######## pdp_ram_be ########
Figure 1. M2 wires (pdp_ram_be).
Scale bar: 50 µm. Cells faint in the background.
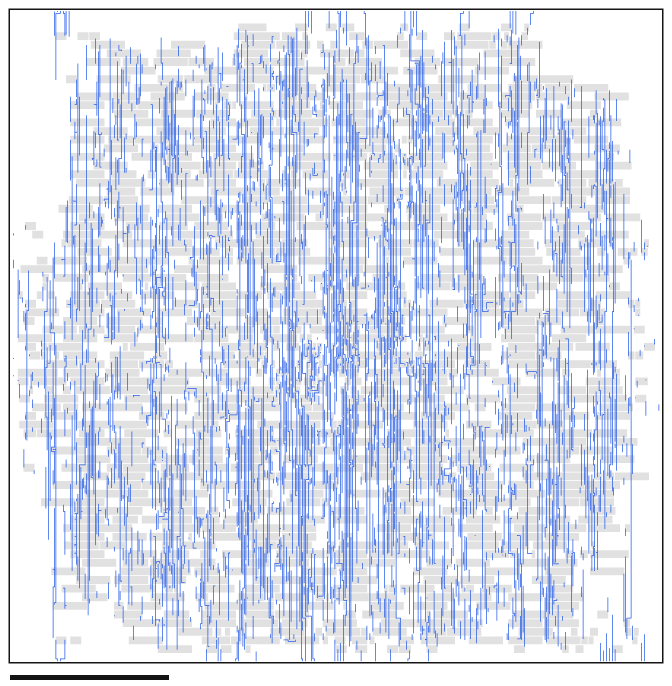

### src/rtl/mem_pkg.sv
// mem_pkg: constants and helpers shared by the inferred memory blocks.
//   RDW_OLD / RDW_NEW : read-during-write policy selectors.
//   lanes_of()        : number of byte lanes in a word.
//   merge_lanes()     : per-lane merge of an old and a new word under a lane mask.
//                       Operands are zero-extended to MEM_MAX_W bits by the caller
//                       and the result is cast back down to the real word width.
package mem_pkg;

  localparam int RDW_OLD   = 0;
  localparam int RDW_NEW   = 1;
  localparam int MEM_MAX_W = 1024;
  localparam int MEM_IDX_W = 10;

  function automatic int lanes_of(input int width, input int lane_width);
    return width / lane_width;
  endfunction

  // Bit b of the result comes from new_word when lane (b / lw) is enabled.
  function automatic logic [MEM_MAX_W-1:0] merge_lanes(
    input logic [MEM_MAX_W-1:0] old_word,
    input logic [MEM_MAX_W-1:0] new_word,
    input logic [MEM_MAX_W-1:0] lane_mask,
    input int                   lw
  );
    logic [MEM_MAX_W-1:0] merged;
    merged = old_word;
    for (int b = 0; b < MEM_MAX_W; b++) begin
      if (lane_mask[MEM_IDX_W'(b / lw)]) merged[MEM_IDX_W'(b)] = new_word[MEM_IDX_W'(b)];
    end
    return merged;
  endfunction

endpackage

### src/rtl/ram_core_be.sv
// ram_core_be: reset-free storage array with lane-enabled write and a registered,
// read-first output. Kept deliberately minimal so it maps onto block RAM with
// byte-write enables. Range checking is the caller's job.
// Ports:
//   clock      : write and read both occur on its rising edge
//   i_we       : write enable (address already known to be in range)
//   i_wr_addr  : write word address
//   i_lane_en  : per-lane write enable
//   i_wdata    : write data
//   i_re       : read enable (address already known to be in range)
//   i_rd_addr  : read word address
//   o_rdata    : read data, holds when i_re is low; returns the pre-write word
//                on a same-address read/write
module ram_core_be #(
  parameter  int words      = 16,
  parameter  int width      = 32,
  parameter  int addr_w     = 4,
  parameter  int lane_width = 8,
  localparam int lanes      = width / lane_width
) (
  input  logic              clock,
  input  logic              i_we,
  input  logic [addr_w-1:0] i_wr_addr,
  input  logic [lanes-1:0]  i_lane_en,
  input  logic [width-1:0]  i_wdata,
  input  logic              i_re,
  input  logic [addr_w-1:0] i_rd_addr,
  output logic [width-1:0]  o_rdata
);

  // One narrow array per lane: each lane is an independent read-first RAM.
  for (genvar g = 0; g < lanes; g++) begin : g_lane
    logic [lane_width-1:0] r_mem [words];
    logic [lane_width-1:0] r_q;

    always_ff @(posedge clock) begin
      if (i_we && i_lane_en[g]) r_mem[i_wr_addr] <= i_wdata[g*lane_width +: lane_width];
      if (i_re)                 r_q <= r_mem[i_rd_addr];
    end

    assign o_rdata[g*lane_width +: lane_width] = r_q;
  end

endmodule

### src/rtl/pdp_ram_be.sv
// pdp_ram_be: single-clock pseudo dual-port RAM with byte-lane write enables,
// selectable read-during-write policy and an optional output register.
// Ports:
//   clock, reset : rising-edge clock, asynchronous active-high reset
//   rd_address   : read word address; rd_en requests a read every cycle it is high
//   wr_address   : write word address; data_valid requests a write
//   data         : write data; wr_lane_en[i] enables lane i
//   q, q_valid   : read result and its strobe
// Handshake: there is no backpressure. Every cycle rd_en is high issues one read;
// q_valid pulses for exactly one cycle when that read's result is on q, one cycle
// later (out_reg=0) or two cycles later (out_reg=1). q holds between results.
// Out-of-range writes are dropped; out-of-range reads return zero with q_valid.
module pdp_ram_be
  import mem_pkg::*;
#(
  parameter  int size       = 16,
  parameter  int width      = 32,
  parameter  int depth      = 4,
  parameter  int lane_width = 8,
  parameter  int rdw_mode   = 0,
  parameter  int out_reg    = 0,
  localparam int lanes      = lanes_of(width, lane_width)
) (
  input  logic              clock,
  input  logic              reset,
  input  logic [depth-1:0]  rd_address,
  input  logic              rd_en,
  input  logic [depth-1:0]  wr_address,
  input  logic [width-1:0]  data,
  input  logic              data_valid,
  input  logic [lanes-1:0]  wr_lane_en,
  output logic [width-1:0]  q,
  output logic              q_valid
);

  if ((width % lane_width) != 0 || size < 1 || size > (1 << depth)) begin : g_bad_geometry
    $error("pdp_ram_be: width must be a multiple of lane_width and 1 <= size <= 2**depth");
  end
  if (rdw_mode != RDW_OLD && rdw_mode != RDW_NEW) begin : g_bad_rdw
    $error("pdp_ram_be: rdw_mode must be RDW_OLD or RDW_NEW");
  end

  localparam logic [depth:0] c_size = (depth+1)'(size);

  logic             w_wr_ok;
  logic             w_rd_ok;
  logic             w_rd_fire;
  logic [width-1:0] w_core_q;
  logic [width-1:0] w_q1;
  logic             r_v1;
  logic             r_zero1;

  assign w_wr_ok   = data_valid && ({1'b0, wr_address} < c_size);
  assign w_rd_ok   = {1'b0, rd_address} < c_size;
  assign w_rd_fire = rd_en && w_rd_ok;

  ram_core_be #(
    .words      (size),
    .width      (width),
    .addr_w     (depth),
    .lane_width (lane_width)
  ) u_core (
    .clock     (clock),
    .i_we      (w_wr_ok),
    .i_wr_addr (wr_address),
    .i_lane_en (wr_lane_en),
    .i_wdata   (data),
    .i_re      (w_rd_fire),
    .i_rd_addr (rd_address),
    .o_rdata   (w_core_q)
  );

  // r_zero1 forces q to zero: after reset (the array output is not reset and may
  // hold stale data) and for out-of-range reads. It only changes on a new read so
  // that q holds its last value while rd_en is low.
  always_ff @(posedge clock or posedge reset) begin
    if (reset) begin
      r_v1    <= 1'b0;
      r_zero1 <= 1'b1;
    end else begin
      r_v1 <= rd_en;
      if (rd_en) r_zero1 <= !w_rd_ok;
    end
  end

  if (rdw_mode == RDW_NEW) begin : g_bypass
    // The array stays read-first; the written lanes are captured next to the read
    // and merged over the array output one cycle later.
    logic             w_col;
    logic             r_col1;
    logic [width-1:0] r_wdata1;
    logic [lanes-1:0] r_lane1;
    logic [lanes-1:0] w_mask;

    assign w_col = w_rd_fire && w_wr_ok && (rd_address == wr_address);

    always_ff @(posedge clock or posedge reset) begin
      if (reset) begin
        r_col1   <= 1'b0;
        r_wdata1 <= '0;
        r_lane1  <= '0;
      end else if (rd_en) begin
        r_col1   <= w_col;
        r_wdata1 <= data;
        r_lane1  <= wr_lane_en;
      end
    end

    assign w_mask = r_col1 ? r_lane1 : '0;
    assign w_q1   = r_zero1 ? '0
                  : width'(merge_lanes(MEM_MAX_W'(w_core_q), MEM_MAX_W'(r_wdata1),
                                       MEM_MAX_W'(w_mask), lane_width));
  end else begin : g_no_bypass
    assign w_q1 = r_zero1 ? '0 : w_core_q;
  end

  if (out_reg != 0) begin : g_out_reg
    logic [width-1:0] r_q2;
    logic             r_v2;

    always_ff @(posedge clock or posedge reset) begin
      if (reset) begin
        r_q2 <= '0;
        r_v2 <= 1'b0;
      end else begin
        r_v2 <= r_v1;
        if (r_v1) r_q2 <= w_q1;
      end
    end

    assign q       = r_q2;
    assign q_valid = r_v2;
  end else begin : g_no_out_reg
    assign q       = w_q1;
    assign q_valid = r_v1;
  end

endmodule

### config.mk
export PLATFORM = sky130hd
export DESIGN_NAME = pdp_ram_be
export DESIGN_NICKNAME = d
export VERILOG_FILES = /design/src/rtl/mem_pkg.sv /design/src/rtl/ram_core_be.sv /design/src/rtl/pdp_ram_be.sv
export SDC_FILE = /design/constraint.sdc
export NUM_CORES = 1
export LEC_CHECK = 0
export CORE_MARGIN = 2
export CORE_UTILIZATION = 51
export DETAILED_ROUTE_END_ITERATION = 8
export GPL_TIMING_DRIVEN = 0
export MAX_ROUTING_LAYER = met4
export PLACE_DENSITY_LB_ADDON = 0.15
export SYNTH_ARGS = -nofsm -noshare
export SYNTH_HDL_FRONTEND = slang
export SYNTH_SLANG_ARGS = --single-unit
### constraint.sdc
create_clock -name clock -period 2.3 [get_ports clock]
set_clock_uncertainty 0.1 [all_clocks]
set_input_delay 0.46 -clock clock [delete_from_list [all_inputs] [get_ports clock]]
set_output_delay 0.46 -clock clock [all_outputs]
set_load 0.02 [all_outputs]
######## nn_topology_sequencer_flat ########
==> config.mk <==
export PLATFORM = sky130hd
export DESIGN_NAME = nn_topology_sequencer_flat
export DESIGN_NICKNAME = d
export VERILOG_FILES = /design/src/rtl/nn_topology_sequencer_pkg.sv /design/src/rtl/nn_topology_sequencer_if.sv /design/src/rtl/nn_topology_sequencer.sv /design/src/flat_wrapper.sv
export SDC_FILE = /design/constraint.sdc
export NUM_CORES = 1
export LEC_CHECK = 0
export CORE_MARGIN = 1
export CORE_UTILIZATION = 35
export CTS_CLUSTER_DIAMETER = 40
export DETAILED_ROUTE_END_ITERATION = 16
export GPL_ROUTABILITY_DRIVEN = 0
export GPL_TIMING_DRIVEN = 0
export PLACE_DENSITY_LB_ADDON = 0.2
export SETUP_SLACK_MARGIN = 0.2
export SYNTH_ARGS = -nofsm -noshare
export SYNTH_HDL_FRONTEND = slang
export SYNTH_SLANG_ARGS = --single-unit
==> constraint.sdc <==
create_clock -name clk -period 1.5 [get_ports clk]
set_input_delay 0.375 -clock clk [delete_from_list [all_inputs] [get_ports clk]]
set_output_delay 0.375 -clock clk [all_outputs]
set_load 0.005 [all_outputs]
==> src/rtl/nn_topology_sequencer_pkg.sv <==
// Shared definitions for the network-topology sequencer: bus widths, program format and state encoding.
package nn_topology_sequencer_pkg;

  localparam int NN_DATA_W = 8;
  localparam int NN_ADDR_W = 8;

  localparam logic [NN_ADDR_W-1:0] HDR_ADDR = '0;
  localparam logic [NN_DATA_W-1:0] END_WORD = '0;

  typedef enum logic [2:0] {
    S_IDLE        = 3'd0,
    S_FETCH_IN    = 3'd1,
    S_FETCH_LAYER = 3'd2,
    S_ISSUE       = 3'd3,
    S_WAIT_DONE   = 3'd4,
    S_FINISH      = 3'd5
  } state_t;

endpackage

==> src/rtl/nn_topology_sequencer_if.sv <==
// Instruction-RAM read bus plus layer-descriptor handshake between the sequencer and the layer datapath.
interface nn_topology_sequencer_if
  import nn_topology_sequencer_pkg::*;
#(
  parameter int LIDX_W = 3
) ();

  logic                 ram_en;
  logic [NN_ADDR_W-1:0] ram_addr;
  logic [NN_DATA_W-1:0] ram_data;

  logic                 layer_valid;
  logic                 layer_ready;
  logic [LIDX_W-1:0]    layer_idx;
  logic [NN_DATA_W-1:0] layer_in_count;
  logic [NN_DATA_W-1:0] layer_out_count;
  logic                 layer_done;

  modport master (
    output ram_en, ram_addr,
    input  ram_data,
    output layer_valid, layer_idx, layer_in_count, layer_out_count,
    input  layer_ready, layer_done
  );

  modport slave (
    input  ram_en, ram_addr,
    output ram_data,
    input  layer_valid, layer_idx, layer_in_count, layer_out_count,
    output layer_ready, layer_done
  );

endinterface

==> src/rtl/nn_topology_sequencer.sv <==
// Walks the topology program in instruction RAM and hands one layer descriptor at a time to the datapath.
module nn_topology_sequencer
  import nn_topology_sequencer_pkg::*;
#(
  parameter int PROG_LEN   = 4,
  parameter int MAX_LAYERS = 8,
  parameter int LIDX_W     = 3
) (
  input  logic                 clk,
  input  logic                 rst_n,
  input  logic                 start,
  nn_topology_sequencer_if.master bus,
  output logic                 busy,
  output logic                 done,
  output logic                 error,
  output logic [LIDX_W:0]      num_layers
);

  localparam logic [NN_ADDR_W-1:0] END_ADDR = NN_ADDR_W'(PROG_LEN);
  localparam logic [LIDX_W:0]      MAX_N    = (LIDX_W+1)'(MAX_LAYERS);

  state_t               state, state_nx;
  logic [NN_ADDR_W-1:0] ram_addr;
  logic [LIDX_W-1:0]    layer_idx;
  logic [NN_DATA_W-1:0] in_count;
  logic [NN_DATA_W-1:0] out_count;
  logic                 at_end;
  logic                 end_word;
  logic                 list_full;

  // at_end gates the RAM enable, so data is never looked at past the program window
  assign at_end    = (ram_addr == END_ADDR);
  assign end_word  = (bus.ram_data == END_WORD);
  assign list_full = (num_layers == MAX_N);

  always_ff @(posedge clk or negedge rst_n) begin
    if (!rst_n) state <= S_IDLE;
    else        state <= state_nx;
  end

  always_comb begin
    state_nx = state;
    unique case (state)
      S_IDLE:        if (start) state_nx = S_FETCH_IN;
      S_FETCH_IN:    state_nx = end_word ? S_FINISH : S_FETCH_LAYER;
      S_FETCH_LAYER: state_nx = (at_end || end_word || list_full) ? S_FINISH : S_ISSUE;
      S_ISSUE:       if (bus.layer_ready) state_nx = S_WAIT_DONE;
      S_WAIT_DONE:   if (bus.layer_done) state_nx = S_FETCH_LAYER;
      S_FINISH:      state_nx = S_IDLE;
      default:       state_nx = S_IDLE;
    endcase
  end

  always_ff @(posedge clk or negedge rst_n) begin
    if (!rst_n) begin
      ram_addr   <= '0;
      layer_idx  <= '0;
      in_count   <= '0;
      out_count  <= '0;
      num_layers <= '0;
      error      <= 1'b0;
    end else begin
      unique case (state)
        S_IDLE: begin
          if (start) begin
            error      <= 1'b0;
            num_layers <= '0;
            ram_addr   <= HDR_ADDR;
            layer_idx  <= '0;
          end
        end
        S_FETCH_IN: begin
          in_count <= bus.ram_data;
          if (end_word) error    <= 1'b1;
          else          ram_addr <= HDR_ADDR + 1'b1;
        end
        S_FETCH_LAYER: begin
          if (!at_end && !end_word) begin
            if (list_full) error     <= 1'b1;
            else           out_count <= bus.ram_data;
          end
        end
        S_ISSUE: begin
          if (bus.layer_ready) num_layers <= num_layers + 1'b1;
        end
        S_WAIT_DONE: begin
          // the layer just finished feeds the next one
          if (bus.layer_done) begin
            in_count  <= out_count;
            layer_idx <= layer_idx + 1'b1;
            ram_addr  <= ram_addr + 1'b1;
          end
        end
        default: ;
      endcase
    end
  end

  assign bus.ram_en          = (state == S_FETCH_IN) || ((state == S_FETCH_LAYER) && !at_end);
  assign bus.ram_addr        = ram_addr;
  assign bus.layer_valid     = (state == S_ISSUE);
  assign bus.layer_idx       = layer_idx;
  assign bus.layer_in_count  = in_count;
  assign bus.layer_out_count = out_count;
  assign busy                = (state != S_IDLE);
  assign done                = (state == S_FINISH);

endmodule

==> src/flat_wrapper.sv <==
// flat-port wrapper written by rule: the top's interface ports become plain ports
module nn_topology_sequencer_flat import nn_topology_sequencer_pkg::*;
#(
  parameter int PROG_LEN   = 4,
  parameter int MAX_LAYERS = 8,
  parameter int LIDX_W     = 3
)
  (clk, rst_n, start, busy, done, error, num_layers, bus_ram_en, bus_ram_addr, bus_ram_data, bus_layer_valid, bus_layer_idx, bus_layer_in_count, bus_layer_out_count, bus_layer_ready, bus_layer_done);
  nn_topology_sequencer_if #(.LIDX_W(LIDX_W)) bus_i ();
  input  logic clk;
  input  logic rst_n;
  input  logic start;
  output logic busy;
  output logic done;
  output logic error;
  output logic [LIDX_W:0] num_layers;
  output wire logic [$bits(bus_i.ram_en)-1:0] bus_ram_en;
  output wire logic [$bits(bus_i.ram_addr)-1:0] bus_ram_addr;
  input wire logic [$bits(bus_i.ram_data)-1:0] bus_ram_data;
  output wire logic [$bits(bus_i.layer_valid)-1:0] bus_layer_valid;
  output wire logic [$bits(bus_i.layer_idx)-1:0] bus_layer_idx;
  output wire logic [$bits(bus_i.layer_in_count)-1:0] bus_layer_in_count;
  output wire logic [$bits(bus_i.layer_out_count)-1:0] bus_layer_out_count;
  input wire logic [$bits(bus_i.layer_ready)-1:0] bus_layer_ready;
  input wire logic [$bits(bus_i.layer_done)-1:0] bus_layer_done;
  assign bus_ram_en = bus_i.ram_en;
  assign bus_ram_addr = bus_i.ram_addr;
  assign bus_i.ram_data = bus_ram_data;
  assign bus_layer_valid = bus_i.layer_valid;
  assign bus_layer_idx = bus_i.layer_idx;
  assign bus_layer_in_count = bus_i.layer_in_count;
  assign bus_layer_out_count = bus_i.layer_out_count;
  assign bus_i.layer_ready = bus_layer_ready;
  assign bus_i.layer_done = bus_layer_done;
  nn_topology_sequencer #(.PROG_LEN(PROG_LEN), .MAX_LAYERS(MAX_LAYERS), .LIDX_W(LIDX_W)) u_core (.clk(clk), .rst_n(rst_n), .start(start), .bus(bus_i), .busy(busy), .done(done), .error(error), .num_layers(num_layers));
endmodule
######## vga_write_arbiter ########
===== src/rtl/vga_write_arbiter.sv =====
//-----------------------------------------------------------------------------
// vga_write_arbiter
//
// Shares the single VGA adapter write port between three drawing engines:
//   requester 0 : background copier
//   requester 1 : sprite drawer
//   requester 2 : bomb / explosion drawer
//
// An engine raises req, gets an exclusive burst grant, streams pixels with
// plot and ends the burst with done. Priority rotates round-robin, starting
// the search one past the last owner. A watchdog revokes an owner that holds
// the port for MAX_IDLE cycles without plotting. Every owner release is
// followed by one GAP cycle so two engines never own the port back to back.
//
// Ports:
//   clock, reset            system clock, asynchronous active-high reset
//   req[2:0]                level request per requester
//   plot[2:0]               pixel valid per requester
//   done[2:0]               burst-end strobe per requester
//   x_in/y_in/c_in          packed pixel fields, requester i at [i*W +: W]
//   grant[2:0]              one-hot owner (or zero), registered
//   vga_x/vga_y/vga_colour  registered pixel to the adapter
//   vga_plot                registered adapter write enable
//   busy                    high in OWN and GAP
//   timeout                 one-cycle pulse on watchdog revocation
//   stray_plot              sticky flag: plot from a non-owner
//   burst_len               pixels forwarded in current/last burst (saturating)
//-----------------------------------------------------------------------------
module vga_write_arbiter #(
  parameter int X_W      = 8,
  parameter int Y_W      = 7,
  parameter int C_W      = 3,
  parameter int MAX_IDLE = 255
) (
  input  logic             clock,
  input  logic             reset,
  input  logic [2:0]       req,
  input  logic [2:0]       plot,
  input  logic [2:0]       done,
  input  logic [3*X_W-1:0] x_in,
  input  logic [3*Y_W-1:0] y_in,
  input  logic [3*C_W-1:0] c_in,
  output logic [2:0]       grant,
  output logic [X_W-1:0]   vga_x,
  output logic [Y_W-1:0]   vga_y,
  output logic [C_W-1:0]   vga_colour,
  output logic             vga_plot,
  output logic             busy,
  output logic             timeout,
  output logic             stray_plot,
  output logic [15:0]      burst_len
);

  localparam logic [15:0] LP_MAX_IDLE = 16'(MAX_IDLE);
  localparam logic [15:0] LP_SAT      = 16'hFFFF;

  typedef enum logic [1:0] {
    ST_IDLE = 2'd0,
    ST_OWN  = 2'd1,
    ST_GAP  = 2'd2
  } state_t;

  //---------------------------------------------------------------------------
  // Registers
  //---------------------------------------------------------------------------
  state_t         r_state;
  logic [2:0]     r_grant;
  logic [1:0]     r_owner;     // index of the current owner, valid in OWN
  logic [1:0]     r_last;      // last owner; search starts at r_last+1
  logic [15:0]    r_idle_cnt;
  logic [15:0]    r_burst_len;
  logic [X_W-1:0] r_vga_x;
  logic [Y_W-1:0] r_vga_y;
  logic [C_W-1:0] r_vga_colour;
  logic           r_vga_plot;
  logic           r_timeout;
  logic           r_stray;

  //---------------------------------------------------------------------------
  // Next-state wires
  //---------------------------------------------------------------------------
  state_t         w_state_next;
  logic [2:0]     w_grant_next;
  logic [1:0]     w_owner_next;
  logic [1:0]     w_last_next;
  logic [15:0]    w_idle_next;
  logic [15:0]    w_burst_next;
  logic           w_fwd;
  logic           w_timeout_next;

  // Round-robin search
  logic [1:0]     w_order [3];
  logic [1:0]     w_pick;
  logic           w_found;

  // Owner-side decode
  logic           w_own_plot;
  logic           w_own_done;
  logic           w_own_req;
  logic           w_expire;
  logic [2:0]     w_owner_mask;
  logic           w_stray_hit;

  //---------------------------------------------------------------------------
  // Round-robin candidate order: start one past the last owner.
  //---------------------------------------------------------------------------
  always_comb begin
    // NOTE: every signal assigned in a combinational block gets a default
    // first so no path leaves it unassigned (which would infer a latch).
    w_order[0] = 2'd0;
    w_order[1] = 2'd1;
    w_order[2] = 2'd2;
    case (r_last)
      2'd0: begin
        w_order[0] = 2'd1;
        w_order[1] = 2'd2;
        w_order[2] = 2'd0;
      end
      2'd1: begin
        w_order[0] = 2'd2;
        w_order[1] = 2'd0;
        w_order[2] = 2'd1;
      end
      default: begin
        w_order[0] = 2'd0;
        w_order[1] = 2'd1;
        w_order[2] = 2'd2;
      end
    endcase
  end

  always_comb begin
    w_pick  = 2'd0;
    w_found = 1'b0;
    for (int k = 0; k < 3; k++) begin
      if (!w_found && req[w_order[k]]) begin
        w_found = 1'b1;
        w_pick  = w_order[k];
      end
    end
  end

  //---------------------------------------------------------------------------
  // Owner-side decode and stray detection
  //---------------------------------------------------------------------------
  assign w_own_plot = plot[r_owner];
  assign w_own_done = done[r_owner];
  assign w_own_req  = req[r_owner];

  // r_idle_cnt never exceeds MAX_IDLE-1, so the increment cannot wrap.
  assign w_expire = (r_idle_cnt + 16'd1) >= LP_MAX_IDLE;

  // Only the registered owner in OWN may plot; anything else is a stray.
  assign w_owner_mask = (r_state == ST_OWN) ? r_grant : 3'b000;
  assign w_stray_hit  = |(plot & ~w_owner_mask);

  //---------------------------------------------------------------------------
  // Next-state / datapath control
  //---------------------------------------------------------------------------
  always_comb begin
    w_state_next   = r_state;
    w_grant_next   = r_grant;
    w_owner_next   = r_owner;
    w_last_next    = r_last;
    w_idle_next    = r_idle_cnt;
    w_burst_next   = r_burst_len;
    w_fwd          = 1'b0;
    w_timeout_next = 1'b0;

    case (r_state)
      ST_IDLE: begin
        if (w_found) begin
          w_grant_next = 3'b001 << w_pick;
          w_owner_next = w_pick;
          w_idle_next  = 16'd0;
          w_burst_next = 16'd0;
          w_state_next = ST_OWN;
        end
      end

      ST_OWN: begin
        if (w_own_done) begin
          // done wins over both an aborted request and watchdog expiry;
          // a same-cycle plot is still the last pixel of the burst.
          w_fwd        = w_own_plot;
          w_grant_next = 3'b000;
          w_last_next  = r_owner;
          w_state_next = ST_GAP;
        end else if (!w_own_req) begin
          // Owner abandoned the burst: its same-cycle pixel is discarded.
          w_grant_next = 3'b000;
          w_last_next  = r_owner;
          w_state_next = ST_GAP;
        end else if (w_own_plot) begin
          w_fwd       = 1'b1;
          w_idle_next = 16'd0;
        end else if (w_expire) begin
          w_grant_next   = 3'b000;
          w_last_next    = r_owner;
          w_timeout_next = 1'b1;
          w_state_next   = ST_GAP;
        end else begin
          w_idle_next = r_idle_cnt + 16'd1;
        end

        if (w_fwd && (r_burst_len != LP_SAT)) begin
          w_burst_next = r_burst_len + 16'd1;
        end
      end

      ST_GAP: begin
        w_state_next = ST_IDLE;
      end

      default: begin
        w_grant_next = 3'b000;
        w_state_next = ST_IDLE;
      end
    endcase
  end

  //---------------------------------------------------------------------------
  // State and datapath registers
  //---------------------------------------------------------------------------
  always_ff @(posedge clock or posedge reset) begin
    if (reset) begin
      r_state      <= ST_IDLE;
      r_grant      <= 3'b000;
      r_owner      <= 2'd0;
      r_last       <= 2'd2;  // requester 0 gets first priority after reset
      r_idle_cnt   <= 16'd0;
      r_burst_len  <= 16'd0;
      r_vga_x      <= '0;
      r_vga_y      <= '0;
      r_vga_colour <= '0;
      r_vga_plot   <= 1'b0;
      r_timeout    <= 1'b0;
      r_stray      <= 1'b0;
    end else begin
      // NOTE: sequential state uses non-blocking assignments so every
      // register samples pre-edge values regardless of statement order.
      r_state     <= w_state_next;
      r_grant     <= w_grant_next;
      r_owner     <= w_owner_next;
      r_last      <= w_last_next;
      r_idle_cnt  <= w_idle_next;
      r_burst_len <= w_burst_next;
      r_vga_plot  <= w_fwd;
      r_timeout   <= w_timeout_next;
      if (w_stray_hit) begin
        r_stray <= 1'b1;
      end
      // Pixel fields hold their last forwarded value between plots.
      if (w_fwd) begin
        r_vga_x      <= x_in[r_owner*X_W +: X_W];
        r_vga_y      <= y_in[r_owner*Y_W +: Y_W];
        r_vga_colour <= c_in[r_owner*C_W +: C_W];
      end
    end
  end

  //---------------------------------------------------------------------------
  // Outputs
  //---------------------------------------------------------------------------
  assign grant      = r_grant;
  assign vga_x      = r_vga_x;
  assign vga_y      = r_vga_y;
  assign vga_colour = r_vga_colour;
  assign vga_plot   = r_vga_plot;
  assign busy       = (r_state != ST_IDLE);
  assign timeout    = r_timeout;
  assign stray_plot = r_stray;
  assign burst_len  = r_burst_len;

endmodule


===== config.mk =====
export PLATFORM = sky130hd
export DESIGN_NAME = vga_write_arbiter
export DESIGN_NICKNAME = d
export VERILOG_FILES = /design/src/rtl/vga_write_arbiter.sv
export SDC_FILE = /design/constraint.sdc
export NUM_CORES = 1
export LEC_CHECK = 0
export CAP_MARGIN = 20
export CORE_MARGIN = 2
export CORE_UTILIZATION = 32
export CTS_BUF_LIST = sky130_fd_sc_hd__clkbuf_2 sky130_fd_sc_hd__clkbuf_4 sky130_fd_sc_hd__clkbuf_8
export CTS_CLUSTER_SIZE = 8
export DETAILED_ROUTE_END_ITERATION = 12
export GPL_TIMING_DRIVEN = 0
export PLACE_DENSITY_LB_ADDON = 0.2
export RECOVER_POWER = 50
export SLEW_MARGIN = 20
export SYNTH_ARGS = -nofsm -noshare
export SYNTH_HDL_FRONTEND = slang
export SYNTH_SLANG_ARGS = --single-unit

===== constraint.sdc =====
create_clock -name clock -period 3 [get_ports clock]
set_clock_uncertainty 0.1 [all_clocks]
set_input_delay 0.3 -clock clock [delete_from_list [all_inputs] [get_ports clock]]
set_output_delay 0.3 -clock clock [all_outputs]
set_load 0.05 [all_outputs]

Figure 2. The metal 3 layer (pdp_ram_be).
Scale bar: 50 µm. Cells faint in the background.
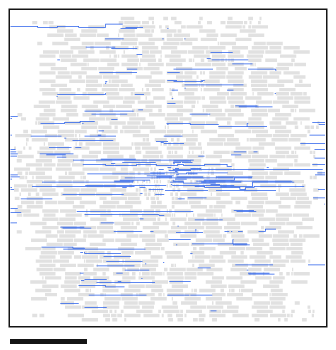
share of all routed wire: 6.6%
nets with wire on the layer: 126
main direction: horizontal
total number of vias: 9866
global-route met3 utilization: 0.0480
Total Routed Length: 46500 µm

Notes on Figure 1 above:
longest straight run: 113 µm
main direction: vertical
wire length on this layer: 22.4 mm
nets with wire on the layer: 1024
met2 global-route usage: 0.352

==> impl_summary.log, pdp_ram_be <==
[report] extracting results
[metrics] quantity of hold-fixing buffers added after cts: 1
[metrics] combinational group power: 0.00115 W
[metrics] total of plain and repair buffers excluding clock buffers: 136
[metrics] WHS Path Cells: 1
[metrics] detailed-route DRC error count: 0
[metrics] Port Buffers: 78
[metrics] violations in the final reports: negative setup slack
[metrics] Worst VDD drop: 0.000591 V
[metrics] gate count after technology mapping: 948
[metrics] sum of overflow across all layers after global routing: 0
[metrics] met1 track demand over resource in global routing: 0.322
[metrics] busiest metal layer after global routing: met2
[metrics] YS chip area: 20700 µm²
[metrics] number of buffers inserted during clock tree synthesis: 53
[metrics] top-count cell post-synth: sky130_fd_sc_hd__edfxtp_1
[metrics] outcome: complete, but fails checks
[metrics] Max clock buf depth: 3
[metrics] Post-Layout Cell Count: 1649
[metrics] TritonCTS clock tree: built
[metrics] Logic cell area: 4310 µm²
[metrics] final antenna-violating net count: 0
[metrics] Worst Hold Slack: 331 ps
[metrics] core footprint: 39900 µm²
[metrics] PnR worst setup slack: -199 ps
[metrics] Tcrit/Tclk final: 1.09
[metrics] static power due to leakage: 7.58 nW
[metrics] global-route wire length before repair: 66900 µm
[metrics] capturing element type of the critical path: register
[metrics] number of endpoints failing setup at the final stage: 166
[metrics] post-detail-place hpwl: 28900 µm
[metrics] number of logic gates: 351
[metrics] fraction of standard cell area in multi-input logic: 0.179
[metrics] routed len/inst: 28.2 µm
[metrics] sequential fraction of design power: 0.549
[metrics] logic depth of the worst path, buffers included: 4
[metrics] worst hold path startpoint: rd_en
[metrics] met1 layer wirelength in the final routing: 19700 µm
[metrics] synth unique cells: 16
[metrics] final-layout setup total negative slack: -11530 ps
[metrics] Post-DP Area: 22200 µm²
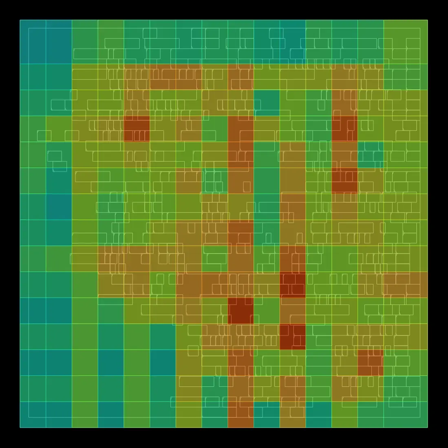
Figure 3: vga_write_arbiter, congestion heat map.
met2 global-route usage: 0.291
met1 track demand over resource in global routing: 0.212
routed len/inst: 15.5 µm

Figure 4. Metal 1 (vga_write_arbiter).
Scale bar: 20 µm.
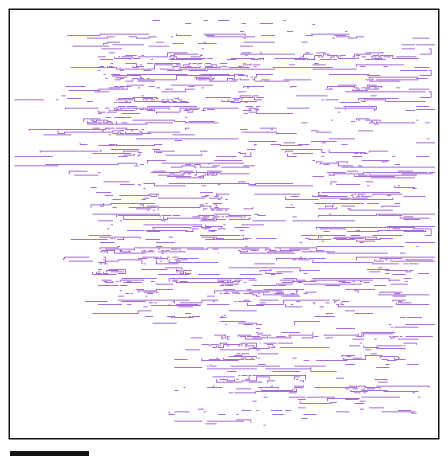
main direction: horizontal
share of all routed wire: 45%
longest straight run: 25.8 µm
total number of vias: 3290
Total Routed Length: 9970 µm

==> impl_summary.log, vga_write_arbiter <==
[report] extracting results
[metrics] outcome: finished, final reports clean
[metrics] PD cells: 788 nW/µm²
[metrics] sum of overflow across all layers after global routing: 0
[metrics] flop2flop setup slack: 380 ps
[metrics] cell class ranked first by area: multi-input combinational cells
[metrics] post-detail-place hpwl: 7460 µm
[metrics] met2 layer wire length in the routed design: 4540 µm
[metrics] total number of sequential cells: 62
[metrics] capturing element type of the critical path: register
[metrics] max-slew violation count: 0
[metrics] share of power burned in combinational logic: 0.532
[metrics] Worst VDD drop: 0.000313 V
[metrics] mux frac, synth: 0.0604
[metrics] Initial Utilization: 0.324
[metrics] core footprint: 10700 µm²
[metrics] post-synthesis share of cell area spent on xor and xnor gates: 0.0252
[metrics] clock group share of total power: 0.172
[metrics] power dissipated in the clock network: 0.000661 W
[metrics] sequential element share of the synthesized area: 0.446
[metrics] switching pwr: 0.00182 W
[metrics] simple-gate portion of the synthesized area: 0.222
[metrics] Yosys warning count: 0
[metrics] Vias/cell: 5.11
[metrics] Hold/Removal Path Class: input pin to async pin
[metrics] synth unique cells: 59
[metrics] count of cells along the worst register-to-register path: 9
[metrics] Top Layout Cells: 86 x sky130_fd_sc_hd__clkdlybuf4s50_1, 61 x sky130_fd_sc_hd__dfrtp_1, 44 x sky130_fd_sc_hd__nand2_1
[metrics] cell row count: 38
[metrics] layout cells sized above 1: 0.0813
[metrics] worst setup path class: register to register
[metrics] post-synthesis share of cell area spent on full adders, half adders and majority gates: 0.0108
Figure 5. The metal 3 layer (nn_topology_sequencer_flat).
Scale bar: 20 µm. Cells faint in the background.
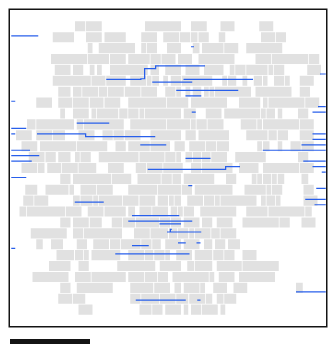
longest straight run: 19.3 µm
main direction: horizontal
nets with wire on the layer: 38

==> impl_summary.log, nn_topology_sequencer_flat <==
[report] extracting results
[metrics] Post-synth EDFFs: 0
[metrics] number of warning messages in the logs: 31
[metrics] vias in the first global route: 2078
[metrics] Post-Layout Cell Count: 413
[metrics] number of gates resized after cts: 173
[metrics] post-synthesis share of cell area spent on full adders, half adders and majority gates: 0.0302
[metrics] PnR worst setup slack: -446 ps
[metrics] Hold Vio Cnt, Final: 0
[metrics] outcome: complete, but fails checks
[metrics] number of endpoints failing setup at the final stage: 38
[metrics] post-CTS clock slew at the launch and capture registers of the worst setup and hold paths: 70 ps
[metrics] routed len/inst: 16.8 µm
[metrics] simple-gate portion of the synthesized area: 0.234
[metrics] Crit Path Max Fanout: 2
[metrics] Buf+Inv Stages, Crit Path: 1
[metrics] main power-consuming group: combinational logic
[metrics] violations in the final reports: negative setup slack
[metrics] vertical die dimension: 78.9 µm
[metrics] worst setup path class: register to output port
[metrics] flop2flop setup slack: -330 ps
[metrics] max-capacitance violation count: 0
[metrics] number of placed instances, taps included: 312
[metrics] data required time at the worst endpoint: 1120 ps
[metrics] power dissipated in the clock network: 0.000682 W
[metrics] layout cells sized above 1: 0.587
[metrics] total of plain and repair buffers excluding clock buffers: 147
[metrics] Initial Utilization: 0.369
[metrics] worst relative slew slack: 0.451
[metrics] layout overhead on the synthesized area: 83.2%
[metrics] post-detail-place hpwl: 3420 µm
[metrics] clock network area share: 0.0215
[metrics] net count after synthesis: 211
[metrics] met2 layer wire length in the routed design: 3580 µm

######## spi_slave_reg_ctrl_flat ########
Figure 6. The metal 3 layer (spi_slave_reg_ctrl_flat).
Scale bar: 20 µm. Cells faint in the background.
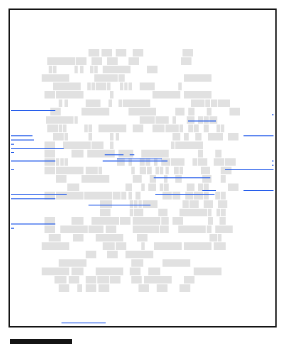

File: src/rtl/spi_slave_reg_ctrl_if.sv
// Bus between the SPI register controller, its byte shifters and the config register file.
interface spi_slave_reg_ctrl_if;
  logic       csn;
  logic [7:0] rx_data;
  logic       rx_valid;
  logic       en_qpi;
  logic [7:0] dummy_cycles;
  logic [7:0] reg_rd_data;
  logic [1:0] reg_wr_addr;
  logic [7:0] reg_wr_data;
  logic       reg_wr_valid;
  logic [1:0] reg_rd_addr;
  logic [7:0] tx_data;
  logic       tx_load;
  logic       qpi_mode;
  logic       cmd_err;

  modport slave (
    input  csn, rx_data, rx_valid, en_qpi, dummy_cycles, reg_rd_data,
    output reg_wr_addr, reg_wr_data, reg_wr_valid, reg_rd_addr, tx_data, tx_load,
           qpi_mode, cmd_err
  );

  modport master (
    output csn, rx_data, rx_valid, en_qpi, dummy_cycles, reg_rd_data,
    input  reg_wr_addr, reg_wr_data, reg_wr_valid, reg_rd_addr, tx_data, tx_load,
           qpi_mode, cmd_err
  );
endinterface

File: src/rtl/spi_slave_reg_ctrl.sv
// SPI slave command decoder: register writes, dummy-delayed register reads, per-frame QPI mode.
// Define SPI_SLAVE_REG_CTRL_AUTOINC_EN for burst writes with a wrapping address increment.
module spi_slave_reg_ctrl (
  input logic                 sclk,
  input logic                 rstn,
  spi_slave_reg_ctrl_if.slave bus
);

  typedef enum logic [2:0] {StIdle, StCmd, StWrData, StDummy, StRdLoad, StDone} state_e;

  state_e     r_state;
  logic [7:0] r_cnt;
  logic [1:0] r_wr_ptr;
  logic [1:0] r_wr_addr;
  logic [7:0] r_wr_data;
  logic       r_wr_valid;
  logic [1:0] r_rd_addr;
  logic [7:0] r_tx_data;
  logic       r_tx_load;
  logic       r_qpi_mode;
  logic       r_cmd_err;

  logic w_is_wr;
  logic w_is_rd;

  assign w_is_wr = (bus.rx_data[7:2] == 6'b000100);
  assign w_is_rd = (bus.rx_data[7:2] == 6'b000101);

  always_ff @(posedge sclk or negedge rstn) begin
    if (!rstn) begin
      r_state    <= StIdle;
      r_cnt      <= 8'd0;
      r_wr_ptr   <= 2'd0;
      r_wr_addr  <= 2'd0;
      r_wr_data  <= 8'h00;
      r_wr_valid <= 1'b0;
      r_rd_addr  <= 2'd0;
      r_tx_data  <= 8'h00;
      r_tx_load  <= 1'b0;
      r_qpi_mode <= 1'b0;
      r_cmd_err  <= 1'b0;
    end else begin
      r_wr_valid <= 1'b0;
      r_tx_load  <= 1'b0;
      if (bus.csn) begin
        // Deselect aborts the frame; strobes above are already suppressed.
        r_state <= StIdle;
        r_cnt   <= 8'd0;
      end else begin
        case (r_state)
          StIdle: begin
            r_state    <= StCmd;
            r_qpi_mode <= bus.en_qpi;
            r_cmd_err  <= 1'b0;
          end
          StCmd: begin
            if (bus.rx_valid) begin
              if (w_is_wr) begin
                r_wr_ptr  <= bus.rx_data[1:0];
                r_rd_addr <= bus.rx_data[1:0];
                r_state   <= StWrData;
              end else if (w_is_rd) begin
                r_rd_addr <= bus.rx_data[1:0];
                if (bus.dummy_cycles != 8'd0) begin
                  r_cnt   <= bus.dummy_cycles;
                  r_state <= StDummy;
                end else begin
                  r_state <= StRdLoad;
                end
              end else begin
                r_cmd_err <= 1'b1;
                r_state   <= StDone;
              end
            end
          end
          StWrData: begin
            if (bus.rx_valid) begin
              r_wr_valid <= 1'b1;
              r_wr_data  <= bus.rx_data;
              r_wr_addr  <= r_wr_ptr;
`ifdef SPI_SLAVE_REG_CTRL_AUTOINC_EN
              r_wr_ptr   <= r_wr_ptr + 2'd1;
`else
              r_state    <= StDone;
`endif
            end
          end
          StDummy: begin
            if (r_cnt == 8'd1) begin
              r_cnt   <= 8'd0;
              r_state <= StRdLoad;
            end else begin
              r_cnt <= r_cnt - 8'd1;
            end
          end
          StRdLoad: begin
            r_tx_data <= bus.reg_rd_data;
            r_tx_load <= 1'b1;
            r_state   <= StDone;
          end
          StDone: begin
            r_state <= StDone;
          end
          default: begin
            r_state <= StIdle;
          end
        endcase
      end
    end
  end

  assign bus.reg_wr_addr  = r_wr_addr;
  assign bus.reg_wr_data  = r_wr_data;
  assign bus.reg_wr_valid = r_wr_valid;
  assign bus.reg_rd_addr  = r_rd_addr;
  assign bus.tx_data      = r_tx_data;
  assign bus.tx_load      = r_tx_load;
  assign bus.qpi_mode     = r_qpi_mode;
  assign bus.cmd_err      = r_cmd_err;

endmodule

File: src/flat_wrapper.sv
// flat-port wrapper written by rule: the top's interface ports become plain ports
module spi_slave_reg_ctrl_flat 
  (sclk, rstn, bus_csn, bus_rx_data, bus_rx_valid, bus_en_qpi, bus_dummy_cycles, bus_reg_rd_data, bus_reg_wr_addr, bus_reg_wr_data, bus_reg_wr_valid, bus_reg_rd_addr, bus_tx_data, bus_tx_load, bus_qpi_mode, bus_cmd_err);
  spi_slave_reg_ctrl_if bus_i ();
  input logic sclk;
  input logic rstn;
  input wire logic [$bits(bus_i.csn)-1:0] bus_csn;
  input wire logic [$bits(bus_i.rx_data)-1:0] bus_rx_data;
  input wire logic [$bits(bus_i.rx_valid)-1:0] bus_rx_valid;
  input wire logic [$bits(bus_i.en_qpi)-1:0] bus_en_qpi;
  input wire logic [$bits(bus_i.dummy_cycles)-1:0] bus_dummy_cycles;
  input wire logic [$bits(bus_i.reg_rd_data)-1:0] bus_reg_rd_data;
  output wire logic [$bits(bus_i.reg_wr_addr)-1:0] bus_reg_wr_addr;
  output wire logic [$bits(bus_i.reg_wr_data)-1:0] bus_reg_wr_data;
  output wire logic [$bits(bus_i.reg_wr_valid)-1:0] bus_reg_wr_valid;
  output wire logic [$bits(bus_i.reg_rd_addr)-1:0] bus_reg_rd_addr;
  output wire logic [$bits(bus_i.tx_data)-1:0] bus_tx_data;
  output wire logic [$bits(bus_i.tx_load)-1:0] bus_tx_load;
  output wire logic [$bits(bus_i.qpi_mode)-1:0] bus_qpi_mode;
  output wire logic [$bits(bus_i.cmd_err)-1:0] bus_cmd_err;
  assign bus_i.csn = bus_csn;
  assign bus_i.rx_data = bus_rx_data;
  assign bus_i.rx_valid = bus_rx_valid;
  assign bus_i.en_qpi = bus_en_qpi;
  assign bus_i.dummy_cycles = bus_dummy_cycles;
  assign bus_i.reg_rd_data = bus_reg_rd_data;
  assign bus_reg_wr_addr = bus_i.reg_wr_addr;
  assign bus_reg_wr_data = bus_i.reg_wr_data;
  assign bus_reg_wr_valid = bus_i.reg_wr_valid;
  assign bus_reg_rd_addr = bus_i.reg_rd_addr;
  assign bus_tx_data = bus_i.tx_data;
  assign bus_tx_load = bus_i.tx_load;
  assign bus_qpi_mode = bus_i.qpi_mode;
  assign bus_cmd_err = bus_i.cmd_err;
  spi_slave_reg_ctrl u_core (.sclk(sclk), .rstn(rstn), .bus(bus_i));
endmodule
File: config.mk
export PLATFORM = sky130hd
export DESIGN_NAME = spi_slave_reg_ctrl_flat
export DESIGN_NICKNAME = d
export VERILOG_FILES = /design/src/rtl/spi_slave_reg_ctrl_if.sv /design/src/rtl/spi_slave_reg_ctrl.sv /design/src/flat_wrapper.sv
export SDC_FILE = /design/constraint.sdc
export NUM_CORES = 1
export LEC_CHECK = 0
export ABC_CLOCK_PERIOD_IN_PS = 3600
export CORE_ASPECT_RATIO = 1.25
export CORE_MARGIN = 10
export CORE_UTILIZATION = 35
export DETAILED_ROUTE_END_ITERATION = 12
export HOLD_SLACK_MARGIN = 0.08
export PLACE_DENSITY = 0.58
export SYNTH_ARGS = -nofsm -noshare
export SYNTH_HDL_FRONTEND = slang
export SYNTH_SLANG_ARGS = --single-unit
File: constraint.sdc
create_clock -name sclk -period 3.6 [get_ports sclk]
set_clock_uncertainty 0.1 [all_clocks]
set_input_delay 0.9 -clock sclk [delete_from_list [all_inputs] [get_ports sclk]]
set_output_delay 0.9 -clock sclk [all_outputs]
set_load 0.01 [all_outputs]
######## alu_rr_scheduler ########
File: config.mk
export PLATFORM = sky130hd
export DESIGN_NAME = alu_rr_scheduler
export DESIGN_NICKNAME = d
export VERILOG_FILES = /design/src/rtl/alu_rr_scheduler.sv
export SDC_FILE = /design/constraint.sdc
export NUM_CORES = 1
export LEC_CHECK = 0
export CAP_MARGIN = 0
export CORE_MARGIN = 2
export CORE_UTILIZATION = 30
export DETAILED_ROUTE_END_ITERATION = 6
export GPL_TIMING_DRIVEN = 0
export PLACE_DENSITY = 0.66
export SYNTH_ARGS = -nofsm -noshare
export SYNTH_HDL_FRONTEND = slang
export SYNTH_SLANG_ARGS = --single-unit
File: constraint.sdc
create_clock -name clk -period 1.75 [get_ports clk]
set_input_delay 0.35 -clock clk [delete_from_list [all_inputs] [get_ports clk]]
set_output_delay 0.35 -clock clk [all_outputs]
set_load 0.05 [all_outputs]
File: src/rtl/alu_rr_scheduler.sv
// alu_rr_scheduler: shares one combinational ALU between NREQ requesters.
// The arbiter is round-robin. The chosen request's operands are registered
// onto the ALU inputs. The result and flags are captured into a response
// register, which is held until the consumer accepts it.
// Optional feature macro: ALU_SCHED_DIV_MULTICYCLE_EN. When it is defined,
// DIV (opcode 6) operands are held DIV_CYCLES cycles before capture.
module alu_rr_scheduler #(
    parameter int WIDTH      = 8,
    parameter int NREQ       = 2,
    parameter int DIV_CYCLES = 4
) (
    input  logic                              clk,
    input  logic                              rst,
    input  logic [NREQ-1:0]                   req_valid,
    output logic [NREQ-1:0]                   req_ready,
    input  logic [4*NREQ-1:0]                 req_opcode,
    input  logic [WIDTH*NREQ-1:0]             req_input1,
    input  logic [WIDTH*NREQ-1:0]             req_input2,
    input  logic [5*NREQ-1:0]                 req_shift,
    output logic [3:0]                        alu_opcode,
    output logic [WIDTH-1:0]                  alu_input1,
    output logic [WIDTH-1:0]                  alu_input2,
    output logic [4:0]                        alu_shift,
    input  logic [WIDTH-1:0]                  alu_result,
    input  logic                              alu_carry,
    input  logic                              alu_zero,
    input  logic                              alu_overflow,
    input  logic                              alu_sign,
    output logic                              rsp_valid,
    input  logic                              rsp_ready,
    output logic [((NREQ > 1) ? $clog2(NREQ) : 1)-1:0] rsp_id,
    output logic [WIDTH-1:0]                  rsp_result,
    output logic [3:0]                        rsp_flags,
    output logic                              rsp_err
);

    localparam int IDW = (NREQ > 1) ? $clog2(NREQ) : 1;
    // Counter only needs to reach DIV_CYCLES-1
    localparam int CW  = (DIV_CYCLES > 1) ? $clog2(DIV_CYCLES) : 1;

    typedef enum logic [1:0] {
        IDLE  = 2'd0,
        ISSUE = 2'd1,
        RESP  = 2'd2
    } state_t;

    state_t           state_r;
    logic [IDW-1:0]   ptr_r;
    logic [CW-1:0]    cnt_r;

    logic             found_s;
    logic [IDW-1:0]   win_s;
    logic [IDW-1:0]   nxt_ptr_s;
    logic [3:0]       sel_op_s;
    logic [WIDTH-1:0] sel_in1_s;
    logic [WIDTH-1:0] sel_in2_s;
    logic [4:0]       sel_sh_s;
    logic [CW-1:0]    div_hold_s;

    // Round-robin search: first valid requester at or above the pointer, with wrap
    always_comb begin
        found_s = 1'b0;
        win_s   = '0;
        for (int k = 0; k < NREQ; k++) begin
            if (!found_s && req_valid[(int'(ptr_r) + k) % NREQ]) begin
                found_s = 1'b1;
                win_s   = IDW'((int'(ptr_r) + k) % NREQ);
            end else begin
                win_s   = win_s;
            end
        end
    end

    // Payload of the winning requester and the pointer value after its accept
    always_comb begin
        sel_op_s  = req_opcode[int'(win_s)*4 +: 4];
        sel_in1_s = req_input1[int'(win_s)*WIDTH +: WIDTH];
        sel_in2_s = req_input2[int'(win_s)*WIDTH +: WIDTH];
        sel_sh_s  = req_shift[int'(win_s)*5 +: 5];
        if (int'(win_s) == NREQ - 1) begin
            nxt_ptr_s = '0;
        end else begin
            nxt_ptr_s = win_s + IDW'(1'b1);
        end
    end

    // Hold count loaded on accept; only DIV is stretched, and only when enabled
    always_comb begin
`ifdef ALU_SCHED_DIV_MULTICYCLE_EN
        if (sel_op_s == 4'd6) begin
            div_hold_s = CW'(DIV_CYCLES - 1);
        end else begin
            div_hold_s = '0;
        end
`else
        div_hold_s = '0;
`endif
    end

    // Grant is combinational and exists only in IDLE, never while in reset
    always_comb begin
        if (!rst && (state_r == IDLE) && found_s) begin
            req_ready = NREQ'(1'b1) << win_s;
        end else begin
            req_ready = '0;
        end
    end

    // Scheduler FSM: accept, issue to the ALU, and hold the response
    always_ff @(posedge clk) begin
        if (rst) begin
            state_r    <= IDLE;
            ptr_r      <= '0;
            cnt_r      <= '0;
            alu_opcode <= 4'd0;
            alu_input1 <= '0;
            alu_input2 <= '0;
            alu_shift  <= 5'd0;
            rsp_valid  <= 1'b0;
            rsp_id     <= '0;
            rsp_result <= '0;
            rsp_flags  <= 4'd0;
            rsp_err    <= 1'b0;
        end else begin
            case (state_r)
                IDLE: begin
                    if (found_s) begin
                        ptr_r  <= nxt_ptr_s;
                        rsp_id <= win_s;
                        if (sel_op_s <= 4'd8) begin
                            alu_opcode <= sel_op_s;
                            alu_input1 <= sel_in1_s;
                            alu_input2 <= sel_in2_s;
                            alu_shift  <= sel_sh_s;
                            cnt_r      <= div_hold_s;
                            state_r    <= ISSUE;
                        end else begin
                            // Unsupported opcode: ALU untouched, answer at once
                            rsp_result <= '0;
                            rsp_flags  <= 4'b0100;
                            rsp_err    <= 1'b1;
                            rsp_valid  <= 1'b1;
                            state_r    <= RESP;
                        end
                    end
                end
                ISSUE: begin
                    if (cnt_r == '0) begin
                        rsp_result <= alu_result;
                        rsp_flags  <= {alu_carry, alu_zero, alu_overflow, alu_sign};
                        rsp_err    <= 1'b0;
                        rsp_valid  <= 1'b1;
                        state_r    <= RESP;
                    end else begin
                        cnt_r <= cnt_r - CW'(1'b1);
                    end
                end
                RESP: begin
                    if (rsp_ready) begin
                        rsp_valid <= 1'b0;
                        state_r   <= IDLE;
                    end
                end
                default: begin
                    rsp_valid <= 1'b0;
                    state_r   <= IDLE;
                end
            endcase
        end
    end

endmodule

######## sr_cmd_gen ########
===== src/rtl/sr_cmd_gen_pkg.sv =====
// sr_cmd_gen_pkg: debounce FSM state encoding and default parameters shared by the command generator.
// Latency: n/a (declarations only).
// Backpressure: n/a.
package sr_cmd_gen_pkg;

  // Debounce channel states; accepted level is 0 in IDLE/RISE_WAIT, 1 in HIGH/FALL_WAIT
  typedef enum logic [1:0] {
    IDLE      = 2'd0,
    RISE_WAIT = 2'd1,
    HIGH      = 2'd2,
    FALL_WAIT = 2'd3
  } db_state_e;

  localparam int DEBOUNCE_CYCLES_DEF = 4;
  localparam int CNT_W_DEF           = 8;

endpackage


===== src/rtl/sr_cmd_gen_debounce_ch.sv =====
// debounce_ch: two-flop synchroniser plus debounce FSM; one-cycle strobe on an accepted rising level.
// Latency: strobe is high in the cycle after edge DEBOUNCE_CYCLES+1 (counting the edge that first samples the raw input as edge 0).
// Backpressure: none; the raw input is free-running and the strobe is never held.
module debounce_ch
  import sr_cmd_gen_pkg::*;
#(
  parameter int DEBOUNCE_CYCLES = DEBOUNCE_CYCLES_DEF,
  parameter int CNT_W           = CNT_W_DEF
) (
  input  logic clk_i,
  input  logic rst_ni,
  input  logic raw_i,
  output logic edge_o
);

  localparam logic [CNT_W-1:0] DB_LIM = CNT_W'(DEBOUNCE_CYCLES);

  logic             sync1_q;
  logic             sync2_q;
  db_state_e        state_q, state_d;
  logic [CNT_W-1:0] cnt_q, cnt_d;

  // Bring the asynchronous raw level into the clock domain
  always_ff @(posedge clk_i or negedge rst_ni) begin
    if (!rst_ni) begin
      sync1_q <= 1'b0;
      sync2_q <= 1'b0;
    end else begin
      sync1_q <= raw_i;
      sync2_q <= sync1_q;
    end
  end

  // FSM state and stability counter registers
  always_ff @(posedge clk_i or negedge rst_ni) begin
    if (!rst_ni) begin
      state_q <= IDLE;
      cnt_q   <= '0;
    end else begin
      state_q <= state_d;
      cnt_q   <= cnt_d;
    end
  end

  // Next state: a level change is accepted only after it stays stable for DEBOUNCE_CYCLES more samples
  always_comb begin
    state_d = state_q;
    cnt_d   = cnt_q;
    case (state_q)
      IDLE: begin
        if (sync2_q) begin
          state_d = RISE_WAIT;
          cnt_d   = CNT_W'(1);
        end
      end
      RISE_WAIT: begin
        if (!sync2_q) begin
          state_d = IDLE;
          cnt_d   = '0;
        end else if (cnt_q == DB_LIM) begin
          state_d = HIGH;
          cnt_d   = '0;
        end else begin
          cnt_d = cnt_q + CNT_W'(1);
        end
      end
      HIGH: begin
        if (!sync2_q) begin
          state_d = FALL_WAIT;
          cnt_d   = CNT_W'(1);
        end
      end
      FALL_WAIT: begin
        if (sync2_q) begin
          state_d = HIGH;
          cnt_d   = '0;
        end else if (cnt_q == DB_LIM) begin
          state_d = IDLE;
          cnt_d   = '0;
        end else begin
          cnt_d = cnt_q + CNT_W'(1);
        end
      end
      default: begin
        state_d = IDLE;
        cnt_d   = '0;
      end
    endcase
  end

  // Strobe in the cycle whose closing edge accepts the new high level; falling edges stay silent
  always_comb begin
    edge_o = 1'b0;
    if (state_q == RISE_WAIT && sync2_q && cnt_q == DB_LIM) begin
      edge_o = 1'b1;
    end
  end

endmodule


===== src/rtl/sr_cmd_gen.sv =====
// sr_cmd_gen: turns two bouncy raw buttons into clean single-cycle s/r commands for the SR flip-flop stage.
// Latency: s/r high between edges DEBOUNCE_CYCLES+2 and +3 after the raw rise; SR_CMD_TOGGLE_EN selects s=r=1 on coincident strobes (else both dropped).
// Backpressure: none; commands are fire-and-forget pulses, cmd_cnt wraps at 255.
module sr_cmd_gen
  import sr_cmd_gen_pkg::*;
#(
  parameter int DEBOUNCE_CYCLES = DEBOUNCE_CYCLES_DEF,
  parameter int CNT_W           = CNT_W_DEF
) (
  input  logic       cp,
  input  logic       rst,
  input  logic       btn_set,
  input  logic       btn_reset,
  output logic       s,
  output logic       r,
  output logic [7:0] cmd_cnt
);

  logic       es;
  logic       er;
  logic       s_q, s_d;
  logic       r_q, r_d;
  logic [7:0] cmd_cnt_q, cmd_cnt_d;

  debounce_ch #(
    .DEBOUNCE_CYCLES(DEBOUNCE_CYCLES),
    .CNT_W          (CNT_W)
  ) u_set_ch (
    .clk_i (cp),
    .rst_ni(rst),
    .raw_i (btn_set),
    .edge_o(es)
  );

  debounce_ch #(
    .DEBOUNCE_CYCLES(DEBOUNCE_CYCLES),
    .CNT_W          (CNT_W)
  ) u_reset_ch (
    .clk_i (cp),
    .rst_ni(rst),
    .raw_i (btn_reset),
    .edge_o(er)
  );

  // Combine the strobes; coincident set and reset either toggle or cancel each other
  always_comb begin
    s_d = es & ~er;
    r_d = er & ~es;
`ifdef SR_CMD_TOGGLE_EN
    if (es && er) begin
      s_d = 1'b1;
      r_d = 1'b1;
    end
`endif
    cmd_cnt_d = cmd_cnt_q + {7'd0, (s_d | r_d)};
  end

  // Output pulse register and command counter, updated together
  always_ff @(posedge cp or negedge rst) begin
    if (!rst) begin
      s_q       <= 1'b0;
      r_q       <= 1'b0;
      cmd_cnt_q <= 8'd0;
    end else begin
      s_q       <= s_d;
      r_q       <= r_d;
      cmd_cnt_q <= cmd_cnt_d;
    end
  end

  assign s       = s_q;
  assign r       = r_q;
  assign cmd_cnt = cmd_cnt_q;

endmodule


===== config.mk =====
export PLATFORM = sky130hd
export DESIGN_NAME = sr_cmd_gen
export DESIGN_NICKNAME = d
export VERILOG_FILES = /design/src/rtl/sr_cmd_gen_pkg.sv /design/src/rtl/sr_cmd_gen_debounce_ch.sv /design/src/rtl/sr_cmd_gen.sv
export SDC_FILE = /design/constraint.sdc
export NUM_CORES = 1
export LEC_CHECK = 0
export CORE_UTILIZATION = 38
export DETAILED_ROUTE_END_ITERATION = 16
export SYNTH_ARGS = -nofsm -noshare
export SYNTH_HDL_FRONTEND = slang
export SYNTH_SLANG_ARGS = --single-unit

===== constraint.sdc =====
create_clock -name cp -period 3.16 [get_ports cp]
set_input_delay 0.948 -clock cp [delete_from_list [all_inputs] [get_ports cp]]
set_output_delay 0.948 -clock cp [all_outputs]
set_load 0.01 [all_outputs]

######## serializer_arb ########
===== src/rtl/serializer_arb.sv =====
// Round-robin sequencer that shares one serializer among REQ_N requesters.
// Define SER_ARB_FIXED_PRIO_EN for fixed priority (lowest index wins).
module serializer_arb #(
  parameter int unsigned REQ_N      = 4,
  parameter int unsigned DATA_W     = 16,
  parameter int unsigned DATA_MOD_W = 4,
  parameter int unsigned BUSY_TO    = 3
) (
  input  logic                         clk_i,
  input  logic                         arst_ni,
  input  logic [REQ_N*DATA_W-1:0]      req_data_i,
  input  logic [REQ_N*DATA_MOD_W-1:0]  req_mod_i,
  input  logic [REQ_N-1:0]             req_val_i,
  output logic [REQ_N-1:0]             req_rdy_o,
  output logic [DATA_W-1:0]            ser_data_o,
  output logic [DATA_MOD_W-1:0]        ser_mod_o,
  output logic                         ser_val_o,
  input  logic                         ser_busy_i,
  output logic [$clog2(REQ_N)-1:0]     grant_id_o,
  output logic                         drop_o,
  output logic                         err_to_o
);
  localparam int unsigned IDX_W = $clog2(REQ_N);
  localparam int unsigned CNT_W = $clog2(BUSY_TO + 1);

  typedef enum logic [1:0] {IDLE, ISSUE, WAIT_BUSY, WAIT_DONE} state_e;

  state_e                state_q, state_d;
  logic [IDX_W-1:0]      ptr_q, ptr_d;
  logic [IDX_W-1:0]      grant_q, grant_d;
  logic [CNT_W-1:0]      cnt_q, cnt_d;
  logic [DATA_W-1:0]     data_q, data_d;
  logic [DATA_MOD_W-1:0] mod_q, mod_d;
  logic                  val_q, val_d;
  logic                  drop_q, drop_d;
  logic                  err_q, err_d;

  logic [DATA_W-1:0]     data_arr [REQ_N];
  logic [DATA_MOD_W-1:0] mod_arr  [REQ_N];
  logic [IDX_W-1:0]      win;
  logic                  found;
  logic                  xfer;
  logic                  illegal;

  always_comb begin
    for (int unsigned k = 0; k < REQ_N; k++) begin
      data_arr[k] = req_data_i[k*DATA_W +: DATA_W];
      mod_arr[k]  = req_mod_i[k*DATA_MOD_W +: DATA_MOD_W];
    end
  end

  // Search order starts at ptr and wraps explicitly, so REQ_N need not be a power of 2.
  always_comb begin
    logic [IDX_W-1:0] cand;
`ifndef SER_ARB_FIXED_PRIO_EN
    int unsigned idx;
`endif
    win   = '0;
    found = 1'b0;
    for (int unsigned i = 0; i < REQ_N; i++) begin
`ifdef SER_ARB_FIXED_PRIO_EN
      cand = IDX_W'(i);
`else
      idx = 32'(ptr_q) + i;
      if (idx >= REQ_N) idx = idx - REQ_N;
      cand = IDX_W'(idx);
`endif
      if (!found && req_val_i[cand]) begin
        found = 1'b1;
        win   = cand;
      end
    end
  end

  always_ff @(posedge clk_i or negedge arst_ni) begin
    if (!arst_ni) begin
      state_q <= IDLE;
      ptr_q   <= '0;
      grant_q <= '0;
      cnt_q   <= '0;
      data_q  <= '0;
      mod_q   <= '0;
      val_q   <= 1'b0;
      drop_q  <= 1'b0;
      err_q   <= 1'b0;
    end else begin
      state_q <= state_d;
      ptr_q   <= ptr_d;
      grant_q <= grant_d;
      cnt_q   <= cnt_d;
      data_q  <= data_d;
      mod_q   <= mod_d;
      val_q   <= val_d;
      drop_q  <= drop_d;
      err_q   <= err_d;
    end
  end

  always_comb begin
    xfer    = (state_q == IDLE) && !ser_busy_i && found;
    illegal = (mod_arr[win] == DATA_MOD_W'(1)) || (mod_arr[win] == DATA_MOD_W'(2));
    state_d = state_q;
    ptr_d   = ptr_q;
    grant_d = grant_q;
    cnt_d   = cnt_q;
    data_d  = data_q;
    mod_d   = mod_q;
    val_d   = 1'b0;
    drop_d  = 1'b0;
    err_d   = 1'b0;
    case (state_q)
      IDLE: begin
        if (xfer) begin
          data_d  = data_arr[win];
          mod_d   = mod_arr[win];
          grant_d = win;
          cnt_d   = '0;
`ifdef SER_ARB_FIXED_PRIO_EN
          ptr_d   = '0;
`else
          ptr_d   = (win == IDX_W'(REQ_N - 1)) ? '0 : win + 1'b1;
`endif
          if (illegal) begin
            drop_d = 1'b1;
          end else begin
            val_d   = 1'b1;
            state_d = ISSUE;
          end
        end
      end
      ISSUE: begin
        cnt_d   = cnt_q + 1'b1;
        state_d = WAIT_BUSY;
      end
      WAIT_BUSY: begin
        if (ser_busy_i) begin
          state_d = WAIT_DONE;
        end else if (cnt_q == CNT_W'(BUSY_TO - 1)) begin
          err_d   = 1'b1;
          state_d = IDLE;
        end else begin
          cnt_d = cnt_q + 1'b1;
        end
      end
      WAIT_DONE: begin
        if (!ser_busy_i) state_d = IDLE;
      end
      default: state_d = IDLE;
    endcase
  end

  always_comb begin
    req_rdy_o = '0;
    if ((state_q == IDLE) && !ser_busy_i && found) req_rdy_o[win] = 1'b1;
  end

  assign ser_data_o = data_q;
  assign ser_mod_o  = mod_q;
  assign ser_val_o  = val_q;
  assign grant_id_o = grant_q;
  assign drop_o     = drop_q;
  assign err_to_o   = err_q;

endmodule


===== config.mk =====
export PLATFORM = sky130hd
export DESIGN_NAME = serializer_arb
export DESIGN_NICKNAME = d
export VERILOG_FILES = /design/src/rtl/serializer_arb.sv
export SDC_FILE = /design/constraint.sdc
export NUM_CORES = 1
export LEC_CHECK = 0
export ABC_CLOCK_PERIOD_IN_PS = 6100
export CORE_UTILIZATION = 30
export CTS_CLUSTER_SIZE = 8
export DETAILED_ROUTE_END_ITERATION = 10
export PLACE_DENSITY = 0.65
export REMOVE_ABC_BUFFERS = 1
export SETUP_SLACK_MARGIN = 0.1
export SLEW_MARGIN = 10
export SYNTH_ARGS = -nofsm -noshare
export SYNTH_HDL_FRONTEND = slang
export SYNTH_SLANG_ARGS = --single-unit

===== constraint.sdc =====
create_clock -name clk_i -period 6.1 [get_ports clk_i]
set_input_delay 1.83 -clock clk_i [delete_from_list [all_inputs] [get_ports clk_i]]
set_output_delay 1.83 -clock clk_i [all_outputs]
set_load 0.01 [all_outputs]

Figure 7. Cell density map (sr_cmd_gen).
7 x 7 tiles, from white (low) to dark blue (high), 0 to 100% covered.
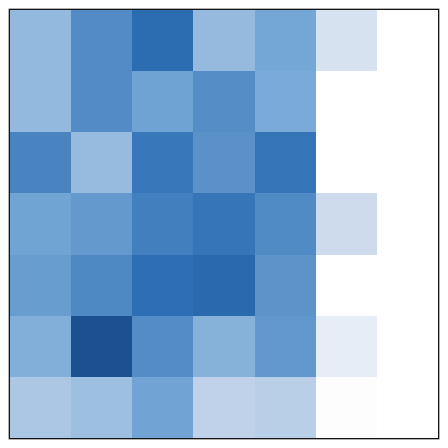
tiles over 75% full: 8.2%
fullest tile: 87%
densest ninth of the die: centre

==> impl_summary.log, sr_cmd_gen <==
[report] extracting results
[metrics] outcome: finished, final reports clean
[metrics] most frequently placed logic cell in the final layout: sky130_fd_sc_hd__dfrtp_1
[metrics] vias in the first global route: 1170
[metrics] number of gates resized after cts: 0
[metrics] fraction of power spent switching nets: 0.304
[metrics] mux frac, synth: 0.0213
[metrics] total of plain and repair buffers excluding clock buffers: 16
[metrics] number of standard cells reported by yosys: 144
[metrics] count of H-tree levels built during CTS: 2
[metrics] Tcrit/Tclk final: 0.966
[metrics] proportion of synthesized flip-flops having asynchronous set or reset: 1.00
[metrics] worst setup path class: register to register
[metrics] cell class ranked first by area: flip-flops and latches
[metrics] Mapped Avg Cell Area: 11.0 µm²
[metrics] number of clock sinks seen by CTS: 34
[metrics] fraction of standard cell area in multi-input logic: 0.365
[metrics] Layout non-clock buf frac: 0.0803
[metrics] top-count cell post-synth: sky130_fd_sc_hd__dfrtp_1
[metrics] static power due to leakage: 0.892 nW
[metrics] filler instances: 353
[metrics] Min-Delay Endpoint: u_set_ch.sync2_q$_DFF_PN0_
[metrics] total number of vias: 1141
[metrics] nets: 178
[metrics] Worst R2R End: cmd_cnt[6]$_DFF_PN0_
[metrics] actual slew at the worst max-slew pin: 805 ps
[metrics] Logic inverters: 13
[metrics] core footprint: 4000 µm²
[metrics] maximum number of pins on one net before global-route repair: 35
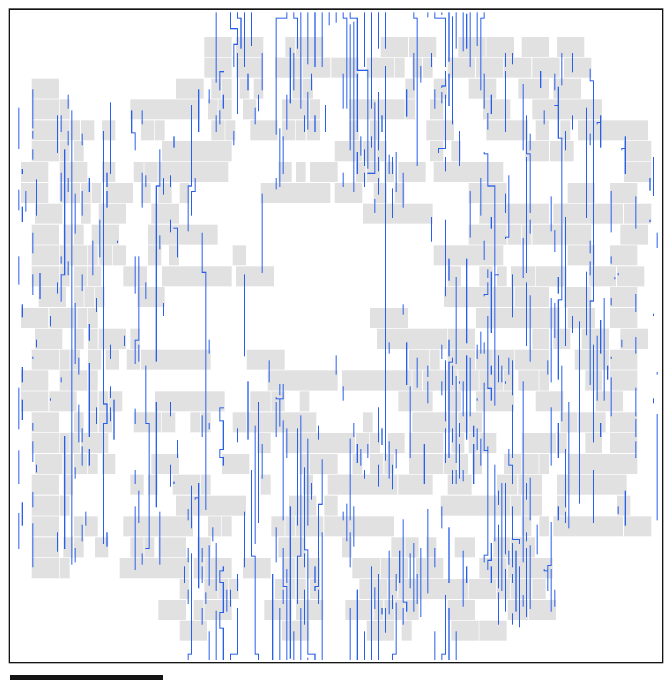
Figure 8: serializer_arb, M2 wires.
Scale bar: 20 µm. Cells faint in the background.
longest straight run: 59.2 µm
main direction: vertical
share of all routed wire: 48%
nets with wire on the layer: 354

==> impl_summary.log, serializer_arb <==
[report] extracting results
[metrics] layout cells sized above 1: 0.0591
[metrics] PD cells: 365 nW/µm²
[metrics] Yosys warning count: 0
[metrics] gate count after technology mapping: 277
[metrics] busiest metal layer after global routing: met2
[metrics] Total Routed Length: 5410 µm
[metrics] cell class ranked first by area: non-clock buffers
[metrics] last element of the critical path: req_rdy_o[2]
[metrics] cell repeated most along the worst path: sky130_fd_sc_hd__clkdlybuf4s50_1
[metrics] well-tap cell count: 77
[metrics] static power due to leakage: 1.55 nW
[metrics] number of endpoints failing setup at the final stage: 0
[metrics] number of logic gates: 221
[metrics] crit path launch: req_val_i[0]
[metrics] cell row count: 29
[metrics] max-slew violation count: 0
[metrics] Hold/Removal Path Class: register to register
[metrics] PnR worst setup slack: 389 ps
[metrics] TritonCTS clock tree: built
[metrics] Initial Utilization: 0.319
[metrics] met1 track demand over resource in global routing: 0.194
[metrics] largest family of logic cells by area: simple AND/OR/NAND/NOR gates
[metrics] Post-synth EDFFs: 0
[metrics] f_max: 175 MHz
[metrics] post-detail-place hpwl: 4180 µm
[metrics] worst r2r src: ptr_q[1]$_DFFE_PN0P_
[metrics] final-layout setup total negative slack: 0 ps
[metrics] met2 layer wire length in the routed design: 2620 µm
[metrics] Logic inverters: 8
[metrics] post-synthesis share of cell area spent on xor and xnor gates: 0.00423
[metrics] Worst VDD drop: 0.000121 V
[metrics] outcome: finished, final reports clean
[metrics] global-route met3 utilization: 0.0438
[metrics] sum of overflow across all layers after global routing: 0
[metrics] fraction of standard cell area in multi-input logic: 0.348
[metrics] AND-OR/OR-AND Cells, Area Fraction: 0.160
[metrics] number of buffers inserted during clock tree synthesis: 5
[metrics] biggest area consumer among synthesized cells: sky130_fd_sc_hd__dfrtp_1
[metrics] vias in the first global route: 2101
[metrics] Logic cell area: 1180 µm²
[metrics] flop2flop setup slack: 3710 ps
[metrics] Buf+Inv Stages, Crit Path: 3
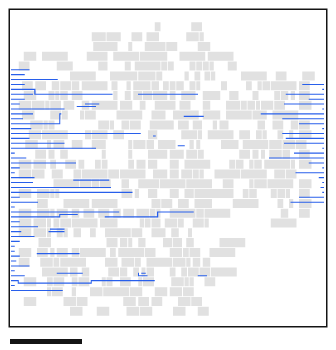
Figure 9: alu_rr_scheduler, the metal 3 layer.
Scale bar: 20 µm. Cells faint in the background.
longest straight run: 35.6 µm
nets with wire on the layer: 82
total number of vias: 2420
Total Routed Length: 6920 µm
global-route met3 utilization: 0.0745

Figure 10. M2 wires (alu_rr_scheduler).
Scale bar: 20 µm. Cells faint in the background.
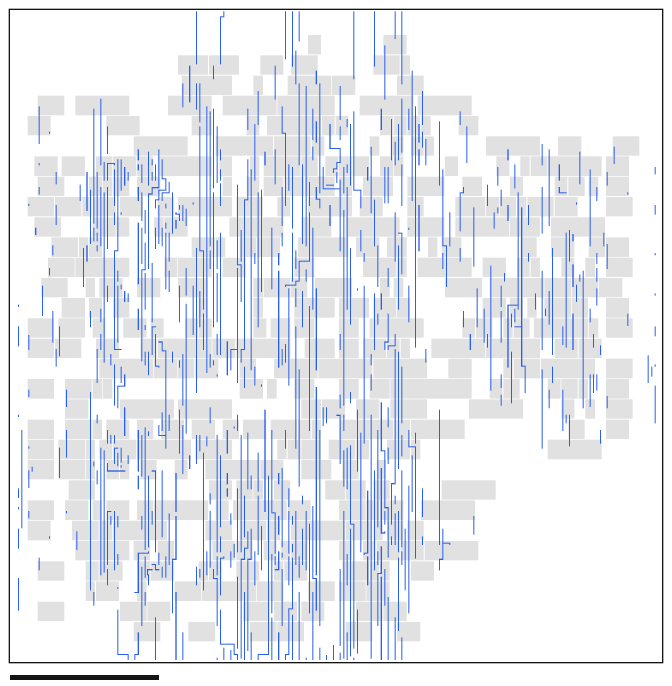
longest straight run: 35.7 µm
wire length on this layer: 3060 µm
nets with wire on the layer: 376
share of all routed wire: 44%
met2 global-route usage: 0.282

==> impl_summary.log, alu_rr_scheduler <==
[report] extracting results
[metrics] max incr delay on CP: 290 ps
[metrics] met1 track demand over resource in global routing: 0.236
[metrics] Yosys warning count: 0
[metrics] layout clock buffer count: 5
[metrics] cell repeated most along the worst path: sky130_fd_sc_hd__clkbuf_8
[metrics] outcome: finished, final reports clean
[metrics] number of endpoints failing setup at the final stage: 0
[metrics] post-synthesis share of cell area spent on xor and xnor gates: 0
[metrics] worst setup path class: input pin to output port
[metrics] PnR worst setup slack: 29.1 ps
[metrics] Worst R2R End: alu_input1[6]$_SDFFE_PP0P_
[metrics] Tcrit/Tclk final: 0.983
[metrics] gp weighted congestion: 0.818
[metrics] detailed-route DRC error count: 0
[metrics] worst r2r src: state_r[1]$_SDFFE_PP0P_
[metrics] switching pwr: 0.00128 W
[metrics] net count after synthesis: 325
[metrics] actual slew at the worst max-slew pin: 531 ps
[metrics] max-slew violation count: 0
[metrics] layout cells sized above 1: 0.140
Figure 11. M2 wires (spi_slave_reg_ctrl_flat).
Scale bar: 20 µm. Cells faint in the background.
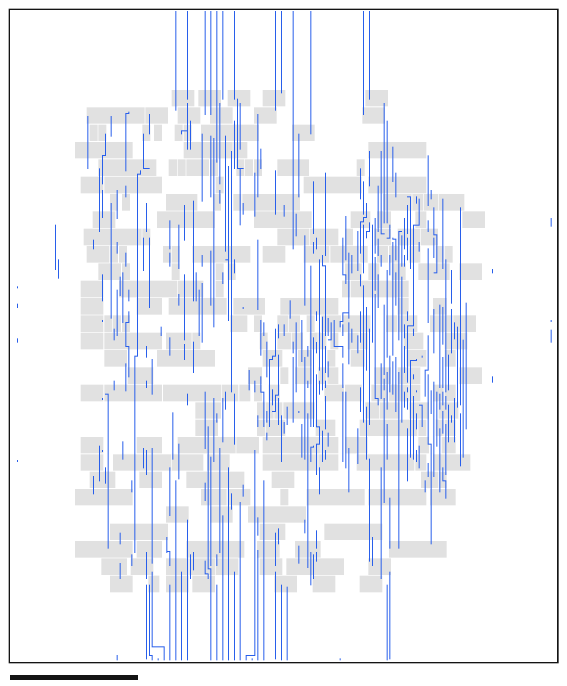
longest straight run: 37.7 µm
share of all routed wire: 54%
nets with wire on the layer: 227
main direction: vertical
total number of vias: 1571
met2 global-route usage: 0.201
Total Routed Length: 5090 µm

Notes on Figure 6 above:
longest straight run: 20.7 µm
main direction: horizontal

==> impl_summary.log, spi_slave_reg_ctrl_flat <==
[report] extracting results
[metrics] outcome: finished, final reports clean
[metrics] net count after synthesis: 215
[metrics] max-slew violation count: 0
[metrics] GRT Total Usage: 0.116
[metrics] f_max: 378 MHz
[metrics] PnR worst setup slack: 958 ps
[metrics] layout overhead on the synthesized area: 33.7%
[metrics] DRC marker count from the first detailed-route iteration: 115
[metrics] TritonCTS clock tree: built
[metrics] largest family of logic cells by area: simple AND/OR/NAND/NOR gates
[metrics] fraction of standard cell area that is sequential: 0.366
[metrics] proportion of synthesized flip-flops having asynchronous set or reset: 1.00
[metrics] Layout Cell Area excl Fill: 2530 µm²
[metrics] Worst Hold Slack: 376 ps
[metrics] maximum number of pins on one net before global-route repair: 38
[metrics] overall die area: 8770 µm²
[metrics] nets: 269
[metrics] PD cells: 380 nW/µm²
[metrics] Post-Layout Cell Count: 300
[metrics] number of warning messages in the logs: 27
[metrics] logic depth of the worst path, buffers included: 5
[metrics] post-synthesis share of cell area spent on full adders, half adders and majority gates: 0.0132
[metrics] Buf+Inv Stages, Crit Path: 1
[metrics] fraction of power spent switching nets: 0.243
[metrics] Tcrit/Tclk final: 0.734
[metrics] cell row count: 29
[metrics] top sig layer: met4
[metrics] cell family with the largest share of critical-path delay: simple AND/OR/NAND/NOR gates
[metrics] global-route wire length before repair: 8130 µm
[metrics] Max clock buf depth: 2
[metrics] Hold Vio Cnt, Final: 0
[metrics] floorplan die width: 85.8 µm
[metrics] post-synthesis register bit count: 37
[metrics] Worst EP arrival: 2710 ps
[metrics] Logic cell area: 896 µm²
[metrics] sequential group power: 0.000475 W
[metrics] total of plain and repair buffers excluding clock buffers: 54
[metrics] synth unique cells: 49
[metrics] clock network area share: 0.0341
[metrics] startpoint type of the worst setup path: input pin
[metrics] Logic inverters: 4

######## systolic_data_setup ########
Figure 12. Congestion heat map (systolic_data_setup).
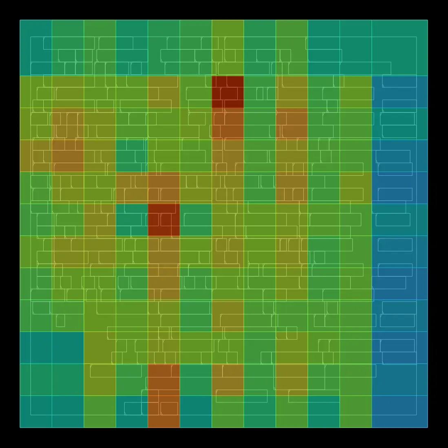

===== src/rtl/tpu_pkg.sv =====
// Shared TPU types: the byte element carried through the array and the
// drain-state enum used by systolic_data_setup.
package tpu_pkg;

  typedef logic [7:0] byte_type;

  typedef enum logic [1:0] {
    IDLE   = 2'd0,
    STREAM = 2'd1,
    DRAIN  = 2'd2
  } drain_state_e;

endpackage


===== src/rtl/lane_delay.sv =====
// DEPTH-stage byte-plus-valid shift register with enable and sync reset;
// one instance per systolic lane provides that lane's skew.
module lane_delay
  import tpu_pkg::*;
#(
  parameter int DEPTH = 1
) (
  input  logic     clk,
  input  logic     rst,
  input  logic     enable,
  input  byte_type data_in,
  input  logic     valid_in,
  output byte_type data_out,
  output logic     valid_out
);

  byte_type         data_p [DEPTH];
  logic [DEPTH-1:0] vld_p;

  always_ff @(posedge clk) begin
    if (rst) begin
      for (int k = 0; k < DEPTH; k++) data_p[k] <= '0;
      vld_p <= '0;
    end else if (enable) begin
      data_p[0] <= data_in;
      vld_p[0]  <= valid_in;
      for (int k = 1; k < DEPTH; k++) begin
        data_p[k] <= data_p[k-1];
        vld_p[k]  <= vld_p[k-1];
      end
    end
  end

  assign data_out  = data_p[DEPTH-1];
  assign valid_out = vld_p[DEPTH-1];

endmodule


===== src/rtl/systolic_data_setup.sv =====
// Skews unskewed input rows diagonally for the matrix_multiply_unit.
// Optional busy/drain_done status and drain FSM: define SYSTOLIC_SETUP_STATUS_EN.
module systolic_data_setup
  import tpu_pkg::*;
#(
  parameter int MATRIX_WIDTH = 4
) (
  input  logic     clk,
  input  logic     rst,
  input  logic     enable,
  input  byte_type data_in [MATRIX_WIDTH],
  input  logic     data_valid,
  input  logic     data_signed,
  output byte_type systolic_data [MATRIX_WIDTH],
  output logic     systolic_signed
`ifdef SYSTOLIC_SETUP_STATUS_EN
  ,
  output logic     busy,
  output logic     drain_done
`endif
);

`ifdef SYSTOLIC_SETUP_STATUS_EN
  logic [MATRIX_WIDTH-1:0] lane_vld;
`endif

  // Lane i is DEPTH=i+1 deep; an idle enabled edge shifts in a zero row.
  for (genvar i = 0; i < MATRIX_WIDTH; i++) begin : g_lane
    byte_type lane_in;
    assign lane_in = data_valid ? data_in[i] : '0;

    lane_delay #(
      .DEPTH(i + 1)
    ) u_lane (
      .clk      (clk),
      .rst      (rst),
      .enable   (enable),
      .data_in  (lane_in),
`ifdef SYSTOLIC_SETUP_STATUS_EN
      .valid_in (data_valid),
      .data_out (systolic_data[i]),
      .valid_out(lane_vld[i])
`else
      .valid_in (1'b0),
      .data_out (systolic_data[i]),
      .valid_out()
`endif
    );
  end

  always_ff @(posedge clk) begin
    if (rst)         systolic_signed <= 1'b0;
    else if (enable) systolic_signed <= data_valid & data_signed;
  end

`ifdef SYSTOLIC_SETUP_STATUS_EN
  localparam int CNT_W = $clog2(MATRIX_WIDTH + 1);

  drain_state_e     state_q, state_d;
  logic [CNT_W-1:0] cnt_q, cnt_d;
  logic             done_d;

  assign busy = |lane_vld;

  always_ff @(posedge clk) begin
    if (rst) begin
      state_q    <= IDLE;
      cnt_q      <= '0;
      drain_done <= 1'b0;
    end else begin
      state_q    <= state_d;
      cnt_q      <= cnt_d;
      drain_done <= done_d;
    end
  end

  // The pulse lands on the edge that retires the last row from the deepest lane.
  always_comb begin
    state_d = state_q;
    cnt_d   = cnt_q;
    done_d  = drain_done;
    if (enable) begin
      done_d = 1'b0;
      case (state_q)
        IDLE: begin
          if (data_valid) state_d = STREAM;
        end
        STREAM: begin
          if (!data_valid) begin
            if (MATRIX_WIDTH == 1) begin
              state_d = IDLE;
              done_d  = 1'b1;
            end else begin
              state_d = DRAIN;
              cnt_d   = CNT_W'(MATRIX_WIDTH - 1);
            end
          end
        end
        DRAIN: begin
          if (data_valid) begin
            state_d = STREAM;
          end else begin
            cnt_d = cnt_q - CNT_W'(1);
            if (cnt_d == '0) begin
              state_d = IDLE;
              done_d  = 1'b1;
            end
          end
        end
        default: state_d = IDLE;
      endcase
    end
  end
`endif

endmodule

===== config.mk =====
export PLATFORM = sky130hd
export DESIGN_NAME = systolic_data_setup
export DESIGN_NICKNAME = d
export VERILOG_FILES = /design/src/rtl/tpu_pkg.sv /design/src/rtl/lane_delay.sv /design/src/rtl/systolic_data_setup.sv
export SDC_FILE = /design/constraint.sdc
export NUM_CORES = 1
export LEC_CHECK = 0
export CAP_MARGIN = 20
export CORE_MARGIN = 2
export CORE_UTILIZATION = 45
export DETAILED_ROUTE_END_ITERATION = 8
export PLACE_DENSITY = 0.75
export SETUP_SLACK_MARGIN = 0.02
export SYNTH_ARGS = -nofsm -noshare
export SYNTH_HDL_FRONTEND = slang
export SYNTH_SLANG_ARGS = --single-unit

===== constraint.sdc =====
create_clock -name clk -period 1.8 [get_ports clk]
set_clock_uncertainty 0.2 [all_clocks]
set_input_delay 0.36 -clock clk [delete_from_list [all_inputs] [get_ports clk]]
set_output_delay 0.36 -clock clk [all_outputs]
set_load 0.1 [all_outputs]

######## systolic_mvm_nxn ########
### src/rtl/systolic_pkg.sv
// rtl/systolic_pkg.sv - shared state encoding, default sizes and width helper for the systolic MVM
package systolic_pkg;

  localparam int N_DEF  = 4;
  localparam int DW_DEF = 4;

  typedef enum logic [2:0] {
    IDLE,
    LOAD_W,
    LOAD_X,
    COMPUTE,
    OUT
  } state_t;

  // Overflow-free accumulator width: a full product plus one bit per doubling of terms.
  function automatic int default_aw(input int dw, input int n);
    return 2 * dw + $clog2(n);
  endfunction

endpackage

### src/rtl/systolic_row_mac.sv
// rtl/systolic_row_mac.sv - one array row: N stationary weights and a column-serial accumulator (SYSTOLIC_SIGNED_EN selects signed math)
module systolic_row_mac
  import systolic_pkg::*;
#(
  parameter int N  = N_DEF,
  parameter int DW = DW_DEF,
  parameter int AW = default_aw(DW_DEF, N_DEF)
) (
  input  logic                                  clk,
  input  logic                                  reset,
  input  logic                                  w_we,
  input  logic [((N > 1) ? $clog2(N) : 1)-1:0]  col,
  input  logic [DW-1:0]                         w_data,
  input  logic [DW-1:0]                         x,
  input  logic                                  acc_en,
  input  logic                                  acc_clr,
  output logic [AW-1:0]                         acc
);

  logic [DW-1:0] w [N];
  logic [DW-1:0] w_sel;
  logic [AW-1:0] prod_ext;

  assign w_sel = w[col];

`ifdef SYSTOLIC_SIGNED_EN
  // Operands are widened with their sign bit so the low 2*DW bits hold the exact signed product.
  logic signed [2*DW-1:0] prod;
  assign prod     = $signed({{DW{w_sel[DW-1]}}, w_sel}) * $signed({{DW{x[DW-1]}}, x});
  assign prod_ext = AW'(prod);
`else
  logic [2*DW-1:0] prod;
  assign prod     = {{DW{1'b0}}, w_sel} * {{DW{1'b0}}, x};
  assign prod_ext = AW'(prod);
`endif

  // Weight storage: written one column at a time while this row is selected during a weight load.
  always_ff @(posedge clk) begin
    if (reset) begin
      for (int j = 0; j < N; j++) w[j] <= '0;
    end else if (w_we) begin
      w[col] <= w_data;
    end
  end

  // Accumulator: the first column restarts the sum, later columns add onto it.
  always_ff @(posedge clk) begin
    if (reset) begin
      acc <= '0;
    end else if (acc_en) begin
      acc <= acc_clr ? prod_ext : acc + prod_ext;
    end
  end

endmodule

### src/rtl/systolic_mvm_nxn.sv
// rtl/systolic_mvm_nxn.sv - weight-stationary NxN matrix-vector multiplier top (optional SYSTOLIC_SIGNED_EN for two's complement)
module systolic_mvm_nxn
  import systolic_pkg::*;
#(
  parameter int N  = N_DEF,
  parameter int DW = DW_DEF,
  parameter int AW = default_aw(DW, N)
) (
  input  logic            clk,
  input  logic            reset,
  input  logic [DW-1:0]   data_in,
  input  logic            data_valid,
  output logic            data_ready,
  input  logic            load_weights,
  output logic [N*AW-1:0] res_data,
  output logic            res_valid,
  input  logic            res_ready,
  output logic            busy
);

  localparam int CIW = (N > 1) ? $clog2(N) : 1;
  localparam logic [CIW-1:0] LAST = CIW'(N - 1);

  state_t         state, state_n;
  logic [CIW-1:0] col;
  logic [CIW-1:0] row;
  logic [DW-1:0]  x_buf [N];
  logic [AW-1:0]  acc   [N];
  logic           wr_w;
  logic           wr_x;
  logic           mac_en;
  logic           mac_clr;

  assign busy    = (state != IDLE);
  assign mac_clr = (col == '0);

  // State register.
  always_ff @(posedge clk) begin
    if (reset) state <= IDLE;
    else       state <= state_n;
  end

  // Next-state and handshake decode; the first beat's load_weights picks the stream type.
  always_comb begin
    state_n    = state;
    data_ready = 1'b0;
    res_valid  = 1'b0;
    wr_w       = 1'b0;
    wr_x       = 1'b0;
    mac_en     = 1'b0;
    case (state)
      IDLE: begin
        data_ready = 1'b1;
        if (data_valid) begin
          if (load_weights) begin
            wr_w    = 1'b1;
            state_n = LOAD_W;
          end else begin
            wr_x    = 1'b1;
            state_n = LOAD_X;
          end
        end
      end
      LOAD_W: begin
        data_ready = 1'b1;
        if (data_valid) begin
          wr_w = 1'b1;
          if (row == LAST && col == LAST) state_n = IDLE;
        end
      end
      LOAD_X: begin
        data_ready = 1'b1;
        if (data_valid) begin
          wr_x = 1'b1;
          if (col == LAST) state_n = COMPUTE;
        end
      end
      COMPUTE: begin
        mac_en = 1'b1;
        if (col == LAST) state_n = OUT;
      end
      OUT: begin
        res_valid = 1'b1;
        if (res_ready) state_n = IDLE;
      end
      default: state_n = IDLE;
    endcase
  end

  // Column counter is shared by weight load, vector load and compute; it wraps to 0 at the end
  // of each phase so IDLE always starts at index 0. Row advances only on weight column wrap.
  always_ff @(posedge clk) begin
    if (reset) begin
      col <= '0;
      row <= '0;
    end else if (wr_w || wr_x || mac_en) begin
      col <= (col == LAST) ? '0 : col + CIW'(1);
      if (wr_w && col == LAST) row <= (row == LAST) ? '0 : row + CIW'(1);
    end
  end

  // Input vector buffer, held until the next vector overwrites it.
  always_ff @(posedge clk) begin
    if (reset) begin
      for (int j = 0; j < N; j++) x_buf[j] <= '0;
    end else if (wr_x) begin
      x_buf[col] <= data_in;
    end
  end

  for (genvar i = 0; i < N; i++) begin : g_row
    systolic_row_mac #(
      .N  (N),
      .DW (DW),
      .AW (AW)
    ) u_row (
      .clk     (clk),
      .reset   (reset),
      .w_we    (wr_w && (row == CIW'(i))),
      .col     (col),
      .w_data  (data_in),
      .x       (x_buf[col]),
      .acc_en  (mac_en),
      .acc_clr (mac_clr),
      .acc     (acc[i])
    );
    assign res_data[i*AW +: AW] = acc[i];
  end

endmodule
### config.mk
export PLATFORM = sky130hd
export DESIGN_NAME = systolic_mvm_nxn
export DESIGN_NICKNAME = d
export VERILOG_FILES = /design/src/rtl/systolic_pkg.sv /design/src/rtl/systolic_row_mac.sv /design/src/rtl/systolic_mvm_nxn.sv
export SDC_FILE = /design/constraint.sdc
export NUM_CORES = 1
export LEC_CHECK = 0
export ABC_AREA = 1
export CAP_MARGIN = 0
export CORE_MARGIN = 10
export CORE_UTILIZATION = 38
export DETAILED_ROUTE_END_ITERATION = 6
export PLACE_DENSITY = 0.68
export SYNTH_ARGS = -nofsm -noshare
export SYNTH_HDL_FRONTEND = slang
export SYNTH_SLANG_ARGS = --single-unit
### constraint.sdc
create_clock -name clk -period 3.87 [get_ports clk]
set_clock_uncertainty 0.2 [all_clocks]
set_input_delay 0.774 -clock clk [delete_from_list [all_inputs] [get_ports clk]]
set_output_delay 0.774 -clock clk [all_outputs]
set_load 0.05 [all_outputs]
Figure 13. Cell density map (systolic_data_setup).
9 x 9 tiles, from white (low) to dark blue (high), 0 to 100% covered.
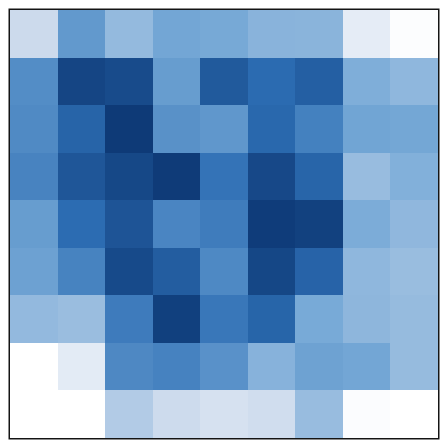
mean over tiles: 56%
tiles over 75% full: 28%
densest ninth of the die: centre
nearly empty tiles: 7.4%
emptiest ninth of the die: lower left
fullest tile: 96%
Initial Utilization: 0.467
core footprint: 6790 µm²

Notes on Figure 12 above:
busiest metal layer after global routing: met2
global-route met3 utilization: 0.0594
met2 global-route usage: 0.186

==> impl_summary.log, systolic_data_setup <==
[report] extracting results
[metrics] outcome: finished, final reports clean
[metrics] Layout Utilization: 0.653
[metrics] leading cell types by count after synthesis: 80 x sky130_fd_sc_hd__edfxtp_1, 48 x sky130_fd_sc_hd__and2_1, 32 x sky130_fd_sc_hd__and3_1
[metrics] number of buffers inserted during clock tree synthesis: 9
[metrics] biggest area consumer among synthesized cells: sky130_fd_sc_hd__edfxtp_1
[metrics] global-route wire length before repair: 7060 µm
[metrics] worst setup path class: register to output port
[metrics] number of gates resized after cts: 0
[metrics] Yosys warning count: 0
[metrics] total number of vias: 1614
[metrics] internal portion of total power: 0.00328 W
[metrics] Worst VDD drop: 0.000523 V
[metrics] Worst EP arrival: 960 ps
[metrics] top-count cell post-synth: sky130_fd_sc_hd__edfxtp_1
[metrics] met1 track demand over resource in global routing: 0.152
[metrics] filler instances: 470
[metrics] number of flip-flops in the largest register: 80
[metrics] gp weighted congestion: 0.711
[metrics] Hold/Removal Path Class: register to register
[metrics] flop2flop setup slack: 840 ps
[metrics] Mapped Avg Cell Area: 16.3 µm²
[metrics] gate count after technology mapping: 194
[metrics] max-capacitance violation count: 0
[metrics] vias in the first global route: 1555
[metrics] Hold Vio Cnt, Final: 0
[metrics] cell class ranked first by area: flip-flops and latches
[metrics] Total Routed Length: 4500 µm
[metrics] Min-Delay Endpoint: g_lane[2].u_lane.data_p[0][15]$_SDFFCE_PN0P_
[metrics] data required time at the worst endpoint: 1240 ps
Figure 14. Congestion heat map (systolic_mvm_nxn).
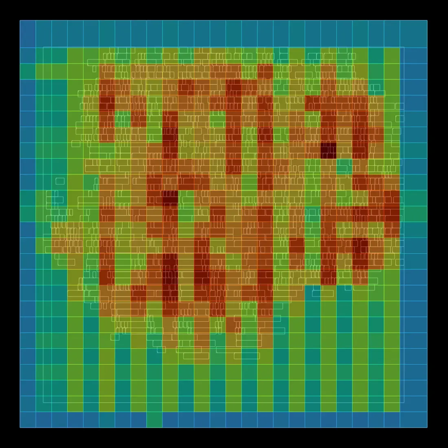
Layout Utilization: 0.521
met2 global-route usage: 0.294
global-route met3 utilization: 0.0357
met1 track demand over resource in global routing: 0.202

==> impl_summary.log, systolic_mvm_nxn <==
[report] extracting results
[metrics] outcome: complete, but fails checks
[metrics] violations in the final reports: negative setup slack
[metrics] max-slew violation count: 0
[metrics] Worst Hold Slack: 285 ps
[metrics] Worst VDD drop: 0.000302 V
[metrics] combinational group power: 0.00551 W
[metrics] share of the synthesized area in the top cell type: 0.255
[metrics] number of logic gates: 885
[metrics] data required time at the worst endpoint: 3980 ps
[metrics] Hold/Removal Path Class: register to register
[metrics] top-count cell post-synth: sky130_fd_sc_hd__nand2_1
[metrics] number of endpoints failing setup at the final stage: 27
[metrics] post-synthesis share of cell area spent on full adders, half adders and majority gates: 0.162
[metrics] layout clock buffer count: 20
[metrics] dominant synthesized flop cell: sky130_fd_sc_hd__edfxtp_1
[metrics] AND-OR/OR-AND Cells, Area Fraction: 0.111
[metrics] last element of the critical path: g_row[3].u_row.acc[8]$_SDFFE_PP0P_
[metrics] cell row count: 57
[metrics] number of gates resized after cts: 41
[metrics] global-route wire length before repair: 42300 µm
[metrics] PnR worst setup slack: -539 ps
[metrics] critical-path cell with the highest stage delay: sky130_fd_sc_hd__fa_1
[metrics] pre-CTS setup slack: -484 ps
[metrics] register with the highest flop count: g_row.u_row.w
[metrics] f_max: 227 MHz
[metrics] capturing element type of the critical path: register
[metrics] vertical die dimension: 178 µm
[metrics] static power due to leakage: 5.87 nW
[metrics] Post-DP Area: 11000 µm²
[metrics] Logic cell area: 6080 µm²
[metrics] Layout non-clock buf frac: 0.125
[metrics] synth unique cells: 43
[metrics] internal portion of total power: 0.00509 W
[metrics] gate count after technology mapping: 1223
[metrics] sequential fraction of design power: 0.188
[metrics] Hold Vio Cnt, Final: 0
[metrics] most frequently placed logic cell in the final layout: sky130_fd_sc_hd__nand2_1
[metrics] main power-consuming group: combinational logic
[metrics] startpoint type of the worst setup path: register
[metrics] cell repeated most along the worst path: sky130_fd_sc_hd__nand2_1
[metrics] YS chip area: 9430 µm²
[metrics] number of detailed-routing iterations run before antenna repair: 5

==> screenshots <==
M2 wires.
panel A
Scale bar: 50 µm. Cells faint in the background.
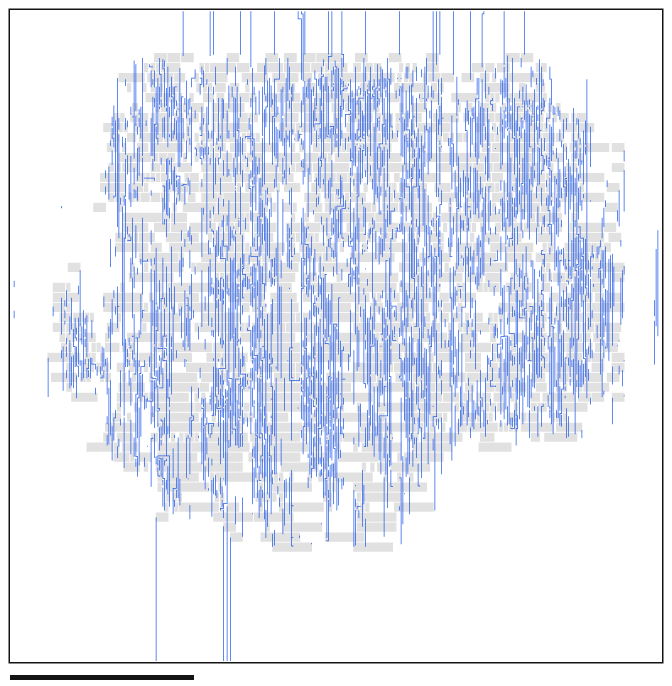
panel B
Scale bar: 20 µm. Cells faint in the background.
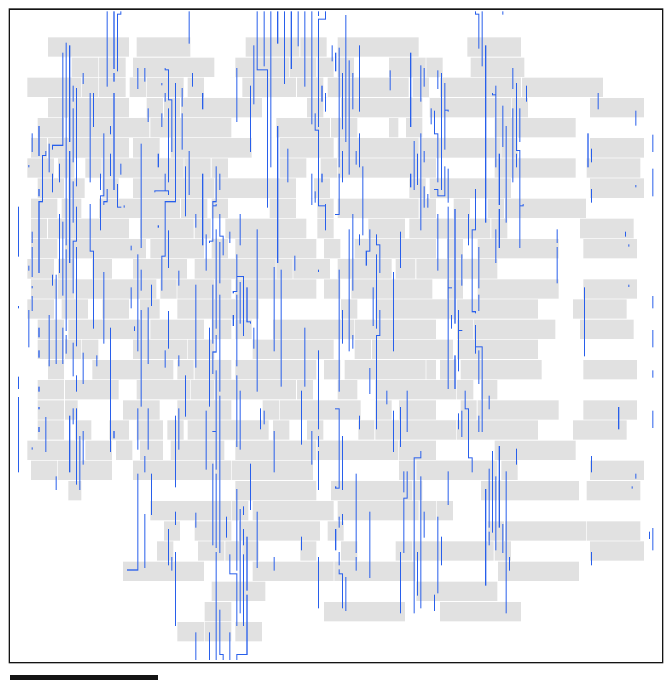
- panel A = systolic_mvm_nxn
- panel B = systolic_data_setup

Key to panel B:
longest straight run: 27.2 µm
main direction: vertical
share of all routed wire: 49%


######## fetch_decode_queue ########
Figure 15. Congestion heat map (fetch_decode_queue).
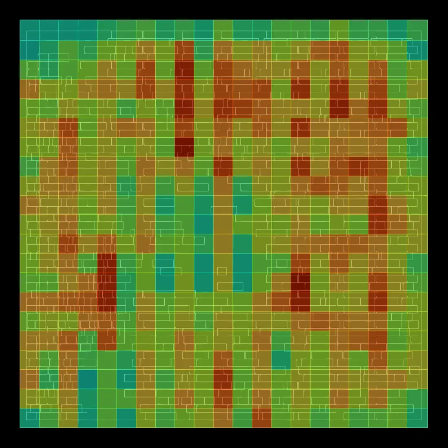

--- src/rtl/fetch_decode_queue.sv ---
// Circular FIFO between fetch and decode carrying {instr, npc, taken} entries.
// A decode flush squashes all entries and returns a registered one-cycle redirect to fetch.
module fetch_decode_queue #(
  parameter int WIDTH = 32,
  parameter int DEPTH = 4
) (
  input  logic                       CLK,
  input  logic                       nRST,
  input  logic                       enq_valid,
  output logic                       enq_ready,
  input  logic [WIDTH-1:0]           enq_instr,
  input  logic [WIDTH-1:0]           enq_npc,
  input  logic                       enq_taken,
  output logic                       deq_valid,
  input  logic                       deq_ready,
  output logic [WIDTH-1:0]           deq_instr,
  output logic [WIDTH-1:0]           deq_npc,
  output logic                       deq_taken,
  input  logic                       flush,
  input  logic [WIDTH-1:0]           flush_target,
  output logic                       redirect_valid,
  output logic [WIDTH-1:0]           branch_target,
  output logic [$clog2(DEPTH+1)-1:0] count
);

  localparam int PTR_W = $clog2(DEPTH);
  localparam int CNT_W = $clog2(DEPTH+1);

  typedef struct packed {
    logic [WIDTH-1:0] instr;
    logic [WIDTH-1:0] npc;
    logic             taken;
  } entry_t;

  entry_t             mem_q [DEPTH];
  entry_t             head_entry;
  logic [PTR_W-1:0]   head_q, head_d;
  logic [PTR_W-1:0]   tail_q, tail_d;
  logic [CNT_W-1:0]   count_q, count_d;
  logic               redirect_q, redirect_d;
  logic [WIDTH-1:0]   target_q, target_d;
  logic               enq_fire, deq_fire;

  // Redirect cycle also blocks enqueue so wrong-path fetches in flight are dropped.
  assign enq_ready = (count_q != CNT_W'(DEPTH)) & ~flush & ~redirect_q;
  assign deq_valid = (count_q != '0) & ~flush;
  assign enq_fire  = enq_valid & enq_ready;
  assign deq_fire  = deq_valid & deq_ready;

  assign head_entry     = mem_q[head_q];
  assign deq_instr      = head_entry.instr;
  assign deq_npc        = head_entry.npc;
  assign deq_taken      = head_entry.taken;
  assign redirect_valid = redirect_q;
  assign branch_target  = target_q;
  assign count          = count_q;

  always_comb begin
    head_d     = head_q;
    tail_d     = tail_q;
    count_d    = count_q;
    redirect_d = 1'b0;
    target_d   = target_q;
    if (flush) begin
      head_d     = '0;
      tail_d     = '0;
      count_d    = '0;
      redirect_d = 1'b1;
      target_d   = flush_target;
    end else begin
      if (enq_fire) tail_d = tail_q + PTR_W'(1);
      if (deq_fire) head_d = head_q + PTR_W'(1);
      count_d = count_q + CNT_W'(enq_fire) - CNT_W'(deq_fire);
    end
  end

  always_ff @(posedge CLK) begin
    if (!nRST) begin
      head_q     <= '0;
      tail_q     <= '0;
      count_q    <= '0;
      redirect_q <= 1'b0;
      target_q   <= '0;
    end else begin
      head_q     <= head_d;
      tail_q     <= tail_d;
      count_q    <= count_d;
      redirect_q <= redirect_d;
      target_q   <= target_d;
    end
  end

  // Entry storage carries no reset; occupancy alone decides what is meaningful.
  always_ff @(posedge CLK) begin
    if (enq_fire) begin
      mem_q[tail_q] <= '{instr: enq_instr, npc: enq_npc, taken: enq_taken};
    end
  end

endmodule

--- config.mk ---
export PLATFORM = sky130hd
export DESIGN_NAME = fetch_decode_queue
export DESIGN_NICKNAME = d
export VERILOG_FILES = /design/src/rtl/fetch_decode_queue.sv
export SDC_FILE = /design/constraint.sdc
export NUM_CORES = 1
export LEC_CHECK = 0
export ABC_CLOCK_PERIOD_IN_PS = 4800
export CORE_MARGIN = 2
export CORE_UTILIZATION = 56
export CTS_BUF_LIST = sky130_fd_sc_hd__clkbuf_16
export CTS_CLUSTER_SIZE = 24
export DETAILED_ROUTE_END_ITERATION = 8
export GPL_TIMING_DRIVEN = 0
export PLACE_DENSITY = 0.95
export SYNTH_ARGS = -nofsm -noshare
export SYNTH_HDL_FRONTEND = slang
export SYNTH_SLANG_ARGS = --single-unit
--- constraint.sdc ---
create_clock -name CLK -period 4.8 [get_ports CLK]
set_input_delay 0.96 -clock CLK [delete_from_list [all_inputs] [get_ports CLK]]
set_output_delay 0.96 -clock CLK [all_outputs]
set_load 0.03 [all_outputs]
######## cmp_arbiter ########
### config.mk
export PLATFORM = sky130hd
export DESIGN_NAME = cmp_arbiter
export DESIGN_NICKNAME = d
export VERILOG_FILES = /design/src/rtl/cmp_arbiter.sv
export SDC_FILE = /design/constraint.sdc
export NUM_CORES = 1
export LEC_CHECK = 0
export CAP_MARGIN = 0
export CORE_UTILIZATION = 41
export CTS_BUF_LIST = sky130_fd_sc_hd__clkbuf_4
export DETAILED_ROUTE_END_ITERATION = 8
export GPL_ROUTABILITY_DRIVEN = 0
export GPL_TIMING_DRIVEN = 1
export PLACE_DENSITY = 0.83
export SLEW_MARGIN = 15
export SYNTH_ARGS = -nofsm -noshare
export SYNTH_HDL_FRONTEND = slang
export SYNTH_SLANG_ARGS = --single-unit
### constraint.sdc
create_clock -name clk -period 1.8 [get_ports clk]
set_clock_uncertainty 0.15 [all_clocks]
set_input_delay 0.18 -clock clk [delete_from_list [all_inputs] [get_ports clk]]
set_output_delay 0.18 -clock clk [all_outputs]
set_load 0.01 [all_outputs]
### src/rtl/cmp_arbiter.sv
// Two-requester arbiter that time-shares one external compare unit (IDLE -> ISSUE -> RESP).
// Define CMP_ARB_RR_EN for round-robin tie-breaking; otherwise r0 has fixed priority.
module cmp_arbiter #(
    parameter int DW  = 32,
    parameter int OPW = 5
) (
    input  logic           clk,
    input  logic           rst,

    input  logic           r0_valid,
    input  logic [DW-1:0]  r0_a,
    input  logic [DW-1:0]  r0_b,
    input  logic [OPW-1:0] r0_op,
    output logic           r0_ready,
    output logic           r0_rsp_valid,
    input  logic           r0_rsp_ready,
    output logic [DW-1:0]  r0_result,
    output logic           r0_flag,

    input  logic           r1_valid,
    input  logic [DW-1:0]  r1_a,
    input  logic [DW-1:0]  r1_b,
    input  logic [OPW-1:0] r1_op,
    output logic           r1_ready,
    output logic           r1_rsp_valid,
    input  logic           r1_rsp_ready,
    output logic [DW-1:0]  r1_result,
    output logic           r1_flag,

    output logic [DW-1:0]  cmp_a,
    output logic [DW-1:0]  cmp_b,
    output logic [OPW-1:0] cmp_op,
    input  logic [DW-1:0]  cmp_result,
    input  logic           cmp_flag
);

    typedef enum logic [1:0] {
        IDLE  = 2'd0,
        ISSUE = 2'd1,
        RESP  = 2'd2
    } state_t;

    state_t         state_q, state_d;
    logic [DW-1:0]  a_q, a_d;
    logic [DW-1:0]  b_q, b_d;
    logic [OPW-1:0] op_q, op_d;
    logic           id_q, id_d;
    logic [DW-1:0]  r0_res_q, r0_res_d;
    logic [DW-1:0]  r1_res_q, r1_res_d;
    logic           r0_flg_q, r0_flg_d;
    logic           r1_flg_q, r1_flg_d;
    logic           any_valid;
    logic           sel_r1;
    logic           owner_rsp_ready;

    assign any_valid       = r0_valid | r1_valid;
    assign owner_rsp_ready = id_q ? r1_rsp_ready : r0_rsp_ready;

`ifdef CMP_ARB_RR_EN
    logic last_grant_q, last_grant_d;

    // On a tie the requester that did not win last time gets the grant.
    assign sel_r1 = r1_valid & (~r0_valid | ~last_grant_q);
`else
    assign sel_r1 = r1_valid & ~r0_valid;
`endif

    always_comb begin
        state_d      = state_q;
        a_d          = a_q;
        b_d          = b_q;
        op_d         = op_q;
        id_d         = id_q;
        r0_res_d     = r0_res_q;
        r1_res_d     = r1_res_q;
        r0_flg_d     = r0_flg_q;
        r1_flg_d     = r1_flg_q;
        r0_ready     = 1'b0;
        r1_ready     = 1'b0;
        r0_rsp_valid = 1'b0;
        r1_rsp_valid = 1'b0;
`ifdef CMP_ARB_RR_EN
        last_grant_d = last_grant_q;
`endif
        case (state_q)
            IDLE: begin
                if (any_valid) begin
                    r0_ready = ~sel_r1;
                    r1_ready = sel_r1;
                    a_d      = sel_r1 ? r1_a  : r0_a;
                    b_d      = sel_r1 ? r1_b  : r0_b;
                    op_d     = sel_r1 ? r1_op : r0_op;
                    id_d     = sel_r1;
                    state_d  = ISSUE;
`ifdef CMP_ARB_RR_EN
                    last_grant_d = sel_r1;
`endif
                end
            end
            ISSUE: begin
                // Compare unit is combinational; its answer is taken in this single cycle.
                if (id_q) begin
                    r1_res_d = cmp_result;
                    r1_flg_d = cmp_flag;
                end else begin
                    r0_res_d = cmp_result;
                    r0_flg_d = cmp_flag;
                end
                state_d = RESP;
            end
            RESP: begin
                r0_rsp_valid = ~id_q;
                r1_rsp_valid = id_q;
                if (owner_rsp_ready) begin
                    state_d = IDLE;
                end
            end
            default: begin
                state_d = IDLE;
            end
        endcase
    end

    always_ff @(posedge clk) begin
        if (rst) begin
            state_q  <= IDLE;
            a_q      <= '0;
            b_q      <= '0;
            op_q     <= '0;
            id_q     <= 1'b0;
            r0_res_q <= '0;
            r1_res_q <= '0;
            r0_flg_q <= 1'b0;
            r1_flg_q <= 1'b0;
        end else begin
            state_q  <= state_d;
            a_q      <= a_d;
            b_q      <= b_d;
            op_q     <= op_d;
            id_q     <= id_d;
            r0_res_q <= r0_res_d;
            r1_res_q <= r1_res_d;
            r0_flg_q <= r0_flg_d;
            r1_flg_q <= r1_flg_d;
        end
    end

`ifdef CMP_ARB_RR_EN
    // Reset to 1 so that r0 wins the first tie.
    always_ff @(posedge clk) begin
        if (rst) begin
            last_grant_q <= 1'b1;
        end else begin
            last_grant_q <= last_grant_d;
        end
    end
`endif

    assign cmp_a     = a_q;
    assign cmp_b     = b_q;
    assign cmp_op    = op_q;
    assign r0_result = r0_res_q;
    assign r0_flag   = r0_flg_q;
    assign r1_result = r1_res_q;
    assign r1_flag   = r1_flg_q;

endmodule

Figure 16. Metal 1 (cmp_arbiter).
Scale bar: 20 µm.
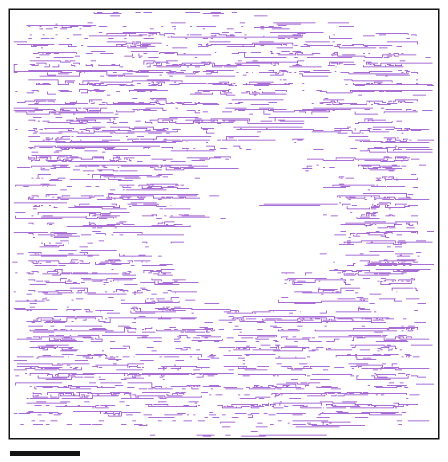
share of all routed wire: 37%
longest straight run: 37.7 µm
nets with wire on the layer: 988
wire length on this layer: 7680 µm
main direction: horizontal
met1 track demand over resource in global routing: 0.296
total number of vias: 6250
Total Routed Length: 20600 µm

==> impl_summary.log, cmp_arbiter <==
[report] extracting results
[metrics] mux frac, synth: 0.00167
[metrics] combinational group power: 0.00209 W
[metrics] Worst EP arrival: 1370 ps
[metrics] Mapped Area: 5990 µm²
[metrics] outcome: finished, final reports clean
[metrics] main power-consuming group: registers
[metrics] pre-CTS setup slack: -170 ps
[metrics] simple-gate portion of the synthesized area: 0.191
[metrics] post-synthesis share of cell area spent on xor and xnor gates: 0
[metrics] Insertion Delay late pin: 530 ps
[metrics] global-route met3 utilization: 0.106
[metrics] Min-Delay Endpoint: r0_result[13]$_SDFFE_PP0P_
[metrics] quantity of hold-fixing buffers added after cts: 1
[metrics] synth top area cells: sky130_fd_sc_hd__dfxtp_1 46%, sky130_fd_sc_hd__a311oi_2 17%, sky130_fd_sc_hd__nand2_1 17%
[metrics] AND-OR/OR-AND Cells, Area Fraction: 0.287
[metrics] internal portion of total power: 0.00532 W
[metrics] nets: 1177
[metrics] logic depth of the worst path, buffers included: 3
[metrics] vertical die dimension: 123 µm
[metrics] power dissipated in the clock network: 0.00202 W
[metrics] post-CTS clock slew at the launch and capture registers of the worst setup and hold paths: 120 ps
[metrics] sum of overflow across all layers after global routing: 0
[metrics] sequential fraction of design power: 0.457
[metrics] Layout Utilization: 0.687
[metrics] number of detailed-routing iterations run before antenna repair: 4
[metrics] met1 layer wirelength in the final routing: 7680 µm
[metrics] met2 global-route usage: 0.452
[metrics] number of buffers inserted during clock tree synthesis: 17
[metrics] cell class ranked first by area: non-clock buffers
[metrics] gate count after technology mapping: 703
[metrics] clock group share of total power: 0.267
[metrics] flop2flop setup slack: 230 ps
[metrics] synth unique cells: 21
[metrics] routed length on met3: 2060 µm
[metrics] startpoint type of the worst setup path: register
[metrics] core footprint: 14000 µm²
[metrics] antenna violations before repair: 1
[metrics] number of logic gates: 494
[metrics] unrepaired setup endpoints after global routing: false
[metrics] post-detail-place hpwl: 14800 µm
[metrics] Mapped Avg Cell Area: 8.52 µm²
[metrics] Ports: 316
Figure 17. Metal 1 (fetch_decode_queue).
Scale bar: 50 µm.
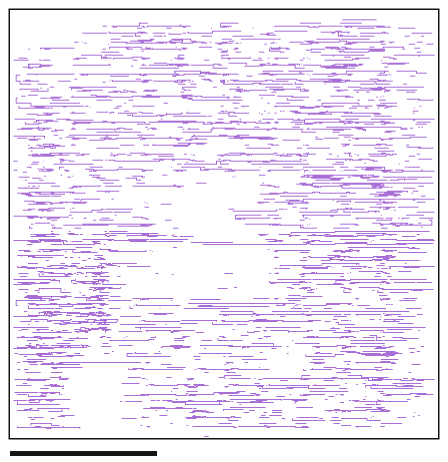
nets with wire on the layer: 755
longest straight run: 44.6 µm
main direction: horizontal
wire length on this layer: 8820 µm
share of all routed wire: 38%
met1 track demand over resource in global routing: 0.279
Total Routed Length: 23400 µm
total number of vias: 5743

## Picture notes: Figure 15
routed len/inst: 22.8 µm
Layout Utilization: 0.746

==> impl_summary.log, fetch_decode_queue <==
[report] extracting results
[metrics] outcome: finished, final reports clean
[metrics] leading cell types by count after synthesis: 260 x sky130_fd_sc_hd__edfxtp_1, 65 x sky130_fd_sc_hd__mux4_2, 42 x sky130_fd_sc_hd__dfxtp_1
[metrics] count of H-tree levels built during CTS: 1
[metrics] detailed-route DRC error count: 0
[metrics] actual slew at the worst max-slew pin: 654 ps
[metrics] sequential fraction of design power: 0.533
[metrics] switching pwr: 0.00112 W
[metrics] layout overhead on the synthesized area: 30.3%
[metrics] share of power burned in combinational logic: 0.072
[metrics] number of placed instances, taps included: 973
[metrics] Hold Vio Cnt, Final: 0
[metrics] max-slew violation count: 0
[metrics] busiest metal layer after global routing: met2
[metrics] worst setup path class: register to output port
[metrics] cell family with the largest share of critical-path delay: buffers and inverters
[metrics] Yosys warning count: 0
[metrics] Insertion Delay late pin: 530 ps
[metrics] cell repeated most along the worst path: sky130_fd_sc_hd__buf_2
[metrics] Mapped Avg Cell Area: 22.3 µm²
[metrics] largest family of logic cells by area: multiplexers

==> gallery <==
The metal 3 layer.
Plate I
Scale bar: 50 µm. Cells faint in the background.
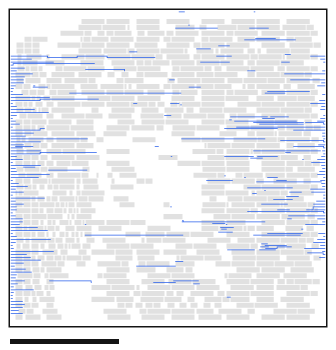
Plate II
Scale bar: 20 µm. Cells faint in the background.
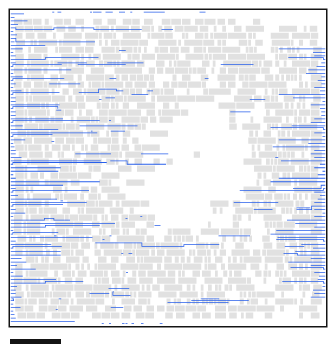
Plate II: cmp_arbiter
Plate I: fetch_decode_queue
The one with the largest die is Plate I.


######## div_32x16_seq_flat ########
Figure 18. Metal 1 (div_32x16_seq_flat).
Scale bar: 20 µm.
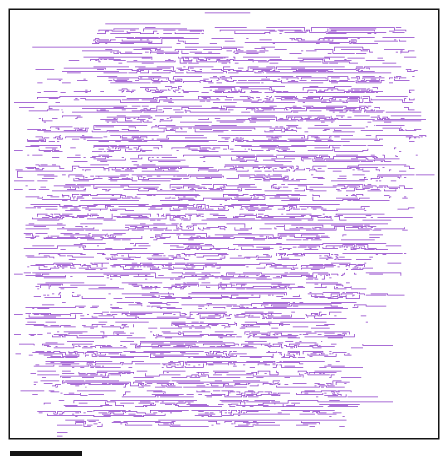
**config.mk**
```make
export PLATFORM = sky130hd
export DESIGN_NAME = div_32x16_seq_flat
export DESIGN_NICKNAME = d
export VERILOG_FILES = /design/src/rtl/div_32x16_seq_if.sv /design/src/rtl/div_32x16_seq.sv /design/src/flat_wrapper.sv
export SDC_FILE = /design/constraint.sdc
export NUM_CORES = 1
export LEC_CHECK = 0
export ABC_AREA = 1
export ABC_CLOCK_PERIOD_IN_PS = 1700
export CAP_MARGIN = 5
export CORE_MARGIN = 2
export CORE_UTILIZATION = 45
export DETAILED_ROUTE_END_ITERATION = 7
export PLACE_DENSITY = 0.76
export SYNTH_ARGS = -nofsm -noshare
export SYNTH_HDL_FRONTEND = slang
export SYNTH_SLANG_ARGS = --single-unit
```
**constraint.sdc**
```tcl
create_clock -name clk -period 1.7 [get_ports clk]
set_input_delay 0.17 -clock clk [delete_from_list [all_inputs] [get_ports clk]]
set_output_delay 0.17 -clock clk [all_outputs]
set_load 0.01 [all_outputs]
```
**src/rtl/div_32x16_seq_if.sv**
```systemverilog
// Handshake and data bundle for div_32x16_seq: operand request side and result side.
interface div_32x16_seq_if;
    logic        in_valid;
    logic        in_ready;
    logic [31:0] dividend;
    logic [15:0] divisor;
    logic        out_valid;
    logic        out_ready;
    logic [15:0] quotient;
    logic [15:0] remainder;
    logic        ovf;
    logic        dbz;
    logic        chk_err;

    modport master (
        output in_valid, dividend, divisor, out_ready,
        input  in_ready, out_valid, quotient, remainder, ovf, dbz, chk_err
    );

    modport slave (
        input  in_valid, dividend, divisor, out_ready,
        output in_ready, out_valid, quotient, remainder, ovf, dbz, chk_err
    );
endinterface

```
**src/rtl/div_32x16_seq.sv**
```systemverilog
// Sequential 32/16 unsigned restoring divider, one quotient bit per cycle.
// Optional DIV_SELFCHECK_EN keeps the operands and flags results that fail q*d+r==dividend.
module div_32x16_seq (
    input  logic               clk,
    input  logic               rst_n,
    div_32x16_seq_if.slave     bus
);
    typedef enum logic [1:0] {IDLE, RUN, DONE} state_t;

    state_t      state, state_next;
    logic [15:0] rem_r;
    logic [15:0] shf_r;
    logic [15:0] dvs_r;
    logic [3:0]  cnt;

    logic        accept;
    logic        start_ovf;
    logic [16:0] trial;
    logic [16:0] diff;
    logic        qbit;
    logic [15:0] rem_next;
    logic [15:0] shf_next;

    assign accept    = (state == IDLE) && bus.in_valid;
    assign start_ovf = (bus.divisor == 16'h0000) || (bus.dividend[31:16] >= bus.divisor);

    always_comb begin
        trial    = {rem_r, shf_r[15]};
        diff     = trial - {1'b0, dvs_r};
        qbit     = (trial >= {1'b0, dvs_r});
        rem_next = qbit ? diff[15:0] : trial[15:0];
        shf_next = {shf_r[14:0], qbit};
    end

    always_ff @(posedge clk or negedge rst_n) begin
        if (!rst_n) state <= IDLE;
        else        state <= state_next;
    end

    always_comb begin
        state_next = state;
        case (state)
            IDLE: if (accept) state_next = start_ovf ? DONE : RUN;
            RUN:  if (cnt == 4'd0) state_next = DONE;
            DONE: if (bus.out_ready) state_next = IDLE;
            default: state_next = IDLE;
        endcase
    end

    assign bus.in_ready = (state == IDLE);

    always_ff @(posedge clk or negedge rst_n) begin
        if (!rst_n) begin
            bus.out_valid <= 1'b0;
            bus.quotient  <= '0;
            bus.remainder <= '0;
            bus.ovf       <= 1'b0;
            bus.dbz       <= 1'b0;
            rem_r         <= '0;
            shf_r         <= '0;
            dvs_r         <= '0;
            cnt           <= '0;
        end else begin
            case (state)
                IDLE: if (accept) begin
                    dvs_r <= bus.divisor;
                    if (start_ovf) begin
                        bus.dbz       <= (bus.divisor == 16'h0000);
                        bus.ovf       <= 1'b1;
                        bus.quotient  <= '1;
                        bus.remainder <= '0;
                        bus.out_valid <= 1'b1;
                    end else begin
                        rem_r   <= bus.dividend[31:16];
                        shf_r   <= bus.dividend[15:0];
                        cnt     <= 4'd15;
                        bus.ovf <= 1'b0;
                        bus.dbz <= 1'b0;
                    end
                end
                RUN: begin
                    rem_r <= rem_next;
                    shf_r <= shf_next;
                    cnt   <= cnt - 4'd1;
                    if (cnt == 4'd0) begin
                        bus.quotient  <= shf_next;
                        bus.remainder <= rem_next;
                        bus.out_valid <= 1'b1;
                    end
                end
                DONE: if (bus.out_ready) bus.out_valid <= 1'b0;
                default: ;
            endcase
        end
    end

`ifdef DIV_SELFCHECK_EN
    logic [31:0] dvd_r;
    logic [31:0] recon;

    always_ff @(posedge clk or negedge rst_n) begin
        if (!rst_n)      dvd_r <= '0;
        else if (accept) dvd_r <= bus.dividend;
    end

    assign recon       = ({16'h0000, bus.quotient} * {16'h0000, dvs_r}) + {16'h0000, bus.remainder};
    assign bus.chk_err = bus.out_valid && !bus.ovf && (recon != dvd_r);
`else
    assign bus.chk_err = 1'b0;
`endif
endmodule

```
**src/flat_wrapper.sv**
```systemverilog
// flat-port wrapper written by rule: the top's interface ports become plain ports
module div_32x16_seq_flat 
  (clk, rst_n, bus_in_valid, bus_dividend, bus_divisor, bus_out_ready, bus_in_ready, bus_out_valid, bus_quotient, bus_remainder, bus_ovf, bus_dbz, bus_chk_err);
  div_32x16_seq_if bus_i ();
  input  logic clk;
  input  logic rst_n;
  input wire logic [$bits(bus_i.in_valid)-1:0] bus_in_valid;
  input wire logic [$bits(bus_i.dividend)-1:0] bus_dividend;
  input wire logic [$bits(bus_i.divisor)-1:0] bus_divisor;
  input wire logic [$bits(bus_i.out_ready)-1:0] bus_out_ready;
  output wire logic [$bits(bus_i.in_ready)-1:0] bus_in_ready;
  output wire logic [$bits(bus_i.out_valid)-1:0] bus_out_valid;
  output wire logic [$bits(bus_i.quotient)-1:0] bus_quotient;
  output wire logic [$bits(bus_i.remainder)-1:0] bus_remainder;
  output wire logic [$bits(bus_i.ovf)-1:0] bus_ovf;
  output wire logic [$bits(bus_i.dbz)-1:0] bus_dbz;
  output wire logic [$bits(bus_i.chk_err)-1:0] bus_chk_err;
  assign bus_i.in_valid = bus_in_valid;
  assign bus_i.dividend = bus_dividend;
  assign bus_i.divisor = bus_divisor;
  assign bus_i.out_ready = bus_out_ready;
  assign bus_in_ready = bus_i.in_ready;
  assign bus_out_valid = bus_i.out_valid;
  assign bus_quotient = bus_i.quotient;
  assign bus_remainder = bus_i.remainder;
  assign bus_ovf = bus_i.ovf;
  assign bus_dbz = bus_i.dbz;
  assign bus_chk_err = bus_i.chk_err;
  div_32x16_seq u_core (.clk(clk), .rst_n(rst_n), .bus(bus_i));
endmodule
```
==> impl_summary.log <==
[report] extracting results
[metrics] Mapped Avg Cell Area: 7.06 µm²
[metrics] post-synthesis share of cell area spent on full adders, half adders and majority gates: 0.0796
[metrics] unrepaired setup endpoints after global routing: true
[metrics] total of plain and repair buffers excluding clock buffers: 313
[metrics] maximum number of pins on one net before global-route repair: 42
[metrics] violations in the final reports: negative setup slack
[metrics] Post-CTS Setup Repair Bufs: 48
[metrics] outcome: complete, but fails checks
[metrics] number of endpoints failing setup at the final stage: 72
[metrics] net count after synthesis: 926
[metrics] Hold Vio Cnt, Final: 0
[metrics] top-count cell post-synth: sky130_fd_sc_hd__nand2_1
[metrics] detailed-route DRC error count: 0
[metrics] PnR worst setup slack: -936 ps
[metrics] layout overhead on the synthesized area: 79.6%
About Figure 18:
longest straight run: 52.0 µm
share of all routed wire: 33%
wire length on this layer: 10400 µm
main direction: horizontal
total number of vias: 8249
Total Routed Length: 31700 µm



==> gallery <==
The metal 3 layer.
shot_01.png
Scale bar: 20 µm. Cells faint in the background.
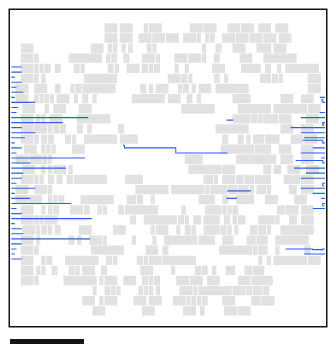
shot_02.png
Scale bar: 20 µm. Cells faint in the background.
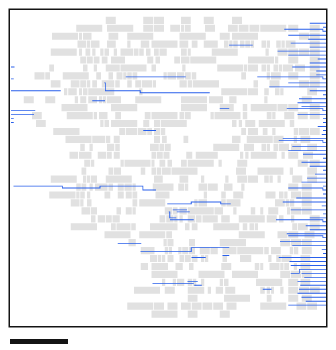
shot_03.png
Scale bar: 20 µm. Cells faint in the background.
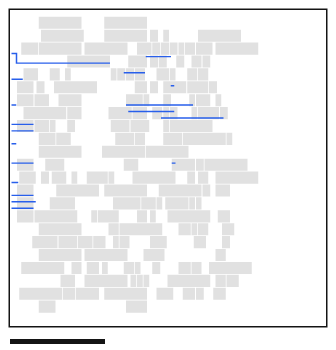
shot_04.png
Scale bar: 20 µm. Cells faint in the background.
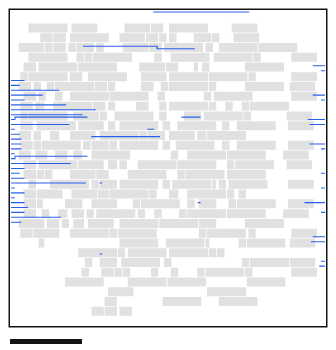
shot_05.png
Scale bar: 20 µm. Cells faint in the background.
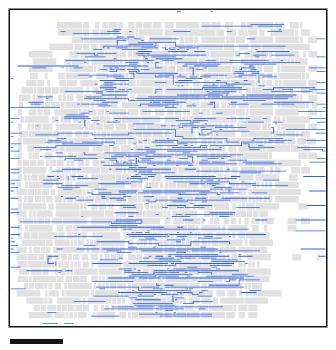
shot_06.png
Scale bar: 50 µm. Cells faint in the background.
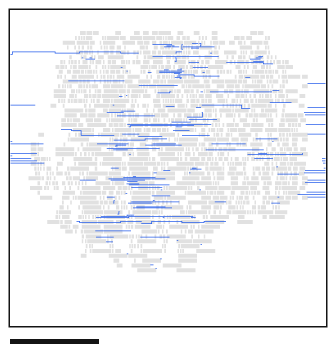
For systolic_data_setup, see shot_04.png.
For systolic_mvm_nxn, see shot_06.png.
For div_32x16_seq_flat, see shot_05.png.
For serializer_arb, see shot_01.png.
For vga_write_arbiter, see shot_02.png.
For sr_cmd_gen, see shot_03.png.
The one with the largest die is shot_06.png.

Key to shot_04.png:
longest straight run: 26.4 µm
nets with wire on the layer: 48
main direction: horizontal
share of all routed wire: 8.0%
wire length on this layer: 359 µm


## Gallery

The metal 4 layer.
picture 1
Scale bar: 20 µm.
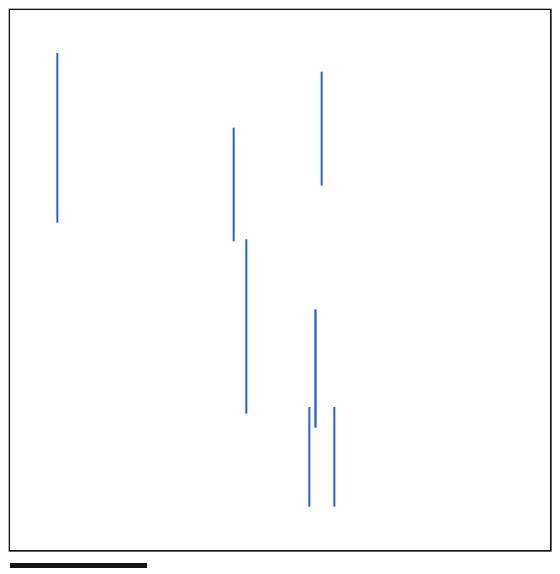
picture 2
Scale bar: 50 µm.
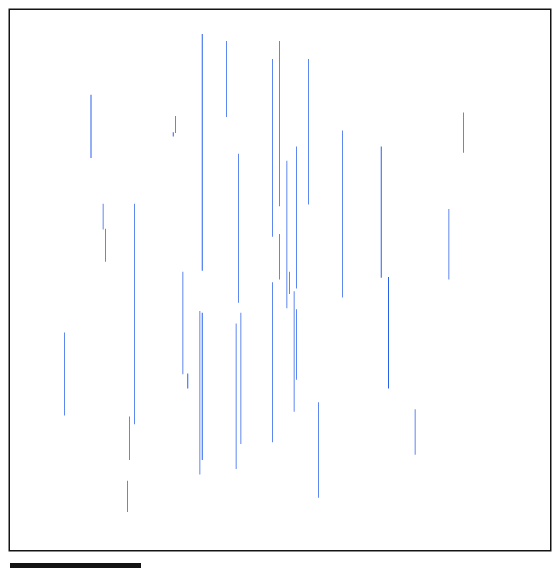
picture 3
Scale bar: 50 µm.
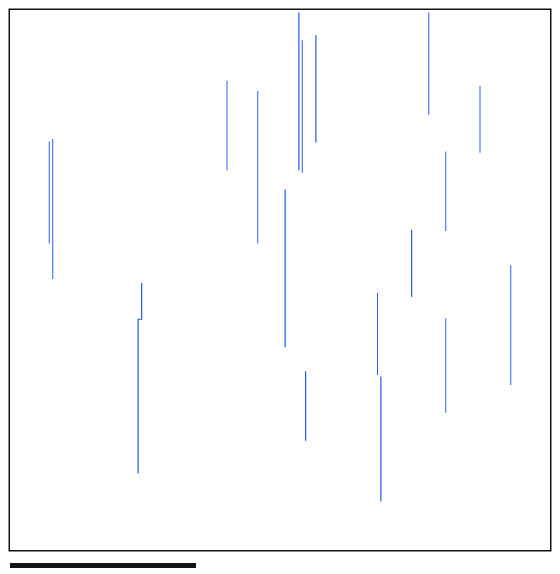
picture 4
Scale bar: 20 µm.
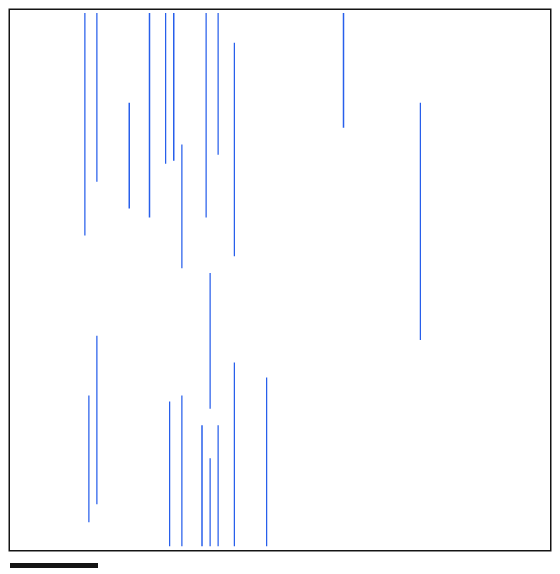
picture 5
Scale bar: 50 µm.
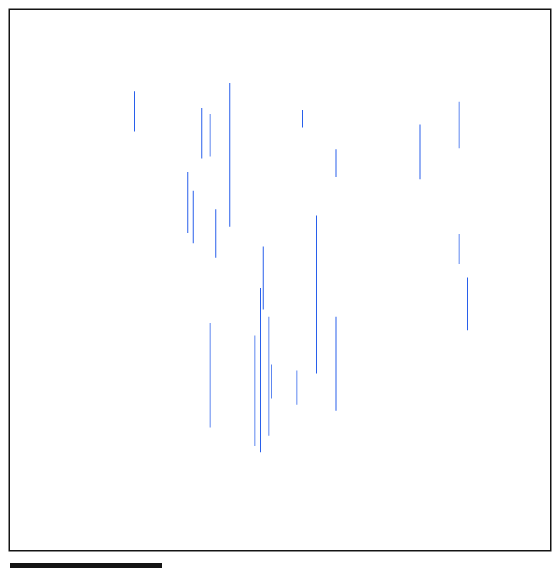
picture 6
Scale bar: 20 µm.
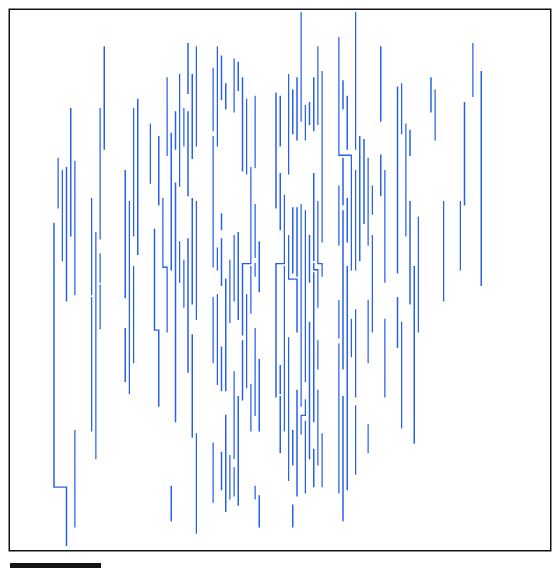
- smallest die: picture 1
- largest die: picture 2
- picture 5 = systolic_mvm_nxn
- picture 6 = div_32x16_seq_flat
- picture 4 = cmp_arbiter
- picture 3 = fetch_decode_queue
- picture 1 = nn_topology_sequencer_flat
- picture 2 = pdp_ram_be

Power figures rest on the tool's default switching activity, not on a simulated workload.
